# design 1

$ cat src/rtl/seven_seg_mux_n.sv
// ---------------------------------------------------------------------------
// seven_seg_mux_n
//   N-digit time-multiplexed seven-segment driver. A refresh counter divides
//   clk so that each digit is shown for DIV+1 cycles, round-robin over DIGITS
//   digits. On every digit switch the pattern and one-hot anode of the next
//   digit are registered, so input changes between switches never glitch the
//   pins.
//
//   Optional feature (macro SEVSEG_DIMMING_EN): adds a 4-bit brightness input.
//   The anode is gated off for the tail of each digit slot (PWM dimming).
//
// Ports
//   clk       in   clock, all state on rising edge
//   rst       in   synchronous reset, active-high
//   en        in   refresh enable; low freezes counter and outputs
//   segs_in   in   packed patterns, digit k at [7k+6:7k]
//   digit_en  in   per-digit enable, 0 blanks that digit
//   bright    in   brightness 0..15 (only with SEVSEG_DIMMING_EN)
//   segment   out  registered segment pattern of the displayed digit
//   anode     out  one-hot digit select, all zero when blanked
//   sel       out  index of the displayed digit
//   tick      out  one-cycle pulse in the cycle after a digit switch
//   frame     out  pulse coincident with tick when sel wraps to 0
// ---------------------------------------------------------------------------
module seven_seg_mux_n #(
  parameter int DIGITS = 4,
  parameter int DIV    = 7500,
  parameter int CBITS  = 13,
  parameter int SELW   = $clog2(DIGITS)
) (
  input  logic                  clk,
  input  logic                  rst,
  input  logic                  en,
  input  logic [7*DIGITS-1:0]   segs_in,
  input  logic [DIGITS-1:0]     digit_en,
`ifdef SEVSEG_DIMMING_EN
  input  logic [3:0]            bright,
`endif
  output logic [6:0]            segment,
  output logic [DIGITS-1:0]     anode,
  output logic [SELW-1:0]       sel,
  output logic                  tick,
  output logic                  frame
);

  localparam int PERIOD = DIV + 1;

  function automatic logic [6:0] pick_seg(input logic [7*DIGITS-1:0] s,
                                          input logic [DIGITS-1:0]   de,
                                          input logic [SELW-1:0]     idx);
    return de[idx] ? s[7*idx +: 7] : 7'b0;
  endfunction

  function automatic logic [DIGITS-1:0] pick_anode(input logic [DIGITS-1:0] de,
                                                   input logic [SELW-1:0]   idx);
    return de[idx] ? (DIGITS'(1) << idx) : '0;
  endfunction

  logic [CBITS-1:0]  cnt_p0;
  logic [SELW-1:0]   sel_p0;
  logic [6:0]        seg_p0;
  logic [DIGITS-1:0] anode_p0;
  logic              tick_p0;
  logic              frame_p0;

  logic              at_end;
  logic [SELW-1:0]   nsel;

  assign at_end = (cnt_p0 == CBITS'(DIV));
  assign nsel   = (sel_p0 == SELW'(DIGITS - 1)) ? '0 : sel_p0 + SELW'(1);

  // Stage p0: refresh counter, digit pointer and registered pin values
  always_ff @(posedge clk) begin
    if (rst) begin
      cnt_p0   <= '0;
      sel_p0   <= SELW'(DIGITS - 1);
      seg_p0   <= '0;
      anode_p0 <= '0;
      tick_p0  <= 1'b0;
      frame_p0 <= 1'b0;
    end else if (en) begin
      if (at_end) begin
        cnt_p0   <= '0;
        sel_p0   <= nsel;
        seg_p0   <= pick_seg(segs_in, digit_en, nsel);
        anode_p0 <= pick_anode(digit_en, nsel);
        tick_p0  <= 1'b1;
        frame_p0 <= (nsel == '0);
      end else begin
        cnt_p0   <= cnt_p0 + CBITS'(1);
        tick_p0  <= 1'b0;
        frame_p0 <= 1'b0;
      end
    end else begin
      tick_p0  <= 1'b0;
      frame_p0 <= 1'b0;
    end
  end

`ifdef SEVSEG_DIMMING_EN
  // on_len can equal 2**CBITS when DIV is at its maximum, hence CBITS+1 bits.
  function automatic logic [CBITS:0] on_len_calc(input logic [3:0] b);
    logic [CBITS+4:0] prod;
    prod = (CBITS+5)'(PERIOD) * ((CBITS+5)'(b) + (CBITS+5)'(1));
    return prod[CBITS+4:4];
  endfunction

  logic [CBITS:0] on_len_p0;

  always_ff @(posedge clk) begin
    if (rst) begin
      on_len_p0 <= (CBITS+1)'(PERIOD);
    end else if (en && at_end) begin
      on_len_p0 <= on_len_calc(bright);
    end
  end

  // Gating uses the current counter value, so the anode turns off mid-slot.
  assign anode = anode_p0 & {DIGITS{({1'b0, cnt_p0} < on_len_p0)}};
`else
  assign anode = anode_p0;
`endif

  assign segment = seg_p0;
  assign sel     = sel_p0;
  assign tick    = tick_p0;
  assign frame   = frame_p0;

endmodule

$ cat config.mk
export PLATFORM = sky130hd
export DESIGN_NAME = seven_seg_mux_n
export DESIGN_NICKNAME = d
export VERILOG_FILES = /design/src/rtl/seven_seg_mux_n.sv
export SDC_FILE = /design/constraint.sdc
export NUM_CORES = 1
export LEC_CHECK = 0
export CELL_PAD_IN_SITES_DETAIL_PLACEMENT = 0
export CELL_PAD_IN_SITES_GLOBAL_PLACEMENT = 1
export CORE_ASPECT_RATIO = 1.5
export CORE_MARGIN = 5
export CORE_UTILIZATION = 33
export CTS_CLUSTER_SIZE = 28
export DETAILED_ROUTE_END_ITERATION = 12
export GPL_TIMING_DRIVEN = 0
export PLACE_DENSITY = 0.9
export SLEW_MARGIN = 15
export SYNTH_ARGS = -nofsm -noshare
export SYNTH_HDL_FRONTEND = slang
export SYNTH_SLANG_ARGS = --single-unit
$ cat constraint.sdc
create_clock -name clk -period 2.6 [get_ports clk]
set_input_delay 0.26 -clock clk [delete_from_list [all_inputs] [get_ports clk]]
set_output_delay 0.26 -clock clk [all_outputs]
set_load 0.01 [all_outputs]
Design 1, a small window of the routed layout:
The bar under the picture is 5 um long. Region (21, 52) to (41, 72) um. Cells in gray, sequential cells in the stronger gray; small squares are vias.
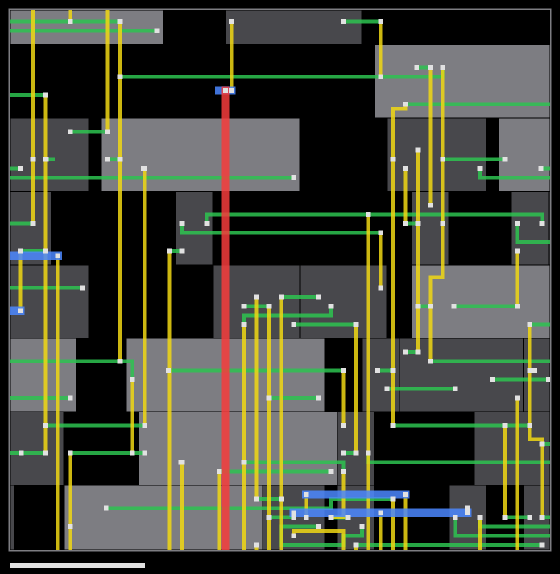
- met4: red
- met1: green
- met2: yellow
- met3: blue
- netlist names of flops here include: cnt_p0 (5), segment (1)
- sequential cells in the window: 6
- most frequent: dfxtp_1 (6), nor2_1 (4), inv_1 (3)
- cells with their middle in the window: 24

Design 1, sequential cells colored by netlist name:
The bar under the picture is 20 um long.
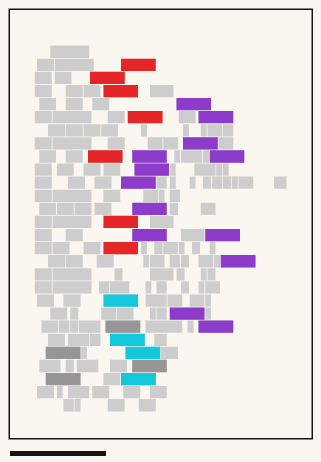
- segment: red (flops 7)
- cnt_p0: purple (flops 13)
- anode: cyan (flops 4; where bottom center)
- not colored: 4

==> reports/results.tsv <==
metric	value	unit
coreArea	0.00399	mm2
grt_use_met2	26.4	%
worstSkewPairLatency	270	ps
netlist_area	0.00137	mm2
n_fill_cell	377	
powerDensity	387	mW/mm2
wl_met1	1140	um
yosysMostFrequentCell	dfxtp_1	
yosysUniqueCellTypes	27	
first_iter_violations	23	
hold_end	cnt_p0[0]$_SDFFE_PP0P_	
largest_register_ffs	13	
clockPowerShare	30.4	%
tool_warnings	31	
clock_path_buffers	2	
fp_util	34.3	%
report.final.slew_viol_count	0	
die_w	62.6	um
rows	28	
status	complete, no violations	
rr_worst_depth	7	

# design 2

Design 2, routed metal, one color a layer:
The bar under the picture is 20 um long.
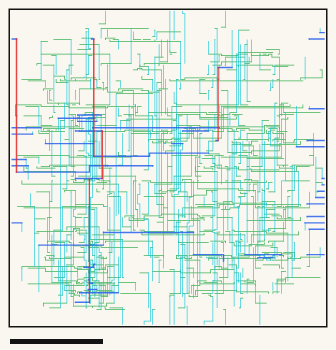
Design 2, sequential cells colored by netlist name:
The bar under the picture is 20 um long.
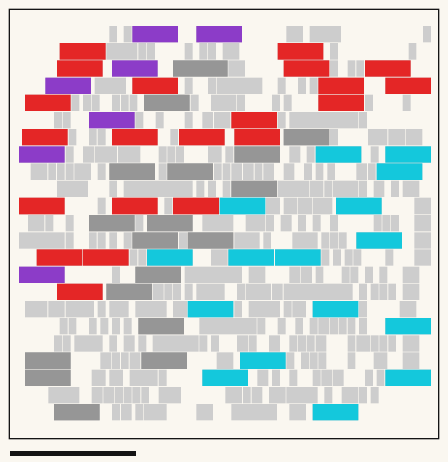
Design 2, a small window of the routed layout:
The bar under the picture is 5 um long. Region (24, 37) to (44, 57) um. Cells in gray, sequential cells in the stronger gray; small squares are vias.
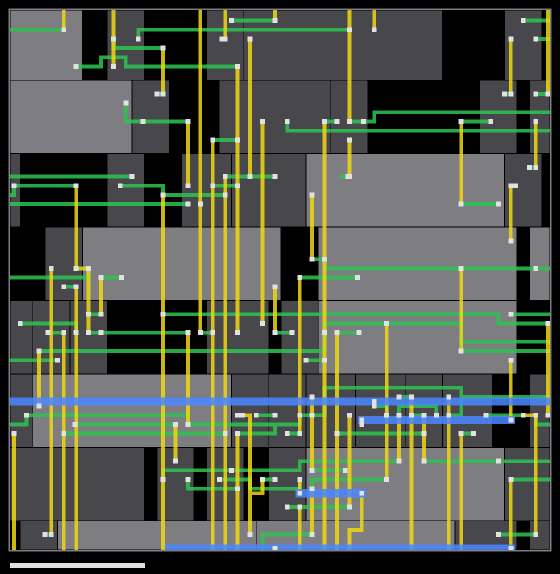
File: src/rtl/fft_stage_ctrl.sv
// Control sequencer for a pipelined radix-2 DIF FFT: frames the input stream,
// delays the sample position along the stage chain and derives per-stage sw/twiddle.
module fft_stage_ctrl #(
  parameter int LOG2N      = 3,
  parameter int PE_LATENCY = 2,
  parameter int FCNT_W     = 16
) (
  input  logic                         clk,
  input  logic                         rst,
  input  logic                         in_valid,
  input  logic                         in_sof,
  output logic [LOG2N-1:0]             sw,
  output logic [LOG2N*(LOG2N-1)-1:0]   tw_addr,
  output logic                         out_valid,
  output logic                         out_sof,
  output logic                         out_eof,
  output logic                         busy,
  output logic                         sync_err,
  output logic [FCNT_W-1:0]            frame_cnt
);

  localparam int DEPTH = LOG2N*PE_LATENCY + 1;
  localparam int LAST  = DEPTH - 1;
  localparam int TW_W  = LOG2N - 1;
  localparam logic [LOG2N-1:0] IDX_LAST = LOG2N'((1 << LOG2N) - 1);

  typedef enum logic {IDLE, RUN} state_t;

  state_t                  state_q, state_d;
  logic [LOG2N-1:0]        cnt_q, cnt_d;
  logic                    sync_err_q, sync_err_d;
  logic [FCNT_W-1:0]       frame_cnt_q, frame_cnt_d;
  logic [LOG2N-1:0]        sw_q, sw_d;
  logic [LOG2N*TW_W-1:0]   tw_q, tw_d;

  logic                    acc_valid;
  logic                    acc_sof;
  logic [LOG2N-1:0]        acc_idx;

  logic [DEPTH-1:0]        tap_valid_q, tap_valid_d;
  logic [DEPTH-1:0]        tap_sof_q, tap_sof_d;
  logic [LOG2N-1:0]        tap_idx_q [DEPTH];
  logic [LOG2N-1:0]        tap_idx_d [DEPTH];

  // Input framing: an sof always restarts a frame; a non-sof sample outside a frame is dropped.
  always_comb begin
    state_d    = state_q;
    cnt_d      = cnt_q;
    sync_err_d = 1'b0;
    acc_valid  = 1'b0;
    acc_sof    = 1'b0;
    acc_idx    = '0;
    if (in_valid) begin
      case (state_q)
        IDLE: begin
          if (in_sof) begin
            acc_valid = 1'b1;
            acc_sof   = 1'b1;
            cnt_d     = LOG2N'(1);
            state_d   = RUN;
          end else begin
            sync_err_d = 1'b1;
          end
        end
        RUN: begin
          acc_valid = 1'b1;
          if (in_sof) begin
            sync_err_d = 1'b1;
            acc_sof    = 1'b1;
            cnt_d      = LOG2N'(1);
          end else begin
            acc_idx = cnt_q;
            if (cnt_q == IDX_LAST) begin
              cnt_d   = '0;
              state_d = IDLE;
            end else begin
              cnt_d = cnt_q + LOG2N'(1);
            end
          end
        end
        default: state_d = IDLE;
      endcase
    end
  end

  always_comb begin
    tap_valid_d = {tap_valid_q[DEPTH-2:0], acc_valid};
    tap_sof_d   = {tap_sof_q[DEPTH-2:0], acc_sof};
    tap_idx_d[0] = acc_idx;
    for (int t = 1; t < DEPTH; t++) begin
      tap_idx_d[t] = tap_idx_q[t-1];
    end
  end

  // Each stage looks at the tap where its samples arrive and holds its controls across gaps.
  genvar gi;
  generate
    for (gi = 0; gi < LOG2N; gi++) begin : g_stage
      localparam int T = gi*PE_LATENCY;
      localparam int M = LOG2N - 1 - gi;
      localparam logic [LOG2N-1:0] K_MASK = LOG2N'((1 << M) - 1);

      logic             stage_sw;
      logic [LOG2N-1:0] stage_k;

      assign stage_sw = tap_idx_q[T][M];
      assign stage_k  = tap_idx_q[T] & K_MASK;
      assign sw_d[gi] = tap_valid_q[T] ? stage_sw : sw_q[gi];
      assign tw_d[gi*TW_W +: TW_W] = !tap_valid_q[T] ? tw_q[gi*TW_W +: TW_W] :
                                     stage_sw ? TW_W'(stage_k << gi) : '0;
    end
  endgenerate

  always_comb begin
    out_valid   = tap_valid_q[LAST];
    out_sof     = tap_valid_q[LAST] & tap_sof_q[LAST];
    out_eof     = tap_valid_q[LAST] & (tap_idx_q[LAST] == IDX_LAST);
    busy        = (state_q == RUN) | (|tap_valid_q);
    frame_cnt_d = frame_cnt_q + FCNT_W'(out_eof);
  end

  always_ff @(posedge clk) begin
    if (rst) begin
      state_q     <= IDLE;
      cnt_q       <= '0;
      sync_err_q  <= 1'b0;
      frame_cnt_q <= '0;
      sw_q        <= '0;
      tw_q        <= '0;
      tap_valid_q <= '0;
      tap_sof_q   <= '0;
      for (int t = 0; t < DEPTH; t++) begin
        tap_idx_q[t] <= '0;
      end
    end else begin
      state_q     <= state_d;
      cnt_q       <= cnt_d;
      sync_err_q  <= sync_err_d;
      frame_cnt_q <= frame_cnt_d;
      sw_q        <= sw_d;
      tw_q        <= tw_d;
      tap_valid_q <= tap_valid_d;
      tap_sof_q   <= tap_sof_d;
      for (int t = 0; t < DEPTH; t++) begin
        tap_idx_q[t] <= tap_idx_d[t];
      end
    end
  end

  assign sw        = sw_q;
  assign tw_addr   = tw_q;
  assign sync_err  = sync_err_q;
  assign frame_cnt = frame_cnt_q;

endmodule
File: config.mk
export PLATFORM = sky130hd
export DESIGN_NAME = fft_stage_ctrl
export DESIGN_NICKNAME = d
export VERILOG_FILES = /design/src/rtl/fft_stage_ctrl.sv
export SDC_FILE = /design/constraint.sdc
export NUM_CORES = 1
export LEC_CHECK = 0
export ABC_AREA = 1
export ABC_CLOCK_PERIOD_IN_PS = 1800
export CAP_MARGIN = 20
export CORE_UTILIZATION = 53
export CTS_CLUSTER_SIZE = 12
export DETAILED_ROUTE_END_ITERATION = 16
export PLACE_DENSITY = 0.78
export SLEW_MARGIN = 30
export SYNTH_ARGS = -nofsm -noshare
export SYNTH_HDL_FRONTEND = slang
export SYNTH_SLANG_ARGS = --single-unit
File: constraint.sdc
create_clock -name clk -period 1.8 [get_ports clk]
set_input_delay 0.18 -clock clk [delete_from_list [all_inputs] [get_ports clk]]
set_output_delay 0.18 -clock clk [all_outputs]
set_load 0.1 [all_outputs]
==> reports/results.tsv <==
metric	value	unit
grt-busiest-layer	met2	
crit_end	frame_cnt[14]$_SDFF_PP0_	
nNonClkInverters	58	
critPathMaxStageDelay	360	ps
rows	23	
routed_via_density	4.77	
layout_top_cell	nor2_1	
combPwrFrac	4.8	%
status	complete, no violations	
die_h	67.7	um
buffers	32	
edf_count	0	
syn_area_per_cell	7.87	um2
cp_data_required_time	2040	ps
drive_gt1_share	18.1	%
## Picture notes: 'routed metal, one color a layer' of design 2
- met3: blue (wire length 262 um)
- met1: green (wire length 1,860 um)
- met2: cyan (wire length 2,290 um)
- met4: red (wire length 106 um)

## Picture notes: 'sequential cells colored by netlist name' of design 2
- tap_sof_q: purple (flops 7; where upper left)
- frame_cnt: cyan (flops 16)
- tap_idx_q: red (flops 21)

## Picture notes: 'a small window of the routed layout' of design 2
- met3: blue
- met1: green
- met2: yellow
- sequential cells in the window: 7
- cells with their middle in the window: 36
- netlist names of flops here include: tap_idx_q (3), tap_valid_q (2)
- most frequent: inv_1 (10), nor2_1 (9), dfxtp_1 (7)


# design 3

Design 3, routing congestion map:
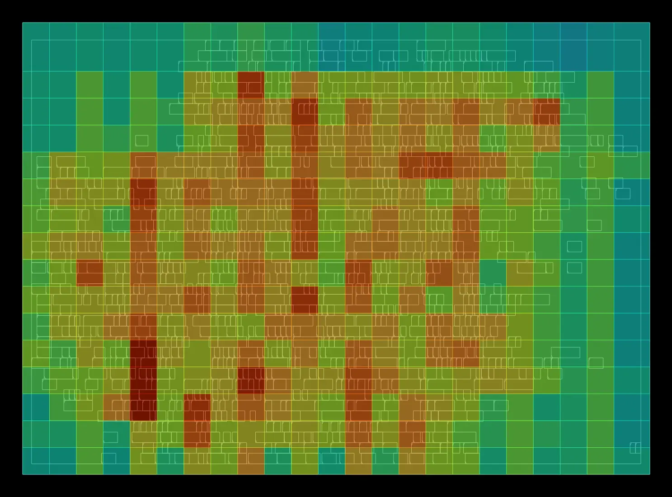
**config.mk**
```make
export PLATFORM = sky130hd
export DESIGN_NAME = jh_adc_vpp_meas_flat
export DESIGN_NICKNAME = d
export VERILOG_FILES = /design/src/rtl/jh_adc_vpp_meas_if.sv /design/src/rtl/jh_adc_vpp_meas.sv /design/src/flat_wrapper.sv
export SDC_FILE = /design/constraint.sdc
export NUM_CORES = 1
export LEC_CHECK = 0
export ABC_AREA = 1
export CAP_MARGIN = 20
export CORE_AREA = 2 2 159 114
export CTS_BUF_LIST = sky130_fd_sc_hd__clkbuf_8
export CTS_CLUSTER_DIAMETER = 40
export DETAILED_ROUTE_END_ITERATION = 10
export DIE_AREA = 0 0 161 116
export PLACE_DENSITY = 0.77
export REMOVE_ABC_BUFFERS = 1
export SYNTH_ARGS = -nofsm -noshare
export SYNTH_HDL_FRONTEND = slang
export SYNTH_SLANG_ARGS = --single-unit
```
**constraint.sdc**
```tcl
create_clock -name CLOCK_65 -period 2.9 [get_ports CLOCK_65]
set_input_delay 0.435 -clock CLOCK_65 [delete_from_list [all_inputs] [get_ports CLOCK_65]]
set_output_delay 0.435 -clock CLOCK_65 [all_outputs]
set_load 0.02 [all_outputs]
```
**src/rtl/jh_adc_vpp_meas_if.sv**
```systemverilog
// rtl/jh_adc_vpp_meas_if.sv - SRAM mirror bus and result handshake bundle for jh_adc_vpp_meas
interface jh_adc_vpp_meas_if #(
  parameter int ADC_W      = 14,
  parameter int SRAM_W     = 16,
  parameter int DEPTH_LOG2 = 7
);
  logic [SRAM_W-1:0]     sram_writedata;
  logic [DEPTH_LOG2-1:0] sram_address;
  logic                  sram_write;
  logic [ADC_W-1:0]      Vpp;
  logic [ADC_W-1:0]      min_last;
  logic [ADC_W-1:0]      max_last;
  logic                  result_valid;
  logic                  result_ack;
  logic                  busy;
  logic                  abort;

  modport master (
    output sram_writedata, sram_address, sram_write,
    output Vpp, min_last, max_last, result_valid, busy, abort,
    input  result_ack
  );

  modport slave (
    input  sram_writedata, sram_address, sram_write,
    input  Vpp, min_last, max_last, result_valid, busy, abort,
    output result_ack
  );
endinterface

```
**src/rtl/jh_adc_vpp_meas.sv**
```systemverilog
// rtl/jh_adc_vpp_meas.sv - burst ADC capture with SRAM mirror, slew-limited min/max and averaged Vpp
module jh_adc_vpp_meas #(
  parameter int ADC_W         = 14,
  parameter int SRAM_W        = 16,
  parameter int DEPTH_LOG2    = 7,
  parameter int SETTLE_CYCLES = 65535,
  parameter int GLITCH_TH     = 64,
  parameter int AVG_LOG2      = 0
) (
  input  logic             CLOCK_65,
  input  logic             rst,
  input  logic             start_write,
  input  logic [ADC_W-1:0] monitor_ADC,
  jh_adc_vpp_meas_if.master bus
);

  localparam int SET_W   = (SETTLE_CYCLES > 1) ? $clog2(SETTLE_CYCLES) : 1;
  localparam int SUM_W   = ADC_W + AVG_LOG2;
  localparam int BURST_W = AVG_LOG2 + 1;
  localparam int CMP_W   = ADC_W + 1;

  localparam logic [SET_W-1:0]   SETTLE_LAST = SET_W'(SETTLE_CYCLES - 1);
  localparam logic [BURST_W-1:0] BURST_LAST  = BURST_W'((1 << AVG_LOG2) - 1);
  localparam logic [CMP_W-1:0]   TH          = CMP_W'(GLITCH_TH);

  typedef enum logic [2:0] {
    S_IDLE,
    S_SETTLE,
    S_CAPTURE,
    S_ACCUM,
    S_DONE,
    S_WAIT_OFF
  } state_t;

  state_t state, state_nxt;

  logic [SET_W-1:0]      settle_cnt_q;
  logic [DEPTH_LOG2-1:0] idx_q;
  logic [BURST_W-1:0]    burst_cnt_q;
  logic [SUM_W-1:0]      sum_q;
  logic [ADC_W-1:0]      min_q, max_q;

  logic [SRAM_W-1:0]     sram_writedata_q;
  logic [DEPTH_LOG2-1:0] sram_address_q;
  logic                  sram_write_q;
  logic [ADC_W-1:0]      vpp_q, min_last_q, max_last_q;
  logic                  result_valid_q, busy_q, abort_q;

  logic do_abort;
  logic settle_done, idx_last, burst_last;
  logic take_max, take_min;

  logic [CMP_W-1:0] s_x, max_x, min_x;

  assign settle_done = (settle_cnt_q == SETTLE_LAST);
  assign idx_last    = &idx_q;
  assign burst_last  = (burst_cnt_q == BURST_LAST);

  // One extra bit so adding the threshold to a near-full-scale code cannot wrap
  assign s_x   = {1'b0, monitor_ADC};
  assign max_x = {1'b0, max_q};
  assign min_x = {1'b0, min_q};

  // Slew limiter: accept a new extreme only if it moved by at most GLITCH_TH
  always_comb begin
    take_max = 1'b0;
    take_min = 1'b0;
    if (s_x > max_x) take_max = (GLITCH_TH == 0) || (s_x <= max_x + TH);
    if (s_x < min_x) take_min = (GLITCH_TH == 0) || (s_x + TH >= min_x);
  end

  // State register
  always_ff @(posedge CLOCK_65) begin
    if (rst) state <= S_IDLE;
    else     state <= state_nxt;
  end

  // Next-state logic; dropping start_write mid-measurement aborts to IDLE
  always_comb begin
    state_nxt = state;
    do_abort  = 1'b0;
    case (state)
      S_IDLE:     if (start_write) state_nxt = S_SETTLE;
      S_SETTLE: begin
        if (!start_write) begin
          do_abort  = 1'b1;
          state_nxt = S_IDLE;
        end else if (settle_done) begin
          state_nxt = S_CAPTURE;
        end
      end
      S_CAPTURE: begin
        if (!start_write) begin
          do_abort  = 1'b1;
          state_nxt = S_IDLE;
        end else if (idx_last) begin
          state_nxt = S_ACCUM;
        end
      end
      S_ACCUM: begin
        if (!start_write) begin
          do_abort  = 1'b1;
          state_nxt = S_IDLE;
        end else if (burst_last) begin
          state_nxt = S_DONE;
        end else begin
          state_nxt = S_CAPTURE;
        end
      end
      S_DONE:     state_nxt = S_WAIT_OFF;
      S_WAIT_OFF: if (!start_write) state_nxt = S_IDLE;
      default:    state_nxt = S_IDLE;
    endcase
  end

  // Datapath and registered outputs, advanced on the same edge as the state
  always_ff @(posedge CLOCK_65) begin
    if (rst) begin
      settle_cnt_q     <= '0;
      idx_q            <= '0;
      burst_cnt_q      <= '0;
      sum_q            <= '0;
      min_q            <= '0;
      max_q            <= '0;
      sram_writedata_q <= '0;
      sram_address_q   <= '0;
      sram_write_q     <= 1'b0;
      vpp_q            <= '0;
      min_last_q       <= '0;
      max_last_q       <= '0;
      result_valid_q   <= 1'b0;
      busy_q           <= 1'b0;
      abort_q          <= 1'b0;
    end else begin
      abort_q      <= do_abort;
      sram_write_q <= 1'b0;
      if (result_valid_q && bus.result_ack) result_valid_q <= 1'b0;
      case (state)
        S_IDLE: begin
          if (start_write) begin
            settle_cnt_q   <= '0;
            burst_cnt_q    <= '0;
            sum_q          <= '0;
            busy_q         <= 1'b1;
            result_valid_q <= 1'b0;
          end
        end
        S_SETTLE: begin
          if (do_abort) begin
            busy_q <= 1'b0;
          end else begin
            settle_cnt_q   <= settle_cnt_q + SET_W'(1);
            idx_q          <= '0;
            sram_address_q <= '0;
          end
        end
        S_CAPTURE: begin
          if (do_abort) begin
            busy_q <= 1'b0;
          end else begin
            sram_write_q     <= 1'b1;
            sram_writedata_q <= SRAM_W'(monitor_ADC);
            sram_address_q   <= idx_q;
            idx_q            <= idx_q + DEPTH_LOG2'(1);
            if (idx_q == '0) begin
              min_q <= monitor_ADC;
              max_q <= monitor_ADC;
            end else begin
              if (take_max) max_q <= monitor_ADC;
              if (take_min) min_q <= monitor_ADC;
            end
          end
        end
        S_ACCUM: begin
          if (do_abort) begin
            busy_q <= 1'b0;
          end else begin
            sum_q          <= sum_q + SUM_W'(max_q - min_q);
            min_last_q     <= min_q;
            max_last_q     <= max_q;
            burst_cnt_q    <= burst_cnt_q + BURST_W'(1);
            sram_address_q <= '0;
          end
        end
        S_DONE: begin
          vpp_q          <= ADC_W'(sum_q >> AVG_LOG2);
          result_valid_q <= 1'b1;
          busy_q         <= 1'b0;
        end
        default: ;
      endcase
    end
  end

  assign bus.sram_writedata = sram_writedata_q;
  assign bus.sram_address   = sram_address_q;
  assign bus.sram_write     = sram_write_q;
  assign bus.Vpp            = vpp_q;
  assign bus.min_last       = min_last_q;
  assign bus.max_last       = max_last_q;
  assign bus.result_valid   = result_valid_q;
  assign bus.busy           = busy_q;
  assign bus.abort          = abort_q;

endmodule

```
**src/flat_wrapper.sv**
```systemverilog
// flat-port wrapper written by rule: the top's interface ports become plain ports
module jh_adc_vpp_meas_flat 
#(
  parameter int ADC_W         = 14,
  parameter int SRAM_W        = 16,
  parameter int DEPTH_LOG2    = 7,
  parameter int SETTLE_CYCLES = 65535,
  parameter int GLITCH_TH     = 64,
  parameter int AVG_LOG2      = 0
)
  (CLOCK_65, rst, start_write, monitor_ADC, bus_sram_writedata, bus_sram_address, bus_sram_write, bus_Vpp, bus_min_last, bus_max_last, bus_result_valid, bus_busy, bus_abort, bus_result_ack);
  jh_adc_vpp_meas_if #(.ADC_W(ADC_W), .SRAM_W(SRAM_W), .DEPTH_LOG2(DEPTH_LOG2)) bus_i ();
  input  logic CLOCK_65;
  input  logic rst;
  input  logic start_write;
  input  logic [ADC_W-1:0] monitor_ADC;
  output wire logic [$bits(bus_i.sram_writedata)-1:0] bus_sram_writedata;
  output wire logic [$bits(bus_i.sram_address)-1:0] bus_sram_address;
  output wire logic [$bits(bus_i.sram_write)-1:0] bus_sram_write;
  output wire logic [$bits(bus_i.Vpp)-1:0] bus_Vpp;
  output wire logic [$bits(bus_i.min_last)-1:0] bus_min_last;
  output wire logic [$bits(bus_i.max_last)-1:0] bus_max_last;
  output wire logic [$bits(bus_i.result_valid)-1:0] bus_result_valid;
  output wire logic [$bits(bus_i.busy)-1:0] bus_busy;
  output wire logic [$bits(bus_i.abort)-1:0] bus_abort;
  input wire logic [$bits(bus_i.result_ack)-1:0] bus_result_ack;
  assign bus_sram_writedata = bus_i.sram_writedata;
  assign bus_sram_address = bus_i.sram_address;
  assign bus_sram_write = bus_i.sram_write;
  assign bus_Vpp = bus_i.Vpp;
  assign bus_min_last = bus_i.min_last;
  assign bus_max_last = bus_i.max_last;
  assign bus_result_valid = bus_i.result_valid;
  assign bus_busy = bus_i.busy;
  assign bus_abort = bus_i.abort;
  assign bus_i.result_ack = bus_result_ack;
  jh_adc_vpp_meas #(.ADC_W(ADC_W), .SRAM_W(SRAM_W), .DEPTH_LOG2(DEPTH_LOG2), .SETTLE_CYCLES(SETTLE_CYCLES), .GLITCH_TH(GLITCH_TH), .AVG_LOG2(AVG_LOG2)) u_core (.CLOCK_65(CLOCK_65), .rst(rst), .start_write(start_write), .monitor_ADC(monitor_ADC), .bus(bus_i));
endmodule
```
==> reports/results.tsv <==
metric	value	unit
total_power	7.85	mW
crit_top_cell	a21oi_1	
netSwitchingFraction	45.9	%
cp.arrival	3050	ps
cts.clk_slew.worst_paths	80	ps
cp_data_required_time	3280	ps
cts_hold_buffers	0	
n_fill_cell	1597	
final_cell_mix	nand2_1 (179), inv_1 (141), a21oi_1 (135), dfxtp_1 (135), nor2_1 (111)	
gp_congestion	0.919	
io_pins	87	
cpMaxStageDelayCell	fa_1	
synthArstFlopShare	0	%
r2r_end	u_core.sum_q[9]$_SDFFE_PP0P_	
cts_buffers	17	
die-area	0.0187	mm2
cts_root_buf	clkbuf_8	
yosysChipArea	0.00764	mm2
status	complete, no violations	
clock_path_buffers	2	
crit_end	u_core.sum_q[9]$_SDFFE_PP0P_	
area_leaders	dfxtp_1 (36%), ha_1 (10%), a21oi_1 (8.8%)	
ff_count	136	
coreArea	0.0170	mm2
drv_cap	0	
yosys.area.top_type	dfxtp_1	
end_kind	register	
worstSkewPairLatency	460	ps
Notes on 'routing congestion map' of design 3 above:
GRT busiest layer: met2
met2 usage: 32.5%


# design 4

Design 4, gate-type map:
The bar under the picture is 20 um long.
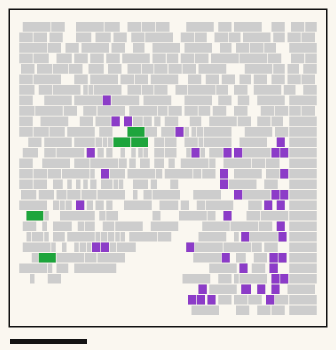
Design 4, routed metal, one color a layer:
The bar under the picture is 20 um long.
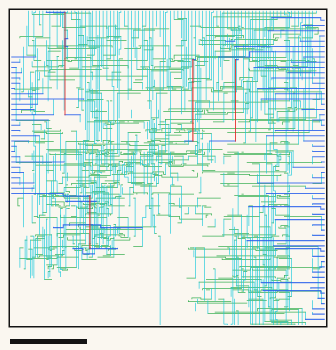
File: config.mk
export PLATFORM = sky130hd
export DESIGN_NAME = sdram_arbiter
export DESIGN_NICKNAME = d
export VERILOG_FILES = /design/src/rtl/sdram_arbiter.sv
export SDC_FILE = /design/constraint.sdc
export NUM_CORES = 1
export LEC_CHECK = 0
export CAP_MARGIN = 20
export CORE_MARGIN = 2
export CORE_UTILIZATION = 28
export CTS_CLUSTER_SIZE = 25
export DETAILED_ROUTE_END_ITERATION = 6
export HOLD_SLACK_MARGIN = 0.15
export PLACE_DENSITY = 0.81
export SYNTH_ARGS = -nofsm -noshare
export SYNTH_HDL_FRONTEND = slang
export SYNTH_SLANG_ARGS = --single-unit
File: constraint.sdc
create_clock -name clk -period 2.75 [get_ports clk]
set_input_delay 0.6875 -clock clk [delete_from_list [all_inputs] [get_ports clk]]
set_output_delay 0.6875 -clock clk [all_outputs]
set_load 0.05 [all_outputs]
File: src/rtl/sdram_arbiter.sv
// sdram_arbiter: two-client grant arbiter with read-return tagging.
// Optional ARB_PRIORITY_EN: strict client 0 priority instead of round-robin.

module sdram_arbiter #(
  parameter int ADDR_W    = 24,
  parameter int DATA_W    = 16,
  parameter int RD_LAT    = 4,
  parameter int MAX_BURST = 64
) (
  input  logic              clk,
  input  logic              rst,
  input  logic [ADDR_W-1:0] c0_addr,
  input  logic              c0_rd_req,
  input  logic              c0_wr_req,
  input  logic [DATA_W-1:0] c0_wr_data,
  output logic              c0_rd_ack,
  output logic              c0_wr_ack,
  output logic              c0_rd_valid,
  output logic [DATA_W-1:0] c0_rd_data,
  input  logic [ADDR_W-1:0] c1_addr,
  input  logic              c1_rd_req,
  input  logic              c1_wr_req,
  input  logic [DATA_W-1:0] c1_wr_data,
  output logic              c1_rd_ack,
  output logic              c1_wr_ack,
  output logic              c1_rd_valid,
  output logic [DATA_W-1:0] c1_rd_data,
  output logic [ADDR_W-1:0] mem_addr,
  output logic              mem_rd_req,
  output logic              mem_wr_req,
  output logic [DATA_W-1:0] mem_wr_data,
  input  logic              mem_rd_ack,
  input  logic              mem_wr_ack,
  input  logic              mem_rd_valid,
  input  logic [DATA_W-1:0] mem_rd_data
);

  typedef enum logic [1:0] {
    IDLE = 2'd0,
    OWN0 = 2'd1,
    OWN1 = 2'd2
  } state_t;

  localparam logic [7:0] BURST_MAX = 8'(MAX_BURST);

  state_t            state_q, state_d;
  logic              rr_q, rr_d;
  logic [7:0]        burst_cnt_q, burst_cnt_d;
  logic              wr_owner_q, wr_owner_d;
  logic [RD_LAT-1:0] tag_v_q, tag_v_d;
  logic [RD_LAT-1:0] tag_o_q, tag_o_d;
  logic              err_q, err_d;

  logic req0, req1, own0, own1;
  logic accept, burst_full;
  logic tail_v, tail_o, hit;

  assign req0   = c0_rd_req | c0_wr_req;
  assign req1   = c1_rd_req | c1_wr_req;
  assign own0   = (state_q == OWN0);
  assign own1   = (state_q == OWN1);
  assign accept = mem_rd_ack | mem_wr_ack;

  always_comb begin
    mem_addr   = '0;
    mem_rd_req = 1'b0;
    mem_wr_req = 1'b0;
    if (own0) begin
      mem_addr   = c0_addr;
      mem_rd_req = c0_rd_req;
      mem_wr_req = c0_wr_req;
    end else if (own1) begin
      mem_addr   = c1_addr;
      mem_rd_req = c1_rd_req;
      mem_wr_req = c1_wr_req;
    end
  end

  assign c0_rd_ack   = mem_rd_ack & own0;
  assign c0_wr_ack   = mem_wr_ack & own0;
  assign c1_rd_ack   = mem_rd_ack & own1;
  assign c1_wr_ack   = mem_wr_ack & own1;
  assign mem_wr_data = wr_owner_q ? c1_wr_data : c0_wr_data;

  // burst_full looks at the count including this cycle's accept,
  // so the grant ends right after the MAX_BURST-th accept
  always_comb begin
    burst_cnt_d = burst_cnt_q;
    if (state_q == IDLE) begin
      burst_cnt_d = 8'd0;
    end else if (accept && burst_cnt_q != BURST_MAX) begin
      burst_cnt_d = burst_cnt_q + 8'd1;
    end
  end

  assign burst_full = (burst_cnt_d == BURST_MAX);

  always_comb begin
    state_d = state_q;
    rr_d    = rr_q;
    unique case (state_q)
      IDLE: begin
`ifdef ARB_PRIORITY_EN
        if (req0) begin
          state_d = OWN0;
          rr_d    = 1'b1;
        end else if (req1) begin
          state_d = OWN1;
          rr_d    = 1'b0;
        end
`else
        if (req0 && (!req1 || !rr_q)) begin
          state_d = OWN0;
          rr_d    = 1'b1;
        end else if (req1) begin
          state_d = OWN1;
          rr_d    = 1'b0;
        end
`endif
      end
      OWN0: begin
        if (!req0 || (burst_full && req1)) state_d = IDLE;
      end
      OWN1: begin
`ifdef ARB_PRIORITY_EN
        if (!req1 || (req0 && burst_cnt_q != 8'd0)) state_d = IDLE;
`else
        if (!req1 || (burst_full && req0)) state_d = IDLE;
`endif
      end
      default: state_d = IDLE;
    endcase
  end

  assign tail_v = tag_v_q[RD_LAT-1];
  assign tail_o = tag_o_q[RD_LAT-1];
  assign hit    = mem_rd_valid & tail_v;

  assign c0_rd_valid = hit & ~tail_o;
  assign c1_rd_valid = hit & tail_o;
  assign c0_rd_data  = c0_rd_valid ? mem_rd_data : '0;
  assign c1_rd_data  = c1_rd_valid ? mem_rd_data : '0;

  always_comb begin
    tag_v_d    = {tag_v_q[RD_LAT-2:0], mem_rd_ack & (own0 | own1)};
    tag_o_d    = {tag_o_q[RD_LAT-2:0], own1};
    wr_owner_d = wr_owner_q;
    if (mem_wr_ack && (own0 | own1)) wr_owner_d = own1;
    err_d      = err_q | (mem_rd_valid ^ tail_v);
  end

  always_ff @(posedge clk) begin
    if (rst) begin
      state_q     <= IDLE;
      rr_q        <= 1'b0;
      burst_cnt_q <= 8'd0;
      wr_owner_q  <= 1'b0;
      tag_v_q     <= '0;
      tag_o_q     <= '0;
      err_q       <= 1'b0;
    end else begin
      state_q     <= state_d;
      rr_q        <= rr_d;
      burst_cnt_q <= burst_cnt_d;
      wr_owner_q  <= wr_owner_d;
      tag_v_q     <= tag_v_d;
      tag_o_q     <= tag_o_d;
      err_q       <= err_d;
    end
  end

endmodule

==> reports/results.tsv <==
metric	value	unit
status	complete, no violations	
cts_root_buf	clkbuf_8	
area_leaders	dfxtp_1 (24%), and2_1 (13%), a22o_1 (12%)	
crit_end	c0_rd_data[2]	
cp_cell_sequence	clkdlybuf4s50_1 > nand2_1 > nor2_1 > buf_4 > and2_1 > buf_12	
end_kind	output port	
fp_util	28.8	%
yosysChipArea	0.00170	mm2
die-area	0.00670	mm2
rsz0062_at_grt	no	
dr_total_vias	2268	
drc_errors	0	
regArea	400	um2
use_met1	24.6	%
setup-violations-final	0	
wl_met1	2950	um
hold_end	tag_v_q[3]$_SDFF_PP0_	
n_fill_cell	378	
layout_top_cell	clkdlybuf4s50_1	
htree_levels	1	
## Picture notes: 'gate-type map' of design 4
- AND and OR gates: purple (cells 43)
- adder and majority cells: green (cells 5)

## Picture notes: 'routed metal, one color a layer' of design 4
- met1: green (wire length 2,950 um)
- met2: cyan (wire length 4,270 um)
- met3: blue (wire length 675 um)
- met4: red (wire length 82.3 um)


# design 5

$ cat src/rtl/fx2_cmd_decoder.sv
// rtl/fx2_cmd_decoder.sv - framed FX2 command words to 32-bit memory bus accesses
// Read data returns as a 16-bit valid/ready response stream.
module fx2_cmd_decoder #(
  parameter int TIMEOUT_CYCLES = 1024,
  parameter int TIMEOUT_WIDTH  = 11
) (
  input  logic        fx2_ifclk,
  input  logic        reset_n,
  input  logic [15:0] command_rx_data,
  input  logic        command_rx_req,
  output logic        command_rx_ack,
  input  logic        command_rx_valid,
  output logic        mem_valid,
  input  logic        mem_ready,
  output logic [31:0] mem_addr,
  output logic [31:0] mem_wdata,
  output logic [3:0]  mem_wstrb,
  input  logic [31:0] mem_rdata,
  output logic [15:0] resp_data,
  output logic        resp_valid,
  input  logic        resp_ready,
  output logic        cmd_error,
  output logic        busy
);

  typedef enum logic [3:0] {
    S_HDR, S_AHI, S_ALO, S_DLO, S_DHI, S_BUS, S_ECHO, S_RLO, S_RHI, S_DRAIN
  } state_t;

  localparam logic [TIMEOUT_WIDTH-1:0] T_LAST = TIMEOUT_WIDTH'(TIMEOUT_CYCLES - 1);

  state_t                   state, state_nx;
  logic [15:0]              hdr, hdr_nx;
  logic [7:0]               cnt, cnt_nx;
  logic [31:0]              addr, addr_nx, wdata, wdata_nx, rdata, rdata_nx;
  logic [8:0]               drain, drain_nx;
  logic [TIMEOUT_WIDTH-1:0] tcnt, tcnt_nx;
  logic                     ack_nx, err_nx;
  logic                     accepting, capture, word_ok, is_write;

  assign accepting = (state == S_HDR) || (state == S_AHI) || (state == S_ALO) ||
                     (state == S_DLO) || (state == S_DHI) || (state == S_DRAIN);
  assign capture   = command_rx_req && !command_rx_ack && accepting;
  assign word_ok   = capture && command_rx_valid;
  assign is_write  = (hdr[15:12] == 4'h1);

  always_ff @(posedge fx2_ifclk or negedge reset_n) begin
    if (!reset_n) begin
      state          <= S_HDR;
      hdr            <= '0;
      cnt            <= '0;
      addr           <= '0;
      wdata          <= '0;
      rdata          <= '0;
      drain          <= '0;
      tcnt           <= '0;
      command_rx_ack <= 1'b0;
      cmd_error      <= 1'b0;
    end else begin
      state          <= state_nx;
      hdr            <= hdr_nx;
      cnt            <= cnt_nx;
      addr           <= addr_nx;
      wdata          <= wdata_nx;
      rdata          <= rdata_nx;
      drain          <= drain_nx;
      tcnt           <= tcnt_nx;
      command_rx_ack <= ack_nx;
      cmd_error      <= err_nx;
    end
  end

  always_comb begin
    state_nx = state;
    hdr_nx   = hdr;
    cnt_nx   = cnt;
    addr_nx  = addr;
    wdata_nx = wdata;
    rdata_nx = rdata;
    drain_nx = drain;
    tcnt_nx  = '0;
    err_nx   = 1'b0;
    // Ack completes the four-phase cycle even after the FSM leaves an accepting state.
    if (capture)              ack_nx = 1'b1;
    else if (!command_rx_req) ack_nx = 1'b0;
    else                      ack_nx = command_rx_ack;
    if (capture && !command_rx_valid) err_nx = 1'b1;

    case (state)
      S_HDR: if (word_ok) begin
        case (command_rx_data[15:12])
          4'h0: ;
          4'h1, 4'h2: begin
            hdr_nx   = command_rx_data;
            cnt_nx   = command_rx_data[7:0];
            state_nx = S_AHI;
          end
          default: err_nx = 1'b1;
        endcase
      end
      S_AHI: if (word_ok) begin
        addr_nx[31:16] = command_rx_data;
        state_nx       = S_ALO;
      end
      S_ALO: if (word_ok) begin
        addr_nx[15:0] = {command_rx_data[15:2], 2'b00};
        if (cnt == 8'd0)   state_nx = S_HDR;
        else if (is_write) state_nx = S_DLO;
        else               state_nx = S_ECHO;
      end
      S_DLO: if (word_ok) begin
        wdata_nx[15:0] = command_rx_data;
        state_nx       = S_DHI;
      end
      S_DHI: if (word_ok) begin
        wdata_nx[31:16] = command_rx_data;
        state_nx        = S_BUS;
      end
      S_BUS: begin
        if (mem_ready) begin
          if (is_write) begin
            addr_nx  = addr + 32'd4;
            cnt_nx   = cnt - 8'd1;
            state_nx = (cnt == 8'd1) ? S_HDR : S_DLO;
          end else begin
            rdata_nx = mem_rdata;
            state_nx = S_RLO;
          end
        end else if (tcnt == T_LAST) begin
          err_nx = 1'b1;
          // Host keeps sending the rest of a write; swallow those data words.
          if (is_write && cnt != 8'd1) begin
            drain_nx = {cnt - 8'd1, 1'b0};
            state_nx = S_DRAIN;
          end else begin
            state_nx = S_HDR;
          end
        end else begin
          tcnt_nx = tcnt + 1'b1;
        end
      end
      S_ECHO: if (resp_ready) state_nx = S_BUS;
      S_RLO:  if (resp_ready) state_nx = S_RHI;
      S_RHI: if (resp_ready) begin
        addr_nx  = addr + 32'd4;
        cnt_nx   = cnt - 8'd1;
        state_nx = (cnt == 8'd1) ? S_HDR : S_BUS;
      end
      S_DRAIN: if (word_ok) begin
        drain_nx = drain - 9'd1;
        if (drain == 9'd1) state_nx = S_HDR;
      end
      default: state_nx = S_HDR;
    endcase
  end

  always_comb begin
    resp_data = 16'h0000;
    case (state)
      S_ECHO:  resp_data = hdr;
      S_RLO:   resp_data = rdata[15:0];
      S_RHI:   resp_data = rdata[31:16];
      default: resp_data = 16'h0000;
    endcase
  end

  assign mem_valid  = (state == S_BUS);
  assign mem_wstrb  = (mem_valid && is_write) ? 4'hF : 4'h0;
  assign mem_addr   = addr;
  assign mem_wdata  = wdata;
  assign resp_valid = (state == S_ECHO) || (state == S_RLO) || (state == S_RHI);
  assign busy       = (state != S_HDR);

endmodule
$ cat config.mk
export PLATFORM = sky130hd
export DESIGN_NAME = fx2_cmd_decoder
export DESIGN_NICKNAME = d
export VERILOG_FILES = /design/src/rtl/fx2_cmd_decoder.sv
export SDC_FILE = /design/constraint.sdc
export NUM_CORES = 1
export LEC_CHECK = 0
export CAP_MARGIN = 20
export CORE_ASPECT_RATIO = 0.6
export CORE_MARGIN = 2
export CORE_UTILIZATION = 45
export CTS_CLUSTER_SIZE = 10
export DETAILED_ROUTE_END_ITERATION = 8
export GPL_TIMING_DRIVEN = 0
export PLACE_DENSITY = 0.71
export SLEW_MARGIN = 10
export SYNTH_ARGS = -nofsm -noshare
export SYNTH_HDL_FRONTEND = slang
export SYNTH_SLANG_ARGS = --single-unit
$ cat constraint.sdc
create_clock -name fx2_ifclk -period 2.4 [get_ports fx2_ifclk]
set_input_delay 0.36 -clock fx2_ifclk [delete_from_list [all_inputs] [get_ports fx2_ifclk]]
set_output_delay 0.36 -clock fx2_ifclk [all_outputs]
set_load 0.01 [all_outputs]
Design 5, a small window of the routed layout:
The bar under the picture is 5 um long. Region (75, 63) to (95, 83) um. Cells in gray, sequential cells in the stronger gray; small squares are vias.
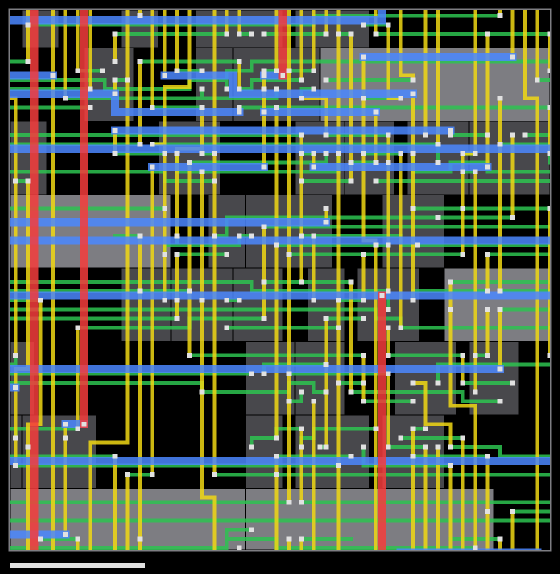
- met1: green
- met3: blue
- met4: red
- met2: yellow
- most frequent: dfrtp_1 (4), a31oi_1 (3), nor2_1 (3)
- netlist names of flops here include: mem_addr (2)
- sequential cells in the window: 4
- cells with their middle in the window: 33

Design 5, gate-type map:
The bar under the picture is 50 um long.
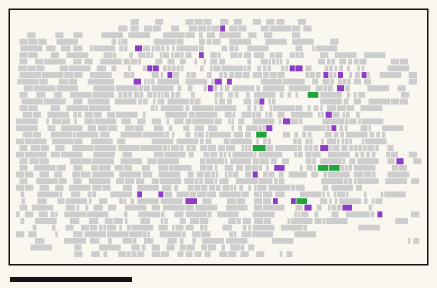
- AND and OR gates: purple (cells 33)
- adder and majority cells: green (cells 6)

Design 5, routed metal, one color a layer:
The bar under the picture is 50 um long.
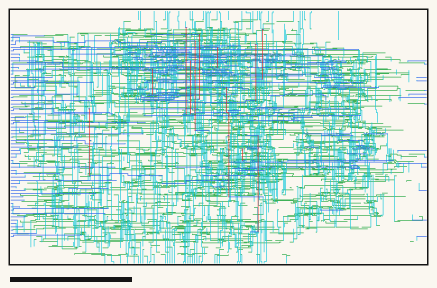
- met1: green (wire length 10,500 um)
- met4: red (wire length 299 um)
- met2: cyan (wire length 9,320 um)
- met3: blue (wire length 3,090 um)

==> reports/results.tsv <==
metric	value	unit
synthArstFlopShare	100	%
synth_adder_area_share	0.998	%
routed_via_density	5.80	
switchingPower	5.04	mW
period_minus_slack	2340	ps
setup-violations-final	0	
drtAntennaViolNets	0	
die-area	0.0178	mm2
ys.flops	144	
ys_sh_xor	1.63	%
drv_cap	0	
top_logic_kind	AND-OR/OR-AND gates	
comb_area_share	36.9	%
ff_type	dfrtp_1	
timing.critical_path.buf_inv	3	
cp_max_fo	9	
netlist_area	0.00752	mm2
drc_errors	0	
drt_first_pass_iters	5	
status	complete, no violations	
total_power	12.9	mW

# design 6

Design 6, gate-type map:
The bar under the picture is 20 um long.
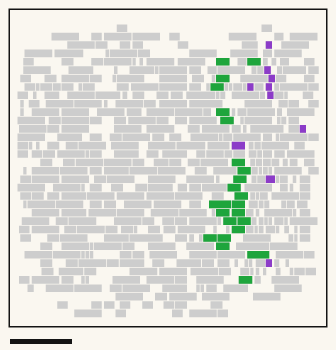
Design 6, sequential cells colored by netlist name:
The bar under the picture is 20 um long.
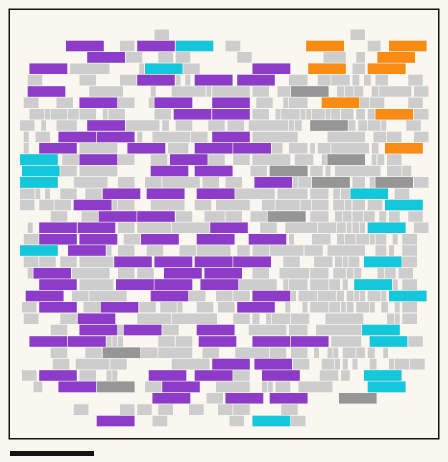
--- config.mk ---
export PLATFORM = sky130hd
export DESIGN_NAME = pixel_plot_sink
export DESIGN_NICKNAME = d
export VERILOG_FILES = /design/src/rtl/display_pkg.sv /design/src/rtl/pixel_req_fifo.sv /design/src/rtl/pixel_plot_sink.sv
export SDC_FILE = /design/constraint.sdc
export NUM_CORES = 1
export LEC_CHECK = 0
export CAP_MARGIN = 0
export CORE_MARGIN = 2
export CORE_UTILIZATION = 57
export DETAILED_ROUTE_END_ITERATION = 8
export GPL_TIMING_DRIVEN = 1
export PLACE_DENSITY = 0.88
export SYNTH_ARGS = -nofsm -noshare
export SYNTH_HDL_FRONTEND = slang
export SYNTH_SLANG_ARGS = --single-unit
--- constraint.sdc ---
create_clock -name clk -period 8.07 [get_ports clk]
set_input_delay 2.421 -clock clk [delete_from_list [all_inputs] [get_ports clk]]
set_output_delay 2.421 -clock clk [all_outputs]
set_load 0.05 [all_outputs]
--- src/rtl/display_pkg.sv ---
// Shared display-side definitions: screen geometry, bus widths, the plot
// request record and the linear framebuffer address helper.
package display_pkg;

    localparam int SCREEN_W     = 320;
    localparam int SCREEN_H     = 240;
    localparam int X_W          = 9;
    localparam int Y_W          = 8;
    localparam int ADDR_W       = 17;
    localparam int PIX_COLOUR_W = 3;

    typedef struct packed {
        logic [X_W-1:0]          x;
        logic [Y_W-1:0]          y;
        logic [PIX_COLOUR_W-1:0] colour;
    } pixel_req_t;

    // y*320 + x built from two shifts so no multiplier is inferred.
    function automatic logic [ADDR_W-1:0] pixel_addr(input logic [X_W-1:0] x,
                                                     input logic [Y_W-1:0] y);
        logic [ADDR_W-1:0] y_ext;
        logic [ADDR_W-1:0] x_ext;
        y_ext = {{(ADDR_W-Y_W){1'b0}}, y};
        x_ext = {{(ADDR_W-X_W){1'b0}}, x};
        return (y_ext << 8) + (y_ext << 6) + x_ext;
    endfunction

endpackage

--- src/rtl/pixel_req_fifo.sv ---
// Synchronous DEPTH-entry FIFO for plot requests. No bypass: a push into an
// empty FIFO becomes visible at dout one cycle later.
module pixel_req_fifo #(
    parameter int WIDTH = 20,
    parameter int DEPTH = 4
) (
    input  logic             clk,
    input  logic             reset,
    input  logic             push,
    input  logic [WIDTH-1:0] din,
    input  logic             pop,
    output logic [WIDTH-1:0] dout,
    output logic             full,
    output logic             empty
);

    localparam int AW = $clog2(DEPTH);

    logic [WIDTH-1:0] mem_q [DEPTH];
    logic [WIDTH-1:0] mem_d [DEPTH];
    logic [AW:0]      wr_ptr_q;
    logic [AW:0]      wr_ptr_d;
    logic [AW:0]      rd_ptr_q;
    logic [AW:0]      rd_ptr_d;
    logic             do_push_s;
    logic             do_pop_s;

    // Pointers carry one extra wrap bit to tell full from empty.
    assign full      = (wr_ptr_q[AW] != rd_ptr_q[AW]) &&
                       (wr_ptr_q[AW-1:0] == rd_ptr_q[AW-1:0]);
    assign empty     = (wr_ptr_q == rd_ptr_q);
    assign dout      = mem_q[rd_ptr_q[AW-1:0]];
    assign do_push_s = push && !full;
    assign do_pop_s  = pop && !empty;

    // Next-state for storage and both pointers.
    always_comb begin
        mem_d    = mem_q;
        wr_ptr_d = wr_ptr_q;
        rd_ptr_d = rd_ptr_q;
        if (do_push_s) begin
            mem_d[wr_ptr_q[AW-1:0]] = din;
            wr_ptr_d                = wr_ptr_q + {{AW{1'b0}}, 1'b1};
        end else begin
            wr_ptr_d = wr_ptr_q;
        end
        if (do_pop_s) begin
            rd_ptr_d = rd_ptr_q + {{AW{1'b0}}, 1'b1};
        end else begin
            rd_ptr_d = rd_ptr_q;
        end
    end

    // Storage and pointer registers.
    always_ff @(posedge clk or posedge reset) begin
        if (reset) begin
            for (int i = 0; i < DEPTH; i++) begin
                mem_q[i] <= {WIDTH{1'b0}};
            end
            wr_ptr_q <= {(AW+1){1'b0}};
            rd_ptr_q <= {(AW+1){1'b0}};
        end else begin
            mem_q    <= mem_d;
            wr_ptr_q <= wr_ptr_d;
            rd_ptr_q <= rd_ptr_d;
        end
    end

endmodule

--- src/rtl/pixel_plot_sink.sv ---
// Pixel-plot stream sink: FIFO, screen range check, linear address and a
// stallable framebuffer write register. Optional: PIXEL_SINK_TRANSPARENT_EN.
module pixel_plot_sink import display_pkg::*; #(
    parameter int                  DEPTH      = 4,
    parameter int                  COLOUR_W   = PIX_COLOUR_W,
    parameter int                  SCREEN_W   = display_pkg::SCREEN_W,
    parameter int                  SCREEN_H   = display_pkg::SCREEN_H,
    parameter logic [COLOUR_W-1:0] KEY_COLOUR = {COLOUR_W{1'b0}}
) (
    input  logic                clk,
    input  logic                reset,
    input  logic                pix_valid,
    input  logic [X_W-1:0]      pix_x,
    input  logic [Y_W-1:0]      pix_y,
    input  logic [COLOUR_W-1:0] pix_colour,
    output logic                pix_ready,
    input  logic                fb_stall,
    output logic                fb_we,
    output logic [ADDR_W-1:0]   fb_addr,
    output logic [COLOUR_W-1:0] fb_data,
    output logic [7:0]          drop_count,
    output logic                idle
);

    localparam int             REQ_W    = X_W + Y_W + COLOUR_W;
    localparam logic [X_W-1:0] X_LIMIT  = X_W'(SCREEN_W);
    localparam logic [Y_W-1:0] Y_LIMIT  = Y_W'(SCREEN_H);
    localparam logic [7:0]     DROP_MAX = 8'd255;

    logic                push_s;
    logic                pop_s;
    logic                advance_s;
    logic                fifo_full_s;
    logic                fifo_empty_s;
    logic [REQ_W-1:0]    head_s;
    logic [X_W-1:0]      head_x_s;
    logic [Y_W-1:0]      head_y_s;
    logic [COLOUR_W-1:0] head_colour_s;
    logic                in_range_s;
    logic                key_hit_s;

    logic                fb_we_q;
    logic                fb_we_d;
    logic [ADDR_W-1:0]   fb_addr_q;
    logic [ADDR_W-1:0]   fb_addr_d;
    logic [COLOUR_W-1:0] fb_data_q;
    logic [COLOUR_W-1:0] fb_data_d;
    logic [7:0]          drop_count_q;
    logic [7:0]          drop_count_d;

    // Ready depends only on registered occupancy, so a full FIFO never
    // accepts even when the output stage pops in the same cycle.
    assign pix_ready = !fifo_full_s;
    assign push_s    = pix_valid && !fifo_full_s;
    assign advance_s = !fb_we_q || !fb_stall;
    assign pop_s     = advance_s && !fifo_empty_s;

    pixel_req_fifo #(
        .WIDTH (REQ_W),
        .DEPTH (DEPTH)
    ) u_fifo (
        .clk   (clk),
        .reset (reset),
        .push  (push_s),
        .din   ({pix_x, pix_y, pix_colour}),
        .pop   (pop_s),
        .dout  (head_s),
        .full  (fifo_full_s),
        .empty (fifo_empty_s)
    );

    assign head_x_s      = head_s[REQ_W-1 -: X_W];
    assign head_y_s      = head_s[COLOUR_W +: Y_W];
    assign head_colour_s = head_s[COLOUR_W-1:0];
    assign in_range_s    = (head_x_s < X_LIMIT) && (head_y_s < Y_LIMIT);

`ifdef PIXEL_SINK_TRANSPARENT_EN
    assign key_hit_s = (head_colour_s == KEY_COLOUR);
`else
    logic unused_key_s;
    assign unused_key_s = &{1'b0, KEY_COLOUR};
    assign key_hit_s    = 1'b0;
`endif

    // Output stage: load from FIFO head, drop/skip, clear, or hold under stall.
    always_comb begin
        fb_we_d      = fb_we_q;
        fb_addr_d    = fb_addr_q;
        fb_data_d    = fb_data_q;
        drop_count_d = drop_count_q;
        if (pop_s) begin
            if (!in_range_s) begin
                fb_we_d = 1'b0;
                if (drop_count_q != DROP_MAX) begin
                    drop_count_d = drop_count_q + 8'd1;
                end else begin
                    drop_count_d = drop_count_q;
                end
            end else if (key_hit_s) begin
                fb_we_d = 1'b0;
            end else begin
                fb_we_d   = 1'b1;
                fb_addr_d = pixel_addr(head_x_s, head_y_s);
                fb_data_d = head_colour_s;
            end
        end else if (advance_s) begin
            fb_we_d = 1'b0;
        end else begin
            fb_we_d = fb_we_q;
        end
    end

    // Output and statistics registers.
    always_ff @(posedge clk or posedge reset) begin
        if (reset) begin
            fb_we_q      <= 1'b0;
            fb_addr_q    <= {ADDR_W{1'b0}};
            fb_data_q    <= {COLOUR_W{1'b0}};
            drop_count_q <= 8'd0;
        end else begin
            fb_we_q      <= fb_we_d;
            fb_addr_q    <= fb_addr_d;
            fb_data_q    <= fb_data_d;
            drop_count_q <= drop_count_d;
        end
    end

    assign fb_we      = fb_we_q;
    assign fb_addr    = fb_addr_q;
    assign fb_data    = fb_data_q;
    assign drop_count = drop_count_q;
    assign idle       = fifo_empty_s && !fb_we_q;

endmodule

==> reports/results.tsv <==
metric	value	unit
die_w	102	um
finalCritPeriodShare	66.3	%
yosysUniqueCellTypes	43	
syn_area_per_cell	13.8	um2
synthSimpleGateAreaFrac	7.49	%
drc_errors	0	
setup_tns	0	ps
clkCellAreaFrac	8.98	%
crit_path_start_kind	register	
whs_path_depth	2	
cts_resized	0	
die-area	0.0105	mm2
antenna_cells	0	
io_pins	55	
routed_via_density	5.74	
logic_area	0.00248	mm2
n_fill_cell	616	
wl	11300	um
logic_gates	256	
fmax	187	MHz
rsz0062_at_grt	no	
cts_buffers	17	
gp_congestion	0.796	
buffers	56	
final_cells	600	
yosysMostFrequentCell	dfrtp_1	
status	complete, no violations	
About 'gate-type map' of design 6:
- AND and OR gates: purple (cells 10)
- adder and majority cells: green (cells 23)

About 'sequential cells colored by netlist name' of design 6:
- fb_addr: cyan (flops 17)
- u_fifo.mem_q: purple (flops 80)
- drop_count: orange (flops 8; where upper right)


# design 7

Design 7, routing congestion map:
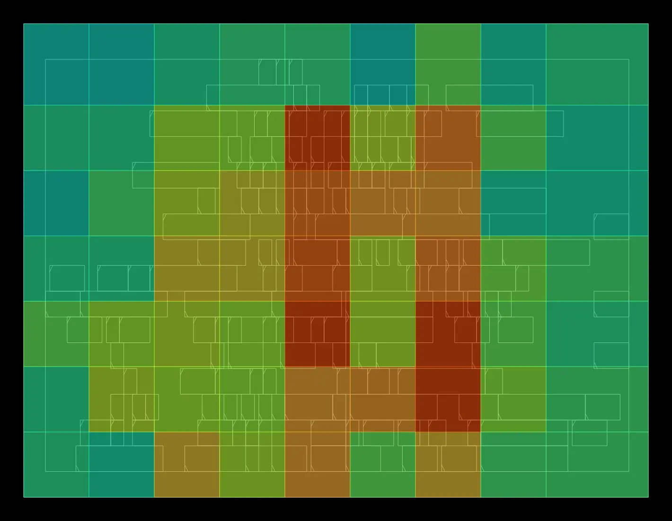
Design 7, a small window of the routed layout:
The bar under the picture is 5 um long. Region (23, 25) to (43, 45) um. Cells in gray, sequential cells in the stronger gray; small squares are vias.
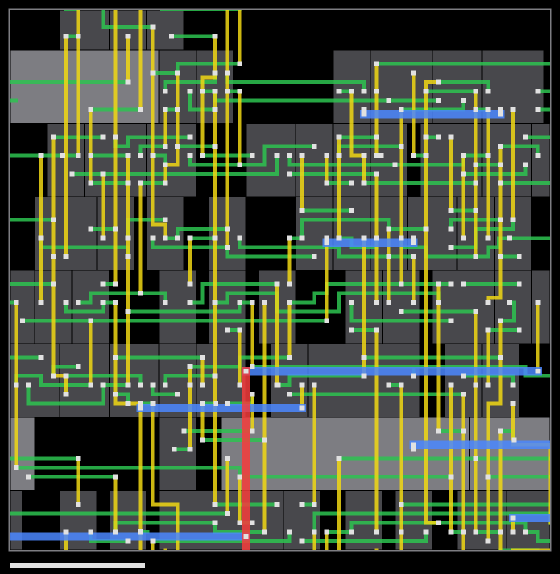
Design 7, routed metal, one color a layer:
The bar under the picture is 20 um long.
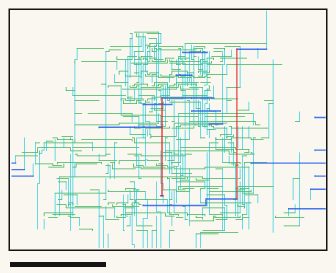
`config.mk`:
```
export PLATFORM = sky130hd
export DESIGN_NAME = bist_sig_controller
export DESIGN_NICKNAME = d
export VERILOG_FILES = /design/src/rtl/bist_sig_controller.sv
export SDC_FILE = /design/constraint.sdc
export NUM_CORES = 1
export LEC_CHECK = 0
export ABC_AREA = 1
export CORE_AREA = 2 2 64 48
export CTS_BUF_LIST = sky130_fd_sc_hd__clkbuf_4 sky130_fd_sc_hd__clkbuf_8
export CTS_CLUSTER_SIZE = 12
export DETAILED_ROUTE_END_ITERATION = 8
export DIE_AREA = 0 0 66 50
export PLACE_DENSITY = 0.68
export SYNTH_ARGS = -nofsm -noshare
export SYNTH_HDL_FRONTEND = slang
export SYNTH_SLANG_ARGS = --single-unit
```
`constraint.sdc`:
```
create_clock -name clock -period 3.07 [get_ports clock]
set_input_delay 0.614 -clock clock [delete_from_list [all_inputs] [get_ports clock]]
set_output_delay 0.614 -clock clock [all_outputs]
set_load 0.005 [all_outputs]
```
`src/rtl/bist_sig_controller.sv`:
```
// rtl/bist_sig_controller.sv - BIST sequencer: clears the MISR, runs the pattern loop, checks the signature
module bist_sig_controller #(
    parameter int PATTERN_COUNT = 8,
    parameter int SIG_WIDTH     = 4,
    parameter int CNT_WIDTH     = 8
) (
    input  logic                 clock,
    input  logic                 reset,
    input  logic                 start,
    input  logic                 abort,
    input  logic [SIG_WIDTH-1:0] signature_in,
    input  logic [SIG_WIDTH-1:0] golden_sig,
    output logic                 ora_clear_n,
    output logic                 tpg_load,
    output logic                 tpg_enable,
    output logic                 busy,
    output logic                 done,
    output logic                 pass,
    output logic [SIG_WIDTH-1:0] sig_captured
);

    typedef enum logic [2:0] {
        IDLE    = 3'd0,
        CLEAR   = 3'd1,
        RUN     = 3'd2,
        CAPTURE = 3'd3,
        DONE    = 3'd4
    } state_t;

    localparam logic [CNT_WIDTH-1:0] LAST_CNT = CNT_WIDTH'(PATTERN_COUNT - 1);

    state_t                 state_q, state_d;
    logic [CNT_WIDTH-1:0]   counter_q, counter_d;
    logic                   ora_clear_n_q, ora_clear_n_d;
    logic                   tpg_load_q, tpg_load_d;
    logic                   tpg_enable_q, tpg_enable_d;
    logic                   busy_q, busy_d;
    logic                   done_q, done_d;
    logic                   pass_q, pass_d;
    logic [SIG_WIDTH-1:0]   sig_captured_q, sig_captured_d;

    always_ff @(posedge clock or negedge reset) begin
        if (!reset) begin
            state_q        <= IDLE;
            counter_q      <= '0;
            ora_clear_n_q  <= 1'b0;
            tpg_load_q     <= 1'b0;
            tpg_enable_q   <= 1'b0;
            busy_q         <= 1'b0;
            done_q         <= 1'b0;
            pass_q         <= 1'b0;
            sig_captured_q <= '0;
        end else begin
            state_q        <= state_d;
            counter_q      <= counter_d;
            ora_clear_n_q  <= ora_clear_n_d;
            tpg_load_q     <= tpg_load_d;
            tpg_enable_q   <= tpg_enable_d;
            busy_q         <= busy_d;
            done_q         <= done_d;
            pass_q         <= pass_d;
            sig_captured_q <= sig_captured_d;
        end
    end

    always_comb begin
        state_d        = state_q;
        counter_d      = counter_q;
        pass_d         = pass_q;
        sig_captured_d = sig_captured_q;

        case (state_q)
            IDLE:    if (start) state_d = CLEAR;
            CLEAR: begin
                counter_d = '0;
                state_d   = RUN;
            end
            RUN: begin
                counter_d = counter_q + CNT_WIDTH'(1);
                if (counter_q == LAST_CNT) state_d = CAPTURE;
            end
            CAPTURE: begin
                // Pre-edge MISR value is taken; the MISR's own update at this edge is discarded.
                sig_captured_d = signature_in;
                pass_d         = (signature_in == golden_sig);
                state_d        = DONE;
            end
            DONE:    if (start) state_d = CLEAR;
            default: state_d = IDLE;
        endcase

        if (state_d == CLEAR) begin
            pass_d         = 1'b0;
            sig_captured_d = '0;
        end

        if (abort) begin
            state_d        = IDLE;
            counter_d      = counter_q;
            pass_d         = 1'b0;
            sig_captured_d = sig_captured_q;
        end

        // Outputs are decoded from the next state so they land in flops alongside it.
        ora_clear_n_d = (state_d == RUN) || (state_d == CAPTURE);
        tpg_load_d    = (state_d == CLEAR);
        tpg_enable_d  = (state_d == RUN);
        busy_d        = (state_d == CLEAR) || (state_d == RUN) || (state_d == CAPTURE);
        done_d        = (state_d == DONE);
    end

    assign ora_clear_n  = ora_clear_n_q;
    assign tpg_load     = tpg_load_q;
    assign tpg_enable   = tpg_enable_q;
    assign busy         = busy_q;
    assign done         = done_q;
    assign pass         = pass_q;
    assign sig_captured = sig_captured_q;

endmodule

```
==> reports/results.tsv <==
metric	value	unit
routed.top_layer	met4	
clkCellAreaFrac	3.22	%
clock_path_buffers	2	
status	complete, no violations	
placed_area	0.00139	mm2
syn_area_per_cell	8.08	um2
cp_max_fo	2	
antenna_cells	0	
hold_violations	0	
htree_levels	1	
end_kind	output port	
io_buffers	21	
area_leaders	dfrtp_1 (46%), nand2_1 (13%), inv_1 (5.6%)	
cp_data_required_time	2460	ps
ys_sh_xor	0.763	%
nNonClkInverters	20	
timing.critical_path.buf_inv	1	
powerDensity	447	mW/mm2
yosysWarnings	0	
dr_total_vias	988	
comb_area_share	37.2	%
clkbuf_count	3	
post_cts_buffers	0	
## Picture notes: 'routing congestion map' of design 7
GRT busiest layer: met2
GR Layer Usage met3: 5.02%
met1 GRT Util: 21.9%
WL per Instance: 11.6 um
final core occ: 53.6%

## Picture notes: 'a small window of the routed layout' of design 7
- met3: blue
- met1: green
- met4: red
- met2: yellow
- cells with their middle in the window: 58
- netlist names of flops here include: counter_q (2)
- sequential cells in the window: 2
- most frequent: nand2_1 (23), inv_1 (7), nand4_1 (7)

## Picture notes: 'routed metal, one color a layer' of design 7
- met1: green (wire length 1,130 um)
- met4: red (wire length 51.7 um)
- met2: cyan (wire length 1,050 um)
- met3: blue (wire length 114 um)


# design 8

Design 8, gate-type map:
The bar under the picture is 20 um long.
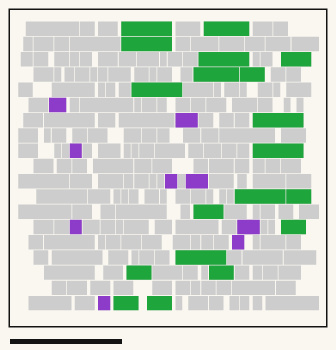
Design 8, nets reached from selected ports:
The bar under the picture is 20 um long.
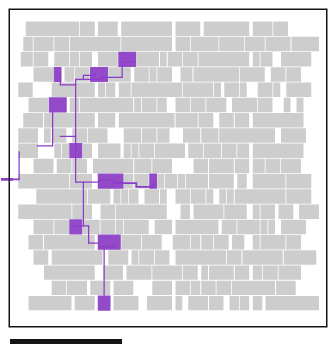
**src/rtl/updown_step_counter.sv**
```systemverilog
// rtl/updown_step_counter.sv - loadable up/down counter with programmable step, carry/borrow pulses and zero flag
// Optional feature macro: PRESCALE_EN (enables the PRESCALE-cycle step divider)
module updown_step_counter #(
  parameter int countWidth = 8
`ifdef PRESCALE_EN
  ,
  parameter int PRESCALE   = 4
`endif
) (
  input  logic                  iClk,
  input  logic                  iReset,
  input  logic                  iClear,
  input  logic                  iLoad,
  input  logic [countWidth-1:0] iLoadValue,
  input  logic                  iEnable,
  input  logic                  iUp,
  input  logic [countWidth-1:0] iStep,
  output logic [countWidth-1:0] oCount,
  output logic                  oCarry,
  output logic                  oBorrow,
  output logic                  oZero
);

  logic                  stepFire;
  logic [countWidth:0]   sumWide;
  logic [countWidth:0]   diffWide;
  logic [countWidth-1:0] nextCount;
  logic                  nextCarry;
  logic                  nextBorrow;

`ifdef PRESCALE_EN
  localparam int divWidth = (PRESCALE > 2) ? $clog2(PRESCALE) : 1;
  localparam logic [divWidth-1:0] divTerminal = divWidth'(PRESCALE - 1);

  logic [divWidth-1:0] divCount;

  // Divider advances only on enabled cycles with no clear/load, wrapping at the terminal value
  always_ff @(posedge iClk or posedge iReset) begin
    if (iReset) begin
      divCount <= '0;
    end else if (iClear || iLoad) begin
      divCount <= '0;
    end else if (iEnable) begin
      if (divCount == divTerminal) begin
        divCount <= '0;
      end else begin
        divCount <= divCount + 1'b1;
      end
    end
  end

  assign stepFire = iEnable && !iClear && !iLoad && (divCount == divTerminal);
`else
  assign stepFire = iEnable && !iClear && !iLoad;
`endif

  // The extra top bit of each wide result is the wrap indicator
  assign sumWide  = {1'b0, oCount} + {1'b0, iStep};
  assign diffWide = {1'b0, oCount} - {1'b0, iStep};

  // Next-state selection with clear > load > step priority; pulses default to 0
  always_comb begin
    nextCount  = oCount;
    nextCarry  = 1'b0;
    nextBorrow = 1'b0;
    if (iClear) begin
      nextCount = '0;
    end else if (iLoad) begin
      nextCount = iLoadValue;
    end else if (stepFire) begin
      if (iUp) begin
        nextCount = sumWide[countWidth-1:0];
        nextCarry = sumWide[countWidth];
      end else begin
        nextCount  = diffWide[countWidth-1:0];
        nextBorrow = diffWide[countWidth];
      end
    end
  end

  // Count, pulses and zero flag all register together so they stay aligned
  always_ff @(posedge iClk or posedge iReset) begin
    if (iReset) begin
      oCount  <= '0;
      oCarry  <= 1'b0;
      oBorrow <= 1'b0;
      oZero   <= 1'b1;
    end else begin
      oCount  <= nextCount;
      oCarry  <= nextCarry;
      oBorrow <= nextBorrow;
      oZero   <= (nextCount == '0);
    end
  end

endmodule
```
**config.mk**
```make
export PLATFORM = sky130hd
export DESIGN_NAME = updown_step_counter
export DESIGN_NICKNAME = d
export VERILOG_FILES = /design/src/rtl/updown_step_counter.sv
export SDC_FILE = /design/constraint.sdc
export NUM_CORES = 1
export LEC_CHECK = 0
export CORE_UTILIZATION = 45
export CTS_CLUSTER_DIAMETER = 60
export DETAILED_ROUTE_END_ITERATION = 12
export PLACE_DENSITY = 0.77
export SKIP_CTS_REPAIR_TIMING = 1
export SLEW_MARGIN = 20
export SYNTH_ARGS = -nofsm -noshare
export SYNTH_HDL_FRONTEND = slang
export SYNTH_SLANG_ARGS = --single-unit
```
**constraint.sdc**
```tcl
create_clock -name iClk -period 2.1 [get_ports iClk]
set_clock_uncertainty 0.05 [all_clocks]
set_input_delay 0.525 -clock iClk [delete_from_list [all_inputs] [get_ports iClk]]
set_output_delay 0.525 -clock iClk [all_outputs]
set_load 0.02 [all_outputs]
```
==> reports/results.tsv <==
metric	value	unit
status	finished, violations left	
violations	setup timing	
setup-violations-final	7	
ff_count	11	
drt_first_pass_iters	4	
layout_setup_ws	-338	ps
hold_violations	0	
buf_share	30.5	%
clock_path_buffers	2	
p_clk	147	uW
place_inst	257	
yosys-top-cells-count	ha_1 (17), inv_1 (16), nor2_1 (11)	
use_met1	38.3	%
setup_tns	-1350	ps
synthCells	152	
rsz0062_at_grt	yes	
grt_pass1_wl	7010	um
drtAntennaViolNets	0	
end_kind	register	
htree_levels	1	
grt_pass1_vias	1518	
edf_count	0	
synth_adder_area_share	19.0	%
cp_cell_sequence	clkdlybuf4s50_1 > inv_1 > ha_2 > o21ai_0 > nand2_1 > o21ai_0 > o211ai_1 > nand3b_4 > nor4_4	
antenna_cells	0	
coreArea	0.00278	mm2
## Picture notes: 'gate-type map' of design 8
- adder and majority cells: green (cells 19)
- AND and OR gates: purple (cells 9)

## Picture notes: 'nets reached from selected ports' of design 8
- iLoad: purple (bits 1; direction input; end cells 12; buffers 2; wire 105 um)


# design 9

Design 9, a small window of the routed layout:
The bar under the picture is 5 um long. Region (70, 128) to (90, 148) um. Cells in gray, sequential cells in the stronger gray; small squares are vias.
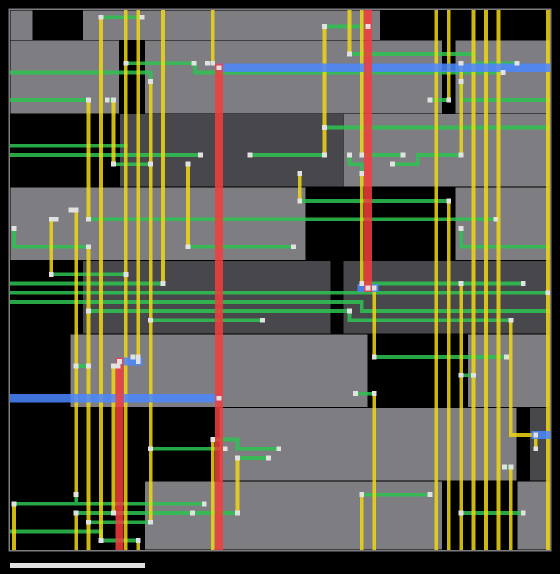
$ cat src/rtl/lidar_scan_tx.sv
`timescale 1ns/1ps
`default_nettype none
// ============================================================================
// lidar_scan_tx : builds one LiDAR scan packet from a local sample buffer
//                 and serialises it as 8N1 UART.   Revision: 1.0
// ============================================================================
module lidar_scan_tx #(
   parameter int CLKS_PER_BIT = 87,
   parameter int MAX_SAMPLES  = 16,
   parameter int GAP_BITS     = 0
) (
   input  logic                           clk,
   input  logic                           reset,
   input  logic                           wr_en,
   input  logic [$clog2(MAX_SAMPLES)-1:0] wr_addr,
   input  logic [15:0]                    wr_data,
   input  logic                           start,
   input  logic [7:0]                     ct,
   input  logic [7:0]                     lsn,
   input  logic [15:0]                    fsa,
   input  logic [15:0]                    lsa,
   output logic                           busy,
   output logic                           done,
   output logic                           tx
);

   localparam int          c_AW       = $clog2(MAX_SAMPLES);
   localparam logic [15:0] c_CLK_LAST = 16'(CLKS_PER_BIT - 1);
   localparam logic [15:0] c_GAP_LAST = 16'((GAP_BITS > 0) ? GAP_BITS - 1 : 0);
   localparam logic [7:0]  c_MAX_LSN  = 8'(MAX_SAMPLES);
   localparam bit          c_HAS_GAP  = (GAP_BITS > 0);

   typedef enum logic [2:0] {
      S_IDLE  = 3'd0,
      S_START = 3'd1,
      S_DATA  = 3'd2,
      S_STOP  = 3'd3,
      S_GAP   = 3'd4,
      S_DONE  = 3'd5
   } state_t;

   state_t            r_state;
   logic [15:0]       r_mem [MAX_SAMPLES];
   logic [15:0]       r_rd_data;
   logic [c_AW-1:0]   r_rd_ptr;
   logic [15:0]       r_clk_cnt;
   logic [15:0]       r_gap_cnt;
   logic [2:0]        r_bit_idx;
   logic [9:0]        r_byte_idx;
   logic [9:0]        r_last_idx;
   logic [7:0]        r_shift;
   logic [7:0]        r_ct;
   logic [7:0]        r_lsn;
   logic [15:0]       r_fsa;
   logic [15:0]       r_lsa;
   logic              r_tx;
   logic              r_busy;
   logic              r_done;

   logic              w_bit_end;
   logic              w_load;
   logic [7:0]        w_eff_lsn;
   logic [9:0]        w_nxt_idx;
   logic [7:0]        w_nxt_byte;

   assign w_bit_end = (r_clk_cnt == c_CLK_LAST);
   assign w_eff_lsn = (lsn > c_MAX_LSN) ? c_MAX_LSN : lsn;

   // Next byte to send; sample bytes come from the registered buffer read,
   // which is stable long before the current byte's stop bit ends.
   always_comb begin
      w_nxt_idx  = r_byte_idx + 10'd1;
      w_nxt_byte = w_nxt_idx[0] ? r_rd_data[15:8] : r_rd_data[7:0];
      case (w_nxt_idx)
         10'd1:   w_nxt_byte = 8'h55;
         10'd2:   w_nxt_byte = r_ct;
         10'd3:   w_nxt_byte = r_lsn;
         10'd4:   w_nxt_byte = r_fsa[7:0];
         10'd5:   w_nxt_byte = r_fsa[15:8];
         10'd6:   w_nxt_byte = r_lsa[7:0];
         10'd7:   w_nxt_byte = r_lsa[15:8];
         default: ;
      endcase
   end

   always_comb begin
      w_load = 1'b0;
      if (w_bit_end) begin
         if (r_state == S_STOP && r_byte_idx != r_last_idx && !c_HAS_GAP)
            w_load = 1'b1;
         if (r_state == S_GAP && r_gap_cnt == c_GAP_LAST)
            w_load = 1'b1;
      end
   end

   // Buffer is frozen while a packet is in flight.
   always_ff @(posedge clk) begin
      if (wr_en && !r_busy && (32'(wr_addr) < MAX_SAMPLES))
         r_mem[wr_addr] <= wr_data;
      r_rd_data <= r_mem[r_rd_ptr];
   end

   always_ff @(posedge clk) begin
      if (!reset) begin
         r_state    <= S_IDLE;
         r_tx       <= 1'b1;
         r_busy     <= 1'b0;
         r_done     <= 1'b0;
         r_clk_cnt  <= 16'd0;
         r_gap_cnt  <= 16'd0;
         r_bit_idx  <= 3'd0;
         r_byte_idx <= 10'd0;
         r_last_idx <= 10'd0;
         r_rd_ptr   <= '0;
         r_shift    <= 8'd0;
         r_ct       <= 8'd0;
         r_lsn      <= 8'd0;
         r_fsa      <= 16'd0;
         r_lsa      <= 16'd0;
      end else begin
         r_done <= 1'b0;
         case (r_state)
            S_IDLE: begin
               if (start) begin
                  r_ct       <= ct;
                  r_lsn      <= w_eff_lsn;
                  r_fsa      <= fsa;
                  r_lsa      <= lsa;
                  r_last_idx <= 10'd7 + {1'b0, w_eff_lsn, 1'b0};
                  r_byte_idx <= 10'd0;
                  r_rd_ptr   <= '0;
                  r_shift    <= 8'hAA;
                  r_clk_cnt  <= 16'd0;
                  r_tx       <= 1'b0;
                  r_busy     <= 1'b1;
                  r_state    <= S_START;
               end
            end
            S_START: begin
               if (w_bit_end) begin
                  r_clk_cnt <= 16'd0;
                  r_bit_idx <= 3'd0;
                  r_tx      <= r_shift[0];
                  r_shift   <= {1'b0, r_shift[7:1]};
                  r_state   <= S_DATA;
               end else begin
                  r_clk_cnt <= r_clk_cnt + 16'd1;
               end
            end
            S_DATA: begin
               if (w_bit_end) begin
                  r_clk_cnt <= 16'd0;
                  if (r_bit_idx == 3'd7) begin
                     r_tx    <= 1'b1;
                     r_state <= S_STOP;
                  end else begin
                     r_bit_idx <= r_bit_idx + 3'd1;
                     r_tx      <= r_shift[0];
                     r_shift   <= {1'b0, r_shift[7:1]};
                  end
               end else begin
                  r_clk_cnt <= r_clk_cnt + 16'd1;
               end
            end
            S_STOP: begin
               if (w_bit_end) begin
                  r_clk_cnt <= 16'd0;
                  if (r_byte_idx == r_last_idx) begin
                     r_done  <= 1'b1;
                     r_busy  <= 1'b0;
                     r_state <= S_DONE;
                  end else if (c_HAS_GAP) begin
                     r_gap_cnt <= 16'd0;
                     r_state   <= S_GAP;
                  end
               end else begin
                  r_clk_cnt <= r_clk_cnt + 16'd1;
               end
            end
            S_GAP: begin
               if (w_bit_end) begin
                  r_clk_cnt <= 16'd0;
                  r_gap_cnt <= r_gap_cnt + 16'd1;
               end else begin
                  r_clk_cnt <= r_clk_cnt + 16'd1;
               end
            end
            S_DONE: begin
               r_state <= S_IDLE;
            end
            default: begin
               r_state <= S_IDLE;
            end
         endcase

         // Entry into the start bit of every byte after the first.
         if (w_load) begin
            r_tx       <= 1'b0;
            r_byte_idx <= w_nxt_idx;
            r_shift    <= w_nxt_byte;
            r_state    <= S_START;
            if (w_nxt_idx >= 10'd8 && w_nxt_idx[0])
               r_rd_ptr <= r_rd_ptr + c_AW'(1);
         end
      end
   end

   assign tx   = r_tx;
   assign busy = r_busy;
   assign done = r_done;

endmodule
`default_nettype wire

$ cat config.mk
export PLATFORM = sky130hd
export DESIGN_NAME = lidar_scan_tx
export DESIGN_NICKNAME = d
export VERILOG_FILES = /design/src/rtl/lidar_scan_tx.sv
export SDC_FILE = /design/constraint.sdc
export NUM_CORES = 1
export LEC_CHECK = 0
export CORE_ASPECT_RATIO = 1.25
export CORE_MARGIN = 3
export CORE_UTILIZATION = 55
export CTS_CLUSTER_DIAMETER = 150
export DETAILED_ROUTE_END_ITERATION = 12
export GPL_TIMING_DRIVEN = 0
export PLACE_DENSITY_LB_ADDON = 0.25
export SKIP_LAST_GASP = 1
export SLEW_MARGIN = 20
export SYNTH_ARGS = -nofsm -noshare
export SYNTH_HDL_FRONTEND = slang
export SYNTH_SLANG_ARGS = --single-unit
$ cat constraint.sdc
create_clock -name clk -period 3.5 [get_ports clk]
set_input_delay 0.7 -clock clk [delete_from_list [all_inputs] [get_ports clk]]
set_output_delay 0.7 -clock clk [all_outputs]
set_load 0.005 [all_outputs]
==> reports/results.tsv <==
metric	value	unit
rrSetupSlack	310	ps
fp_util	56.2	%
cp_cell_sequence	clkbuf_1 > clkbuf_2 > inv_1 > ha_1 > clkbuf_1 > clkbuf_1 > nor2_1 > o21ai_0 > nand3_1 > o221ai_1 > a311oi_1	
clkbuf_count	45	
status	complete, no violations	
taps	390	
ff_type	edfxtp_1	
coreArea	0.0287	mm2
power-top-group	sequential cells	
p_leak	6.16	nW
setup-violations-final	0	
timing.critical_path.buf_inv	5	
tightest_slew	1030	ps
finClkSkew	29.4	ps
buffers	160	
cpMaxStageDelayCell	clkbuf_1	
drc_errors	0	
cts_root_buf	clkbuf_16	
ir_drop	0.504	mV
crit_family	buffers and inverters	
synthSimpleGateAreaFrac	10.9	%
power_frac_seq	52.1	%
hold_end	r_lsa[4]$_SDFFE_PN0P_	
placed_area	0.0176	mm2
largestClassByArea	registers	
total_power	9.71	mW
mux_area_share	12.5	%
antenna_cells	0	
grt_use_met2	45.7	%
Notes on 'a small window of the routed layout' of design 9 above:
- met1: green
- met3: blue
- met2: yellow
- met4: red
- cells with their middle in the window: 9
- most frequent: edfxtp_1 (6), clkbuf_16 (2), mux4_2 (1)
- netlist names of flops here include: r_mem (6)
- sequential cells in the window: 6


# design 10

Design 10, routing congestion map:
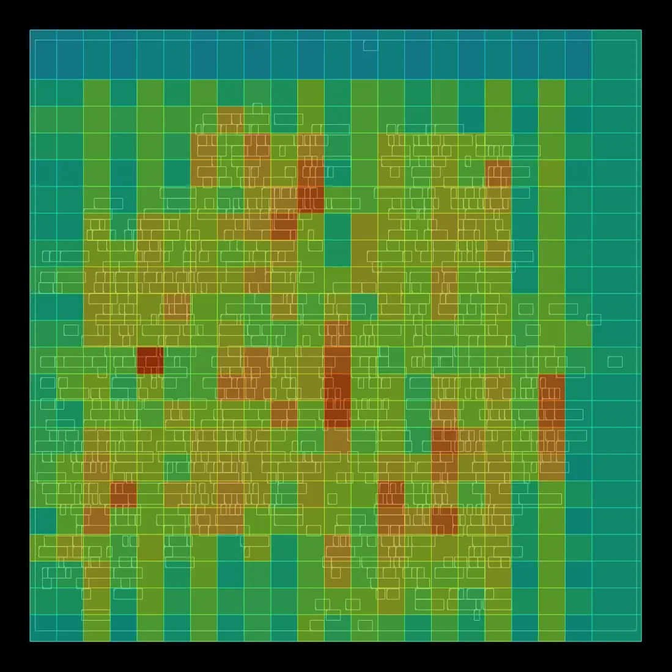
Design 10, routed metal, one color a layer:
The bar under the picture is 50 um long.
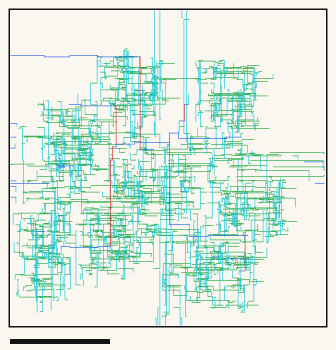
<file path="config.mk">
export PLATFORM = sky130hd
export DESIGN_NAME = joypad_responder_flat
export DESIGN_NICKNAME = d
export VERILOG_FILES = /design/src/rtl/joypad_pkg.sv /design/src/rtl/joypad_responder_if.sv /design/src/rtl/joypad_debounce.sv /design/src/rtl/joypad_responder.sv /design/src/flat_wrapper.sv
export SDC_FILE = /design/constraint.sdc
export NUM_CORES = 1
export LEC_CHECK = 0
export ABC_CLOCK_PERIOD_IN_PS = 1900
export CORE_UTILIZATION = 30
export CTS_CLUSTER_SIZE = 30
export DETAILED_ROUTE_END_ITERATION = 10
export SLEW_MARGIN = 20
export SYNTH_ARGS = -nofsm -noshare
export SYNTH_HDL_FRONTEND = slang
export SYNTH_HIERARCHICAL = 1
export SYNTH_SLANG_ARGS = --single-unit
</file>
<file path="constraint.sdc">
create_clock -name clock -period 1.9 [get_ports clock]
set_input_delay 0.19 -clock clock [delete_from_list [all_inputs] [get_ports clock]]
set_output_delay 0.19 -clock clock [all_outputs]
set_load 0.02 [all_outputs]
</file>
<file path="src/rtl/joypad_pkg.sv">
// +------------------------------------------------------------------+
// | joypad_pkg: button indices and debounce sizing for the joypad.   |
// | Revision: 1.0                                                    |
// +------------------------------------------------------------------+
`default_nettype none

package joypad_pkg;

  localparam int BTN_RIGHT  = 0;
  localparam int BTN_LEFT   = 1;
  localparam int BTN_UP     = 2;
  localparam int BTN_DOWN   = 3;
  localparam int BTN_A      = 4;
  localparam int BTN_B      = 5;
  localparam int BTN_SELECT = 6;
  localparam int BTN_START  = 7;

  localparam int NUM_BUTTONS             = 8;
  localparam int DEFAULT_DEBOUNCE_CYCLES = 33333;
  localparam int CNT_W                   = 16;

endpackage

`default_nettype wire

</file>
<file path="src/rtl/joypad_responder_if.sv">
// +------------------------------------------------------------------+
// | joypad_responder_if: raw buttons in, P1 row select / read-back.  |
// | Revision: 1.0                                                    |
// +------------------------------------------------------------------+
`default_nettype none

interface joypad_responder_if;
  logic [7:0] buttons;
  logic [1:0] joypad_sel;
  logic [3:0] joypad_data;
  logic       joypad_irq;
  logic [7:0] pressed;

  modport master (
    output buttons,
    output joypad_sel,
    input  joypad_data,
    input  joypad_irq,
    input  pressed
  );

  modport slave (
    input  buttons,
    input  joypad_sel,
    output joypad_data,
    output joypad_irq,
    output pressed
  );
endinterface

`default_nettype wire

</file>
<file path="src/rtl/joypad_debounce.sv">
// +------------------------------------------------------------------+
// | joypad_debounce: synchronizer plus stable-time debounce counter. |
// | Revision: 1.0                                                    |
// +------------------------------------------------------------------+
`default_nettype none

module joypad_debounce
  import joypad_pkg::*;
#(
  parameter int DEBOUNCE_CYCLES = DEFAULT_DEBOUNCE_CYCLES,
  parameter int SYNC_STAGES     = 2
) (
  input  wire logic clock,
  input  wire logic reset_n,
  input  wire logic raw,
  output logic      clean
);

  localparam logic [CNT_W-1:0] CNT_LAST = CNT_W'(DEBOUNCE_CYCLES - 1);

  logic [SYNC_STAGES-1:0] sync_q;
  logic [CNT_W-1:0]       cnt_q;
  logic                   clean_q;
  logic                   synced;

  assign synced = sync_q[SYNC_STAGES-1];
  assign clean  = clean_q;

  always_ff @(posedge clock) begin
    if (!reset_n) begin
      sync_q <= '0;
    end else begin
      sync_q <= {sync_q[SYNC_STAGES-2:0], raw};
    end
  end

  // Any sample agreeing with the clean state throws away the whole count.
  always_ff @(posedge clock) begin
    if (!reset_n) begin
      cnt_q   <= '0;
      clean_q <= 1'b0;
    end else if (synced == clean_q) begin
      cnt_q <= '0;
    end else if (cnt_q >= CNT_LAST) begin
      clean_q <= synced;
      cnt_q   <= '0;
    end else begin
      cnt_q <= cnt_q + 1'b1;
    end
  end

endmodule

`default_nettype wire

</file>
<file path="src/rtl/joypad_responder.sv">
// +------------------------------------------------------------------+
// | joypad_responder: debounced buttons muxed onto the DMG P1 port.  |
// | Revision: 1.0                                                    |
// +------------------------------------------------------------------+
`default_nettype none

module joypad_responder
  import joypad_pkg::*;
#(
  parameter int DEBOUNCE_CYCLES = DEFAULT_DEBOUNCE_CYCLES,
  parameter int SYNC_STAGES     = 2
) (
  input  wire logic         clock,
  input  wire logic         reset_n,
  joypad_responder_if.slave pad
);

  logic [NUM_BUTTONS-1:0] clean;
  logic [3:0]             dir_col;
  logic [3:0]             act_col;
  logic [3:0]             next_data;
  logic [3:0]             data_q;
  logic [3:0]             prev_data_q;
  logic                   irq_q;

  for (genvar i = 0; i < NUM_BUTTONS; i++) begin : g_btn
    joypad_debounce #(
      .DEBOUNCE_CYCLES (DEBOUNCE_CYCLES),
      .SYNC_STAGES     (SYNC_STAGES)
    ) u_debounce (
      .clock   (clock),
      .reset_n (reset_n),
      .raw     (pad.buttons[i]),
      .clean   (clean[i])
    );
  end

  assign dir_col = ~clean[BTN_DOWN:BTN_RIGHT];
  assign act_col = ~clean[BTN_START:BTN_A];

  always_comb begin
    next_data = 4'hF;
    case (pad.joypad_sel)
      2'b11:   next_data = 4'hF;
      2'b10:   next_data = dir_col;
      2'b01:   next_data = act_col;
      default: next_data = dir_col & act_col;
    endcase
  end

  // irq looks at the registered port value, so row-select falls count too.
  always_ff @(posedge clock) begin
    if (!reset_n) begin
      data_q      <= 4'hF;
      prev_data_q <= 4'hF;
      irq_q       <= 1'b0;
    end else begin
      data_q      <= next_data;
      prev_data_q <= data_q;
      irq_q       <= |(prev_data_q & ~data_q);
    end
  end

  assign pad.joypad_data = data_q;
  assign pad.joypad_irq  = irq_q;
  assign pad.pressed     = clean;

endmodule

`default_nettype wire
</file>
<file path="src/flat_wrapper.sv">
// flat-port wrapper written by rule: the top's interface ports become plain ports
module joypad_responder_flat import joypad_pkg::*;
#(
  parameter int DEBOUNCE_CYCLES = DEFAULT_DEBOUNCE_CYCLES,
  parameter int SYNC_STAGES     = 2
)
  (clock, reset_n, pad_buttons, pad_joypad_sel, pad_joypad_data, pad_joypad_irq, pad_pressed);
  joypad_responder_if pad_i ();
  input  wire logic clock;
  input  wire logic reset_n;
  input wire logic [$bits(pad_i.buttons)-1:0] pad_buttons;
  input wire logic [$bits(pad_i.joypad_sel)-1:0] pad_joypad_sel;
  output wire logic [$bits(pad_i.joypad_data)-1:0] pad_joypad_data;
  output wire logic [$bits(pad_i.joypad_irq)-1:0] pad_joypad_irq;
  output wire logic [$bits(pad_i.pressed)-1:0] pad_pressed;
  assign pad_i.buttons = pad_buttons;
  assign pad_i.joypad_sel = pad_joypad_sel;
  assign pad_joypad_data = pad_i.joypad_data;
  assign pad_joypad_irq = pad_i.joypad_irq;
  assign pad_pressed = pad_i.pressed;
  joypad_responder #(.DEBOUNCE_CYCLES(DEBOUNCE_CYCLES), .SYNC_STAGES(SYNC_STAGES)) u_core (.clock(clock), .reset_n(reset_n), .pad(pad_i));
endmodule
</file>
==> reports/results.tsv <==
metric	value	unit
cp_max_fo	4	
placed_area	0.00786	mm2
syn_area_per_cell	9.39	um2
cts.clk_slew.worst_paths	70	ps
top_logic_kind	simple AND/OR/NAND/NOR gates	
tightest_slew	660	ps
switchingPower	1.50	mW
edf_count	0	
ys.flops	161	
status	complete, no violations	
crit_end	pad_pressed[3]	
fmax	572	MHz
fp_util	30.8	%
hold_violations	0	
first_iter_violations	186	
antenna_cells	0	
dr_wl_met2	5660	um
clkbuf_count	19	
numClockSinks	161	
routed.top_layer	met4	
setup_tns	0	ps
buffers	28	
area_leaders	dfxtp_1 (44%), xnor2_1 (12%), nor2_2 (6.2%)	
Notes on 'routing congestion map' of design 10 above:
overall routing resource usage: 10.9%
met1 GRT Util: 13.6%
WL per Instance: 10.8 um
final core occ: 35.8%
met2 usage: 17.9%

Notes on 'routed metal, one color a layer' of design 10 above:
- met4: red (wire length 187 um)
- met2: cyan (wire length 5,660 um)
- met1: green (wire length 6,160 um)
- met3: blue (wire length 320 um)


# design 11

Design 11, a small window of the routed layout:
The bar under the picture is 5 um long. Region (53, 57) to (73, 77) um. Cells in gray, sequential cells in the stronger gray; small squares are vias.
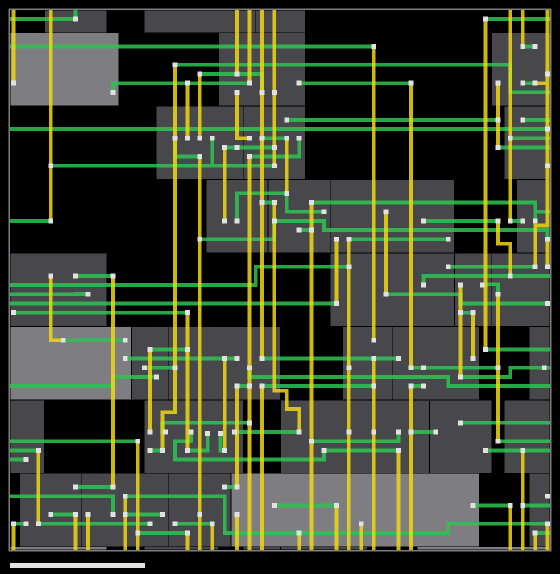
<file path="config.mk">
export PLATFORM = sky130hd
export DESIGN_NAME = mmio_uart_tx_flat
export DESIGN_NICKNAME = d
export VERILOG_FILES = /design/src/rtl/mips_io_pkg.sv /design/src/rtl/mmio_uart_tx_if.sv /design/src/rtl/sync_fifo.sv /design/src/rtl/mmio_uart_tx.sv /design/src/flat_wrapper.sv
export SDC_FILE = /design/constraint.sdc
export NUM_CORES = 1
export LEC_CHECK = 0
export CAP_MARGIN = 40
export CORE_ASPECT_RATIO = 0.75
export CORE_UTILIZATION = 45
export CTS_BUF_LIST = sky130_fd_sc_hd__clkbuf_16
export CTS_CLUSTER_SIZE = 12
export DETAILED_ROUTE_END_ITERATION = 8
export GPL_TIMING_DRIVEN = 0
export PLACE_DENSITY = 0.71
export SYNTH_ARGS = -nofsm -noshare
export SYNTH_HDL_FRONTEND = slang
export SYNTH_HIERARCHICAL = 1
export SYNTH_SLANG_ARGS = --single-unit
</file>
<file path="constraint.sdc">
create_clock -name clk -period 4.1 [get_ports clk]
set_clock_uncertainty 0.2 [all_clocks]
set_input_delay 0.615 -clock clk [delete_from_list [all_inputs] [get_ports clk]]
set_output_delay 0.615 -clock clk [all_outputs]
set_load 0.02 [all_outputs]
</file>
<file path="src/rtl/mips_io_pkg.sv">
// Shared definitions for the memory-mapped UART transmitter on the MIPS data bus:
// register offsets, STATUS bit positions and the transmit FSM state type.
package mips_io_pkg;

    localparam logic [1:0] OFF_TXDATA = 2'd0;
    localparam logic [1:0] OFF_STATUS = 2'd1;
    localparam logic [1:0] OFF_CTRL   = 2'd2;

    localparam int ST_BUSY      = 0;
    localparam int ST_FULL      = 1;
    localparam int ST_EMPTY     = 2;
    localparam int ST_OVF       = 3;
    localparam int ST_COUNT_LSB = 8;

    typedef enum logic [1:0] {
        IDLE  = 2'd0,
        START = 2'd1,
        DATA  = 2'd2,
        STOP  = 2'd3
    } tx_state_t;

    function automatic logic [31:0] status_word(input logic busy, input logic full,
                                                input logic empty, input logic ovf,
                                                input logic [7:0] count);
        logic [31:0] w;
        w = 32'd0;
        w[ST_BUSY]              = busy;
        w[ST_FULL]              = full;
        w[ST_EMPTY]             = empty;
        w[ST_OVF]               = ovf;
        w[ST_COUNT_LSB +: 8]    = count;
        return w;
    endfunction

endpackage

</file>
<file path="src/rtl/mmio_uart_tx_if.sv">
// Core data-bus view of the UART: store strobe, address, write data, and the
// read data / select pair the top level muxes against data memory.
interface mmio_uart_tx_if;
    logic        memwrite;
    logic [31:0] adr;
    logic [31:0] writedata;
    logic [31:0] readdata;
    logic        sel;

    modport master (output memwrite, output adr, output writedata,
                    input readdata, input sel);
    modport slave  (input memwrite, input adr, input writedata,
                    output readdata, output sel);
endinterface

</file>
<file path="src/rtl/sync_fifo.sv">
// Single-clock FIFO with first-word-fall-through read data. A push into a full
// FIFO is accepted only when a pop happens in the same cycle.
module sync_fifo #(
    parameter int WIDTH = 8,
    parameter int DEPTH = 8,
    localparam int AW = $clog2(DEPTH),
    localparam int CW = AW + 1
) (
    input  logic             clk,
    input  logic             rst_n,
    input  logic             push,
    input  logic             pop,
    input  logic [WIDTH-1:0] wdata,
    output logic [WIDTH-1:0] rdata,
    output logic             full,
    output logic             empty,
    output logic [CW-1:0]    count
);

    logic [WIDTH-1:0] mem_r [DEPTH];
    logic [AW-1:0]    wr_ptr_r;
    logic [AW-1:0]    rd_ptr_r;
    logic [CW-1:0]    count_r;
    logic             do_push_s;
    logic             do_pop_s;

    assign full      = (count_r == CW'(DEPTH));
    assign empty     = (count_r == CW'(0));
    assign do_pop_s  = pop && !empty;
    assign do_push_s = push && (!full || do_pop_s);
    assign rdata     = mem_r[rd_ptr_r];
    assign count     = count_r;

    // Storage, pointers (wrap naturally at the power-of-two depth) and occupancy.
    always_ff @(posedge clk or negedge rst_n) begin
        if (!rst_n) begin
            wr_ptr_r <= AW'(0);
            rd_ptr_r <= AW'(0);
            count_r  <= CW'(0);
            for (int i = 0; i < DEPTH; i++) begin
                mem_r[i] <= WIDTH'(0);
            end
        end else begin
            if (do_push_s) begin
                mem_r[wr_ptr_r] <= wdata;
                wr_ptr_r        <= wr_ptr_r + AW'(1);
            end
            if (do_pop_s) begin
                rd_ptr_r <= rd_ptr_r + AW'(1);
            end
            case ({do_push_s, do_pop_s})
                2'b10:   count_r <= count_r + CW'(1);
                2'b01:   count_r <= count_r - CW'(1);
                default: count_r <= count_r;
            endcase
        end
    end

endmodule

</file>
<file path="src/rtl/mmio_uart_tx.sv">
// Memory-mapped 8N1 UART transmitter: decodes core stores into a TX FIFO and
// serialises bytes LSB first on txd; STATUS/CTRL are readable over the bus.
module mmio_uart_tx
    import mips_io_pkg::*;
#(
    parameter logic [31:0] BASE_ADDR    = 32'hFFFF_0000,
    parameter int          CLKS_PER_BIT = 16,
    parameter int          FIFO_DEPTH   = 8
) (
    input  logic          clk,
    input  logic          reset,
    mmio_uart_tx_if.slave bus,
    output logic          txd,
    output logic          irq_empty
);

    localparam int            BW        = $clog2(CLKS_PER_BIT);
    localparam int            CW        = $clog2(FIFO_DEPTH) + 1;
    localparam logic [BW-1:0] BAUD_LAST = BW'(CLKS_PER_BIT - 1);

    logic          sel_s;
    logic          wr_s;
    logic [1:0]    off_s;
    logic          push_req_s;
    logic          ovf_clr_s;
    logic          ctrl_wr_s;
    logic [31:0]   rdata_s;
    logic          unused_s;

    logic          fifo_full_s;
    logic          fifo_empty_s;
    logic [CW-1:0] fifo_count_s;
    logic [7:0]    fifo_rdata_s;
    logic          pop_s;

    logic          en_r;
    logic          ovf_r;
    tx_state_t     state_r;
    tx_state_t     state_nxt_s;
    logic [BW-1:0] baud_r;
    logic [BW-1:0] baud_nxt_s;
    logic [2:0]    bit_idx_r;
    logic [2:0]    bit_idx_nxt_s;
    logic [7:0]    shift_r;
    logic [7:0]    shift_nxt_s;
    logic          baud_end_s;
    logic          txd_r;
    logic          txd_nxt_s;

    assign sel_s      = (bus.adr[31:4] == BASE_ADDR[31:4]);
    assign off_s      = bus.adr[3:2];
    assign wr_s       = bus.memwrite && sel_s;
    assign push_req_s = wr_s && (off_s == OFF_TXDATA);
    assign ovf_clr_s  = wr_s && (off_s == OFF_STATUS) && bus.writedata[ST_OVF];
    assign ctrl_wr_s  = wr_s && (off_s == OFF_CTRL);
    assign unused_s   = ^{bus.adr[1:0], bus.writedata[31:8]};

    assign bus.sel      = sel_s;
    assign bus.readdata = rdata_s;
    assign txd          = txd_r;
    assign irq_empty    = fifo_empty_s && (state_r == IDLE) && en_r;

    sync_fifo #(
        .WIDTH (8),
        .DEPTH (FIFO_DEPTH)
    ) u_fifo (
        .clk   (clk),
        .rst_n (reset),
        .push  (push_req_s),
        .pop   (pop_s),
        .wdata (bus.writedata[7:0]),
        .rdata (fifo_rdata_s),
        .full  (fifo_full_s),
        .empty (fifo_empty_s),
        .count (fifo_count_s)
    );

    // Register read mux; unselected or reserved offsets return zero.
    always_comb begin
        rdata_s = 32'd0;
        if (sel_s) begin
            case (off_s)
                OFF_STATUS: rdata_s = status_word(state_r != IDLE, fifo_full_s, fifo_empty_s,
                                                  ovf_r, 8'(fifo_count_s));
                OFF_CTRL:   rdata_s = {31'd0, en_r};
                default:    rdata_s = 32'd0;
            endcase
        end else begin
            rdata_s = 32'd0;
        end
    end

    // CTRL.EN and the sticky overflow flag (a push that is matched by a pop is not an overflow).
    always_ff @(posedge clk or negedge reset) begin
        if (!reset) begin
            en_r  <= 1'b0;
            ovf_r <= 1'b0;
        end else begin
            if (ctrl_wr_s) begin
                en_r <= bus.writedata[0];
            end
            if (push_req_s && fifo_full_s && !pop_s) begin
                ovf_r <= 1'b1;
            end else if (ovf_clr_s) begin
                ovf_r <= 1'b0;
            end
        end
    end

    // Transmit FSM next state; txd is registered from the next-state view so it lines up with state.
    always_comb begin
        state_nxt_s   = state_r;
        baud_nxt_s    = baud_r;
        bit_idx_nxt_s = bit_idx_r;
        shift_nxt_s   = shift_r;
        pop_s         = 1'b0;
        txd_nxt_s     = 1'b1;
        baud_end_s    = (baud_r == BAUD_LAST);
        case (state_r)
            IDLE: begin
                if (en_r && !fifo_empty_s) begin
                    pop_s         = 1'b1;
                    shift_nxt_s   = fifo_rdata_s;
                    bit_idx_nxt_s = 3'd0;
                    baud_nxt_s    = BW'(0);
                    state_nxt_s   = START;
                end else begin
                    state_nxt_s   = IDLE;
                end
            end
            START: begin
                if (baud_end_s) begin
                    baud_nxt_s  = BW'(0);
                    state_nxt_s = DATA;
                end else begin
                    baud_nxt_s  = baud_r + BW'(1);
                end
            end
            DATA: begin
                if (baud_end_s) begin
                    baud_nxt_s    = BW'(0);
                    shift_nxt_s   = {1'b0, shift_r[7:1]};
                    bit_idx_nxt_s = bit_idx_r + 3'd1;
                    if (bit_idx_r == 3'd7) begin
                        state_nxt_s = STOP;
                    end else begin
                        state_nxt_s = DATA;
                    end
                end else begin
                    baud_nxt_s    = baud_r + BW'(1);
                end
            end
            STOP: begin
                if (baud_end_s) begin
                    baud_nxt_s = BW'(0);
                    if (en_r && !fifo_empty_s) begin
                        pop_s         = 1'b1;
                        shift_nxt_s   = fifo_rdata_s;
                        bit_idx_nxt_s = 3'd0;
                        state_nxt_s   = START;
                    end else begin
                        state_nxt_s   = IDLE;
                    end
                end else begin
                    baud_nxt_s = baud_r + BW'(1);
                end
            end
            default: begin
                state_nxt_s = IDLE;
                baud_nxt_s  = BW'(0);
            end
        endcase
        case (state_nxt_s)
            START:   txd_nxt_s = 1'b0;
            DATA:    txd_nxt_s = shift_nxt_s[0];
            default: txd_nxt_s = 1'b1;
        endcase
    end

    // Transmit FSM state and datapath registers.
    always_ff @(posedge clk or negedge reset) begin
        if (!reset) begin
            state_r   <= IDLE;
            baud_r    <= BW'(0);
            bit_idx_r <= 3'd0;
            shift_r   <= 8'd0;
            txd_r     <= 1'b1;
        end else begin
            state_r   <= state_nxt_s;
            baud_r    <= baud_nxt_s;
            bit_idx_r <= bit_idx_nxt_s;
            shift_r   <= shift_nxt_s;
            txd_r     <= txd_nxt_s;
        end
    end

endmodule
</file>
<file path="src/flat_wrapper.sv">
// flat-port wrapper written by rule: the top's interface ports become plain ports
module mmio_uart_tx_flat import mips_io_pkg::*;
#(
    parameter logic [31:0] BASE_ADDR    = 32'hFFFF_0000,
    parameter int          CLKS_PER_BIT = 16,
    parameter int          FIFO_DEPTH   = 8
)
  (clk, reset, txd, irq_empty, bus_memwrite, bus_adr, bus_writedata, bus_readdata, bus_sel);
  mmio_uart_tx_if bus_i ();
  input  logic clk;
  input  logic reset;
  output logic txd;
  output logic irq_empty;
  input wire logic [$bits(bus_i.memwrite)-1:0] bus_memwrite;
  input wire logic [$bits(bus_i.adr)-1:0] bus_adr;
  input wire logic [$bits(bus_i.writedata)-1:0] bus_writedata;
  output wire logic [$bits(bus_i.readdata)-1:0] bus_readdata;
  output wire logic [$bits(bus_i.sel)-1:0] bus_sel;
  assign bus_i.memwrite = bus_memwrite;
  assign bus_i.adr = bus_adr;
  assign bus_i.writedata = bus_writedata;
  assign bus_readdata = bus_i.readdata;
  assign bus_sel = bus_i.sel;
  mmio_uart_tx #(.BASE_ADDR(BASE_ADDR), .CLKS_PER_BIT(CLKS_PER_BIT), .FIFO_DEPTH(FIFO_DEPTH)) u_core (.clk(clk), .reset(reset), .bus(bus_i), .txd(txd), .irq_empty(irq_empty));
endmodule
</file>
==> reports/results.tsv <==
metric	value	unit
crit_end	u_core/u_fifo/count[3]$_DFFE_PN0P_	
hold_violations	0	
use_met1	27.5	%
drive_gt1_share	35.1	%
nNetsFinal	579	
place_inst	622	
combPwrFrac	5.9	%
synthArstFlopShare	100	%
report.final.slew_viol_count	0	
regArea	0.00235	mm2
drc_errors	0	
status	complete, no violations	
grt_pass1_vias	3444	
yosysChipArea	0.00526	mm2
layout_top_cell	dfrtp_1	
yosys.area.top_type	dfrtp_1	
top_logic_kind	multiplexers	
drv_cap	0	
cts_root_buf	clkbuf_16	
yosysWarnings	6	
ff_type	dfrtp_1	
cp_data_required_time	4110	ps
total_power	1.86	mW
numClockSinks	94	
worstSkewPairLatency	340	ps
coreArea	0.0111	mm2
buffers	95	
n_fill_cell	914	
hp-class	input pin to async pin	
wl_met1	5330	um
## Picture notes: 'a small window of the routed layout' of design 11
- met2: yellow
- met1: green
- sequential cells in the window: 1
- netlist names of flops here include: u_core/u_fifo/mem_r (1)
- most frequent: or2_2 (3)
- cells with their middle in the window: 24


# design 12

[config.mk]
export PLATFORM = sky130hd
export DESIGN_NAME = bcd_counter_mux_segdis
export DESIGN_NICKNAME = d
export VERILOG_FILES = /design/src/rtl/bcd_counter_mux_segdis.sv
export SDC_FILE = /design/constraint.sdc
export NUM_CORES = 1
export LEC_CHECK = 0
export CAP_MARGIN = 20
export CORE_MARGIN = 2
export CORE_UTILIZATION = 35
export CTS_BUF_LIST = sky130_fd_sc_hd__clkbuf_8
export CTS_CLUSTER_SIZE = 14
export DETAILED_ROUTE_END_ITERATION = 8
export GPL_ROUTABILITY_DRIVEN = 0
export GPL_TIMING_DRIVEN = 0
export MAX_ROUTING_LAYER = met4
export PLACE_DENSITY = 0.65
export SYNTH_ARGS = -nofsm -noshare
export SYNTH_HDL_FRONTEND = slang
export SYNTH_SLANG_ARGS = --single-unit
export TNS_END_PERCENT = 50
[constraint.sdc]
create_clock -name clk -period 4.3 [get_ports clk]
set_input_delay 0.86 -clock clk [delete_from_list [all_inputs] [get_ports clk]]
set_output_delay 0.86 -clock clk [all_outputs]
set_load 0.02 [all_outputs]
[src/rtl/bcd_counter_mux_segdis.sv]
// Multi-digit packed-BCD up/down counter with a time-multiplexed
// 8-position common-select 7-segment display front-end.
// One tick prescaler paces counting; an independent scan prescaler
// walks the digit index. All outputs are registered.

// One BCD decade: steps when its ripple input is set and reports
// carry/borrow out when it wraps.
module bcd_digit (
  input  logic [3:0] d,
  input  logic       up,
  input  logic       step,
  output logic [3:0] nxt,
  output logic       cout
);
  // Next-digit value and ripple out for one decade
  always_comb begin
    nxt  = d;
    cout = 1'b0;
    if (step) begin
      if (up) begin
        if (d >= 4'd9) begin
          nxt  = 4'd0;
          cout = 1'b1;
        end else begin
          nxt = d + 4'd1;
        end
      end else begin
        if (d == 4'd0) begin
          nxt  = 4'd9;
          cout = 1'b1;
        end else begin
          nxt = d - 4'd1;
        end
      end
    end
  end
endmodule

module bcd_counter_mux_segdis #(
  parameter int DIGITS   = 4,
  parameter int TICK_DIV = 1000000,
  parameter int SCAN_DIV = 10000
) (
  input  logic                  clk,
  input  logic                  rst,
  input  logic                  en,
  input  logic                  up,
  input  logic                  clr,
  output logic [4*DIGITS-1:0]   count,
  output logic                  carry,
  output logic [7:0]            seg_com,
  output logic [7:0]            seg_data
);
  localparam int TW = (TICK_DIV > 1) ? $clog2(TICK_DIV) : 1;
  localparam int SW = (SCAN_DIV > 1) ? $clog2(SCAN_DIV) : 1;
  localparam int DW = (DIGITS   > 1) ? $clog2(DIGITS)   : 1;
  localparam logic [TW-1:0] TMAX = TW'(TICK_DIV - 1);
  localparam logic [SW-1:0] SMAX = SW'(SCAN_DIV - 1);
  localparam logic [DW-1:0] DMAX = DW'(DIGITS - 1);

  logic [TW-1:0]             tcnt;
  logic [SW-1:0]             scnt;
  logic [DW-1:0]             didx;
  logic [DIGITS-1:0][3:0]    dig;
  logic [DIGITS-1:0][3:0]    dig_nxt;
  logic [DIGITS:0]           rip;
  logic                      tick;

  assign tick   = en && (tcnt == TMAX);
  assign rip[0] = 1'b1;
  assign count  = dig;

  // Ripple chain: digit g steps only when every lower digit wrapped
  for (genvar g = 0; g < DIGITS; g++) begin : g_dig
    bcd_digit u_dig (
      .d    (dig[g]),
      .up   (up),
      .step (rip[g]),
      .nxt  (dig_nxt[g]),
      .cout (rip[g+1])
    );
  end

  // 7-segment decode {dp,g,f,e,d,c,b,a}; non-BCD blanks the digit
  function automatic logic [7:0] seg7(input logic [3:0] v);
    case (v)
      4'd0:    seg7 = 8'b0011_1111;
      4'd1:    seg7 = 8'b0000_0110;
      4'd2:    seg7 = 8'b0101_1011;
      4'd3:    seg7 = 8'b0100_1111;
      4'd4:    seg7 = 8'b0110_0110;
      4'd5:    seg7 = 8'b0110_1101;
      4'd6:    seg7 = 8'b0111_1101;
      4'd7:    seg7 = 8'b0000_0111;
      4'd8:    seg7 = 8'b0111_1111;
      4'd9:    seg7 = 8'b0110_0111;
      default: seg7 = 8'b0000_0000;
    endcase
  endfunction

  // Tick prescaler, count register and wrap pulse; clr beats a tick
  always_ff @(posedge clk) begin
    if (rst) begin
      tcnt  <= '0;
      dig   <= '0;
      carry <= 1'b0;
    end else if (clr) begin
      tcnt  <= '0;
      dig   <= '0;
      carry <= 1'b0;
    end else begin
      carry <= tick && rip[DIGITS];
      if (en) tcnt <= tick ? '0 : tcnt + TW'(1);
      if (tick) dig <= dig_nxt;
    end
  end

  // Free-running scan prescaler and digit index; unaffected by en/clr
  always_ff @(posedge clk) begin
    if (rst) begin
      scnt <= '0;
      didx <= '0;
    end else if (scnt == SMAX) begin
      scnt <= '0;
      didx <= (didx == DMAX) ? '0 : didx + DW'(1);
    end else begin
      scnt <= scnt + SW'(1);
    end
  end

  // Display registers sample the current digit, so they trail by a cycle
  always_ff @(posedge clk) begin
    if (rst) begin
      seg_com  <= 8'hFF;
      seg_data <= 8'h00;
    end else begin
      seg_com  <= ~(8'h80 >> didx);
      seg_data <= seg7(dig[didx]);
    end
  end
endmodule

Design 12, gate-type map:
The bar under the picture is 20 um long.
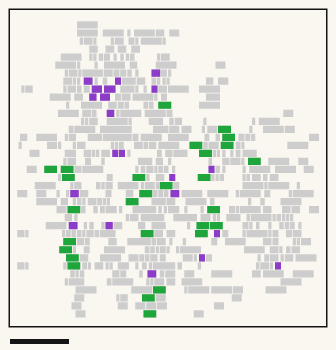
- AND and OR gates: purple (cells 21)
- adder and majority cells: green (cells 28)

==> reports/results.tsv <==
metric	value	unit
dr_total_vias	3191	
hp-class	register to register	
grt_pass1_wl	14100	um
synthAoiAreaFrac	14.9	%
n_fill_cell	997	
synth_adder_area_share	9.42	%
die-area	0.0115	mm2
cp.arrival	3270	ps
tightest_slew	663	ps
p_leak	1.56	nW
whs_path_depth	1	
finClkSkew	24.1	ps
place_ws	961	ps
crit_start	up	
numClockSinks	64	
path_class	input pin to register	
powerDensity	274	mW/mm2
netlist_area	0.00372	mm2
buf_share	9.83	%
dp_hpwl	6160	um
grt.total_usage	15.6	%
cp_max_fo	10	
status	complete, no violations	
grt_max_degree	12	
nNetsFinal	512	
edf_count	0	
wl_met3	403	um
layout_setup_ws	1290	ps
Design 12, sequential cells colored by netlist name:
The bar under the picture is 20 um long.
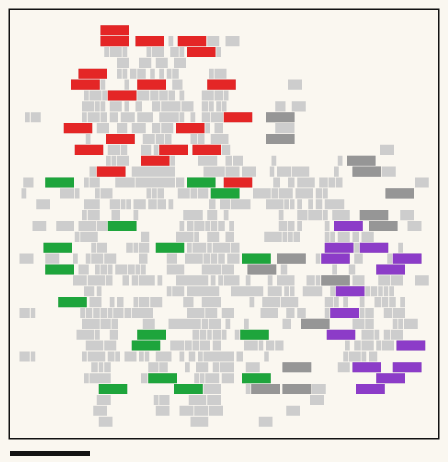
- scnt: purple (flops 14)
- count: green (flops 16)
- tcnt: red (flops 20)
- not colored: 14


# design 13

===== config.mk =====
export PLATFORM = sky130hd
export DESIGN_NAME = spi_slave
export DESIGN_NICKNAME = d
export VERILOG_FILES = /design/src/rtl/spi_pkg.sv /design/src/rtl/spi_sync.sv /design/src/rtl/spi_slave.sv
export SDC_FILE = /design/constraint.sdc
export NUM_CORES = 1
export LEC_CHECK = 0
export CORE_ASPECT_RATIO = 1.1
export CORE_MARGIN = 5
export CORE_UTILIZATION = 54
export CTS_CLUSTER_SIZE = 25
export DETAILED_ROUTE_END_ITERATION = 10
export MAX_ROUTING_LAYER = met4
export PLACE_DENSITY = 0.79
export REMOVE_ABC_BUFFERS = 1
export SLEW_MARGIN = 20
export SYNTH_ARGS = -nofsm -noshare
export SYNTH_HDL_FRONTEND = slang
export SYNTH_SLANG_ARGS = --single-unit

===== constraint.sdc =====
create_clock -name mclk -period 2.22 [get_ports mclk]
set_input_delay 0.444 -clock mclk [delete_from_list [all_inputs] [get_ports mclk]]
set_output_delay 0.444 -clock mclk [all_outputs]
set_load 0.03 [all_outputs]

===== src/rtl/spi_pkg.sv =====
// Shared types and defaults for the SPI subsystem.
package spi_pkg;

  typedef enum logic {IDLE, ACTIVE} spi_state_t;

  localparam int unsigned SPI_DATA_W      = 8;
  localparam int unsigned SPI_SYNC_STAGES = 2;
  localparam logic [7:0]  SPI_IDLE_FILL   = 8'h00;

endpackage


===== src/rtl/spi_sync.sv =====
// Multi-flop synchronizer for one asynchronous input bit.
module spi_sync
  import spi_pkg::*;
#(
  parameter int unsigned STAGES    = SPI_SYNC_STAGES,
  parameter logic        RESET_VAL = 1'b0
) (
  input  logic clk,
  input  logic reset,
  input  logic d,
  output logic q
);

  logic [STAGES-1:0] sync_q;

  always_ff @(posedge clk or posedge reset) begin
    if (reset) begin
      sync_q <= {STAGES{RESET_VAL}};
    end else begin
      sync_q <= {sync_q[STAGES-2:0], d};
    end
  end

  assign q = sync_q[STAGES-1];

endmodule


===== src/rtl/spi_slave.sv =====
// SPI mode-0 responder, LSB-first, fully in the mclk domain with oversampled pins
// and a single-entry transmit buffer.
module spi_slave
  import spi_pkg::*;
#(
  parameter int unsigned DATA_W      = SPI_DATA_W,
  parameter int unsigned SYNC_STAGES = SPI_SYNC_STAGES
) (
  input  logic              mclk,
  input  logic              reset,
  input  logic              sclk,
  input  logic              cs_n,
  input  logic              mosi,
  output logic              miso,
  input  logic [DATA_W-1:0] tx_data,
  input  logic              tx_load,
  output logic              tx_ready,
  output logic [DATA_W-1:0] rx_data,
  output logic              rx_valid,
  output logic              tx_underrun,
  output logic              frame_err,
  output logic              busy
);

  localparam int unsigned      CNT_W    = $clog2(DATA_W + 1);
  localparam logic [CNT_W-1:0] LAST_BIT = CNT_W'(DATA_W - 1);

  logic sclk_s, cs_s, mosi_s;
  logic sclk_q, cs_q;
  logic sclk_rise, sclk_fall, cs_rise, cs_fall;

  // cs_n resets high so a deasserted select produces no edge after reset.
  spi_sync #(.STAGES(SYNC_STAGES), .RESET_VAL(1'b0)) u_sync_sclk (
    .clk(mclk), .reset(reset), .d(sclk), .q(sclk_s)
  );
  spi_sync #(.STAGES(SYNC_STAGES), .RESET_VAL(1'b1)) u_sync_cs (
    .clk(mclk), .reset(reset), .d(cs_n), .q(cs_s)
  );
  spi_sync #(.STAGES(SYNC_STAGES), .RESET_VAL(1'b0)) u_sync_mosi (
    .clk(mclk), .reset(reset), .d(mosi), .q(mosi_s)
  );

  assign sclk_rise = sclk_s & ~sclk_q;
  assign sclk_fall = ~sclk_s & sclk_q;
  assign cs_fall   = ~cs_s & cs_q;
  assign cs_rise   = cs_s & ~cs_q;

  spi_state_t        state_q, state_d;
  logic [CNT_W-1:0]  bit_cnt_q, bit_cnt_d;
  logic [DATA_W-1:0] rx_shift_q, rx_shift_d;
  logic [DATA_W-1:0] tx_shift_q, tx_shift_d;
  logic [DATA_W-1:0] tx_buf_q, tx_buf_d;
  logic [DATA_W-1:0] rx_data_q, rx_data_d;
  logic              tx_full_q, tx_full_d;
  logic              miso_q, miso_d;
  logic              rx_valid_q, rx_valid_d;
  logic              underrun_q, underrun_d;
  logic              frame_err_q, frame_err_d;
  logic              und_pend_q, und_pend_d;
  logic              skip_fall_q, skip_fall_d;
  logic              load_shift;

  always_comb begin
    state_d     = state_q;
    bit_cnt_d   = bit_cnt_q;
    rx_shift_d  = rx_shift_q;
    tx_shift_d  = tx_shift_q;
    tx_buf_d    = tx_buf_q;
    tx_full_d   = tx_full_q;
    miso_d      = miso_q;
    rx_data_d   = rx_data_q;
    rx_valid_d  = 1'b0;
    underrun_d  = 1'b0;
    frame_err_d = 1'b0;
    und_pend_d  = und_pend_q;
    skip_fall_d = skip_fall_q;
    load_shift  = 1'b0;

    unique case (state_q)
      IDLE: begin
        miso_d      = 1'b0;
        und_pend_d  = 1'b0;
        skip_fall_d = 1'b0;
        if (cs_fall) begin
          state_d    = ACTIVE;
          bit_cnt_d  = '0;
          load_shift = 1'b1;
        end
      end
      ACTIVE: begin
        if (cs_rise) begin
          state_d     = IDLE;
          miso_d      = 1'b0;
          bit_cnt_d   = '0;
          und_pend_d  = 1'b0;
          skip_fall_d = 1'b0;
          frame_err_d = (bit_cnt_q != '0);
        end else if (sclk_rise) begin
          rx_shift_d = {mosi_s, rx_shift_q[DATA_W-1:1]};
          // An empty reload at a byte boundary is only an underrun once the next byte starts.
          if (und_pend_q) begin
            underrun_d = 1'b1;
            und_pend_d = 1'b0;
          end
          if (bit_cnt_q == LAST_BIT) begin
            rx_data_d   = rx_shift_d;
            rx_valid_d  = 1'b1;
            bit_cnt_d   = '0;
            load_shift  = 1'b1;
            skip_fall_d = 1'b1;
          end else begin
            bit_cnt_d = bit_cnt_q + CNT_W'(1);
          end
        end else if (sclk_fall) begin
          // The fall right after a reload must keep bit 0 of the fresh byte on miso.
          if (skip_fall_q) begin
            skip_fall_d = 1'b0;
          end else begin
            tx_shift_d = tx_shift_q >> 1;
            miso_d     = tx_shift_d[0];
          end
        end
      end
      default: state_d = IDLE;
    endcase

    if (load_shift) begin
      if (tx_full_q) begin
        tx_shift_d = tx_buf_q;
        tx_full_d  = 1'b0;
      end else begin
        tx_shift_d = DATA_W'(SPI_IDLE_FILL);
        if (state_q == IDLE) begin
          underrun_d = 1'b1;
        end else begin
          und_pend_d = 1'b1;
        end
      end
      miso_d = tx_shift_d[0];
    end

    if (tx_load && !tx_full_q) begin
      tx_buf_d  = tx_data;
      tx_full_d = 1'b1;
    end
  end

  always_ff @(posedge mclk or posedge reset) begin
    if (reset) begin
      sclk_q      <= 1'b0;
      cs_q        <= 1'b1;
      state_q     <= IDLE;
      bit_cnt_q   <= '0;
      rx_shift_q  <= '0;
      tx_shift_q  <= '0;
      tx_buf_q    <= '0;
      tx_full_q   <= 1'b0;
      miso_q      <= 1'b0;
      rx_data_q   <= '0;
      rx_valid_q  <= 1'b0;
      underrun_q  <= 1'b0;
      frame_err_q <= 1'b0;
      und_pend_q  <= 1'b0;
      skip_fall_q <= 1'b0;
    end else begin
      sclk_q      <= sclk_s;
      cs_q        <= cs_s;
      state_q     <= state_d;
      bit_cnt_q   <= bit_cnt_d;
      rx_shift_q  <= rx_shift_d;
      tx_shift_q  <= tx_shift_d;
      tx_buf_q    <= tx_buf_d;
      tx_full_q   <= tx_full_d;
      miso_q      <= miso_d;
      rx_data_q   <= rx_data_d;
      rx_valid_q  <= rx_valid_d;
      underrun_q  <= underrun_d;
      frame_err_q <= frame_err_d;
      und_pend_q  <= und_pend_d;
      skip_fall_q <= skip_fall_d;
    end
  end

  assign miso        = miso_q;
  assign tx_ready    = ~tx_full_q;
  assign rx_data     = rx_data_q;
  assign rx_valid    = rx_valid_q;
  assign tx_underrun = underrun_q;
  assign frame_err   = frame_err_q;
  assign busy        = (state_q == ACTIVE);

endmodule


Design 13, a small window of the routed layout:
The bar under the picture is 5 um long. Region (25, 43) to (45, 63) um. Cells in gray, sequential cells in the stronger gray; small squares are vias.
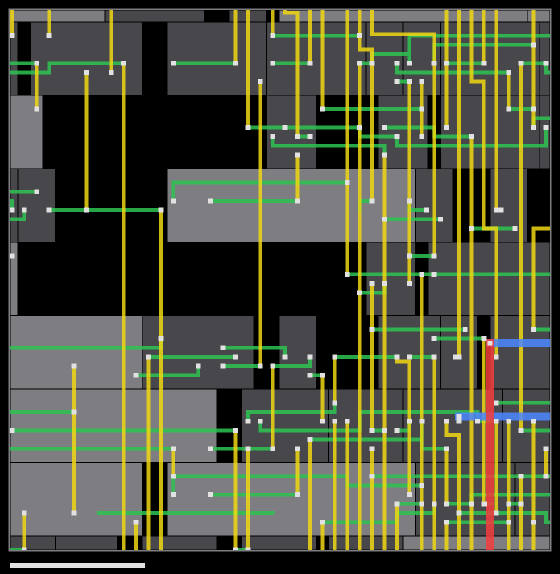
- met2: yellow
- met3: blue
- met1: green
- met4: red
- netlist names of flops here include: tx_buf_q (3)
- most frequent: clkdlybuf4s50_1 (5), dfrtp_1 (5), nand2_1 (4)
- cells with their middle in the window: 29
- sequential cells in the window: 5

Design 13, routed metal, one color a layer:
The bar under the picture is 20 um long.
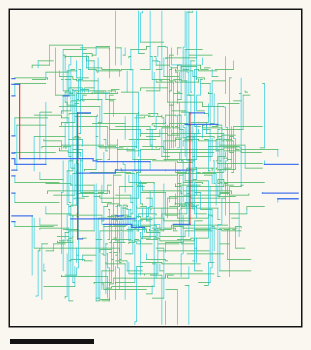
- met1: green (wire length 1,710 um)
- met4: red (wire length 74.1 um)
- met2: cyan (wire length 2,240 um)
- met3: blue (wire length 151 um)

==> reports/results.tsv <==
metric	value	unit
wire_per_inst	15.9	um
max-slew-margin-rel	60.0	%
antenna_cells	0	
powerDensity	937	mW/mm2
synthCells	182	
grt_max_degree	51	
cp_max_fo	15	
timing.critical_path.buf_inv	1	
crit_family	buffers and inverters	
met3_usage	4.94	%
numClockSinks	50	
worstSkewPairLatency	310	ps
place_ws	383	ps
status	complete, no violations	
seq-cell-share	49.5	%
min-delay-start	u_sync_cs.sync_q[0]$_DFF_PP1_	
layout_top_cell	dfrtp_1	
clkbuf_count	6	
p_comb	414	uW


==> layout pictures side by side <==
A small window of the routed layout.
image #1
The bar under the picture is 5 um long. Region (44, 65) to (64, 85) um. Cells in gray, sequential cells in the stronger gray; small squares are vias.
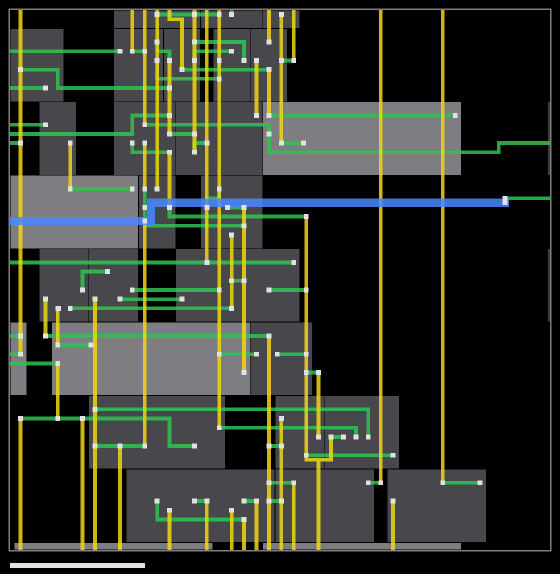
image #2
The bar under the picture is 5 um long. Region (18, 29) to (38, 49) um. Cells in gray, sequential cells in the stronger gray; small squares are vias.
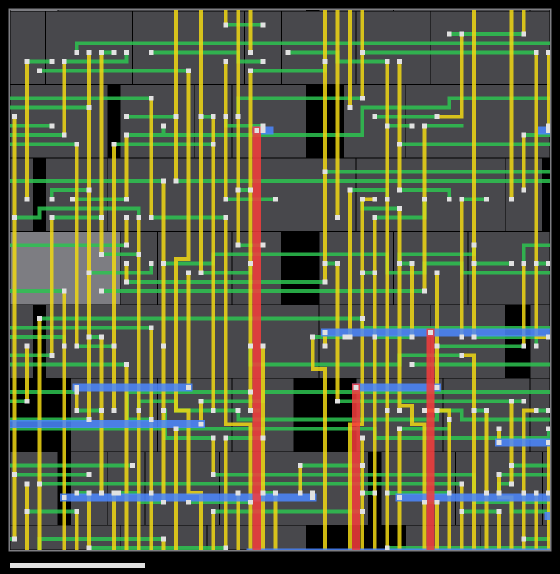
image #3
The bar under the picture is 5 um long. Region (41, 62) to (61, 82) um. Cells in gray, sequential cells in the stronger gray; small squares are vias.
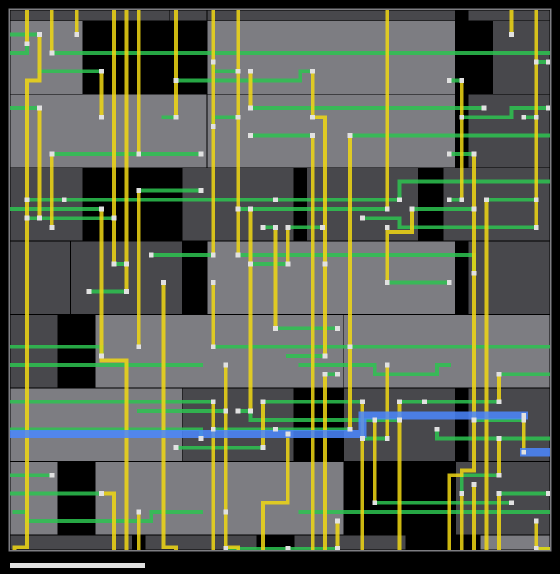
image #4
The bar under the picture is 5 um long. Region (31, 47) to (51, 67) um. Cells in gray, sequential cells in the stronger gray; small squares are vias.
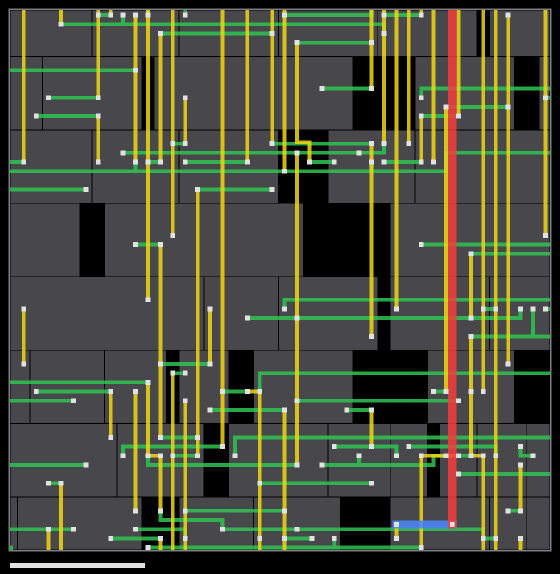
image #5
The bar under the picture is 5 um long. Region (69, 100) to (89, 120) um. Cells in gray, sequential cells in the stronger gray; small squares are vias.
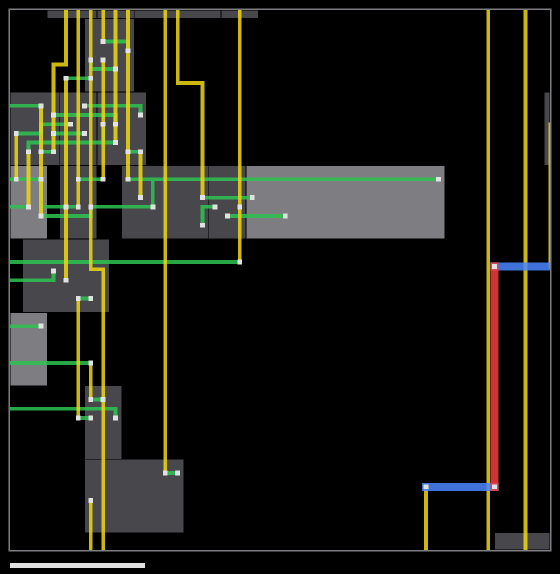
image #6
The bar under the picture is 5 um long. Region (70, 71) to (90, 91) um. Cells in gray, sequential cells in the stronger gray; small squares are vias.
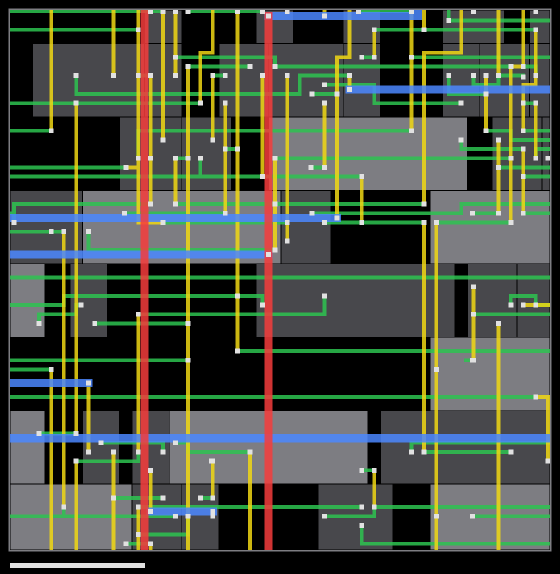
For design 8, see image #2.
For design 6, see image #3.
For design 3, see image #6.
For design 4, see image #4.
For design 10, see image #5.
For design 12, see image #1.
Of these, largest die: image #5
Of these, smallest die: image #2


==> notes/layouts.md <==
Pictures saved along the way, in no particular order.

Routed metal, one color a layer.
panel A
The bar under the picture is 50 um long.
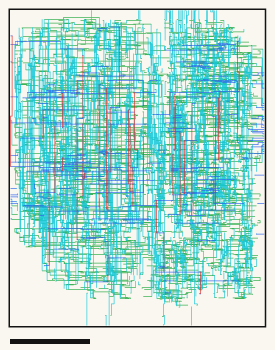
panel B
The bar under the picture is 50 um long.
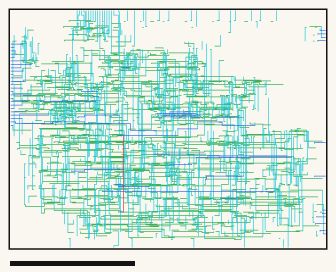
panel C
The bar under the picture is 20 um long.
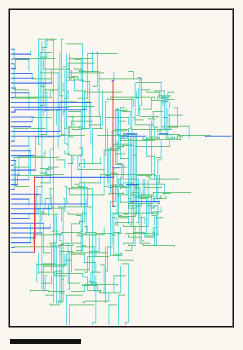
panel D
The bar under the picture is 20 um long.
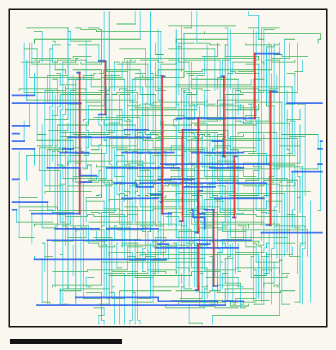
panel E
The bar under the picture is 20 um long.
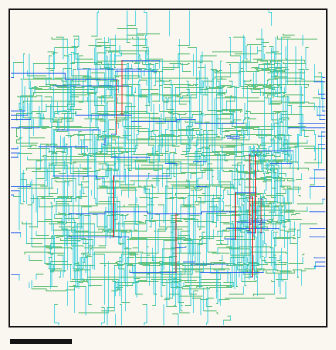
panel F
The bar under the picture is 20 um long.
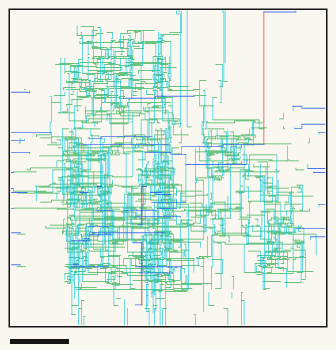
Panel D is design 8.
Panel C is design 1.
Panel B is design 11.
Panel F is design 12.
Panel A is design 9.
Panel E is design 6.

Power is estimated from default activity; no workload was simulated.
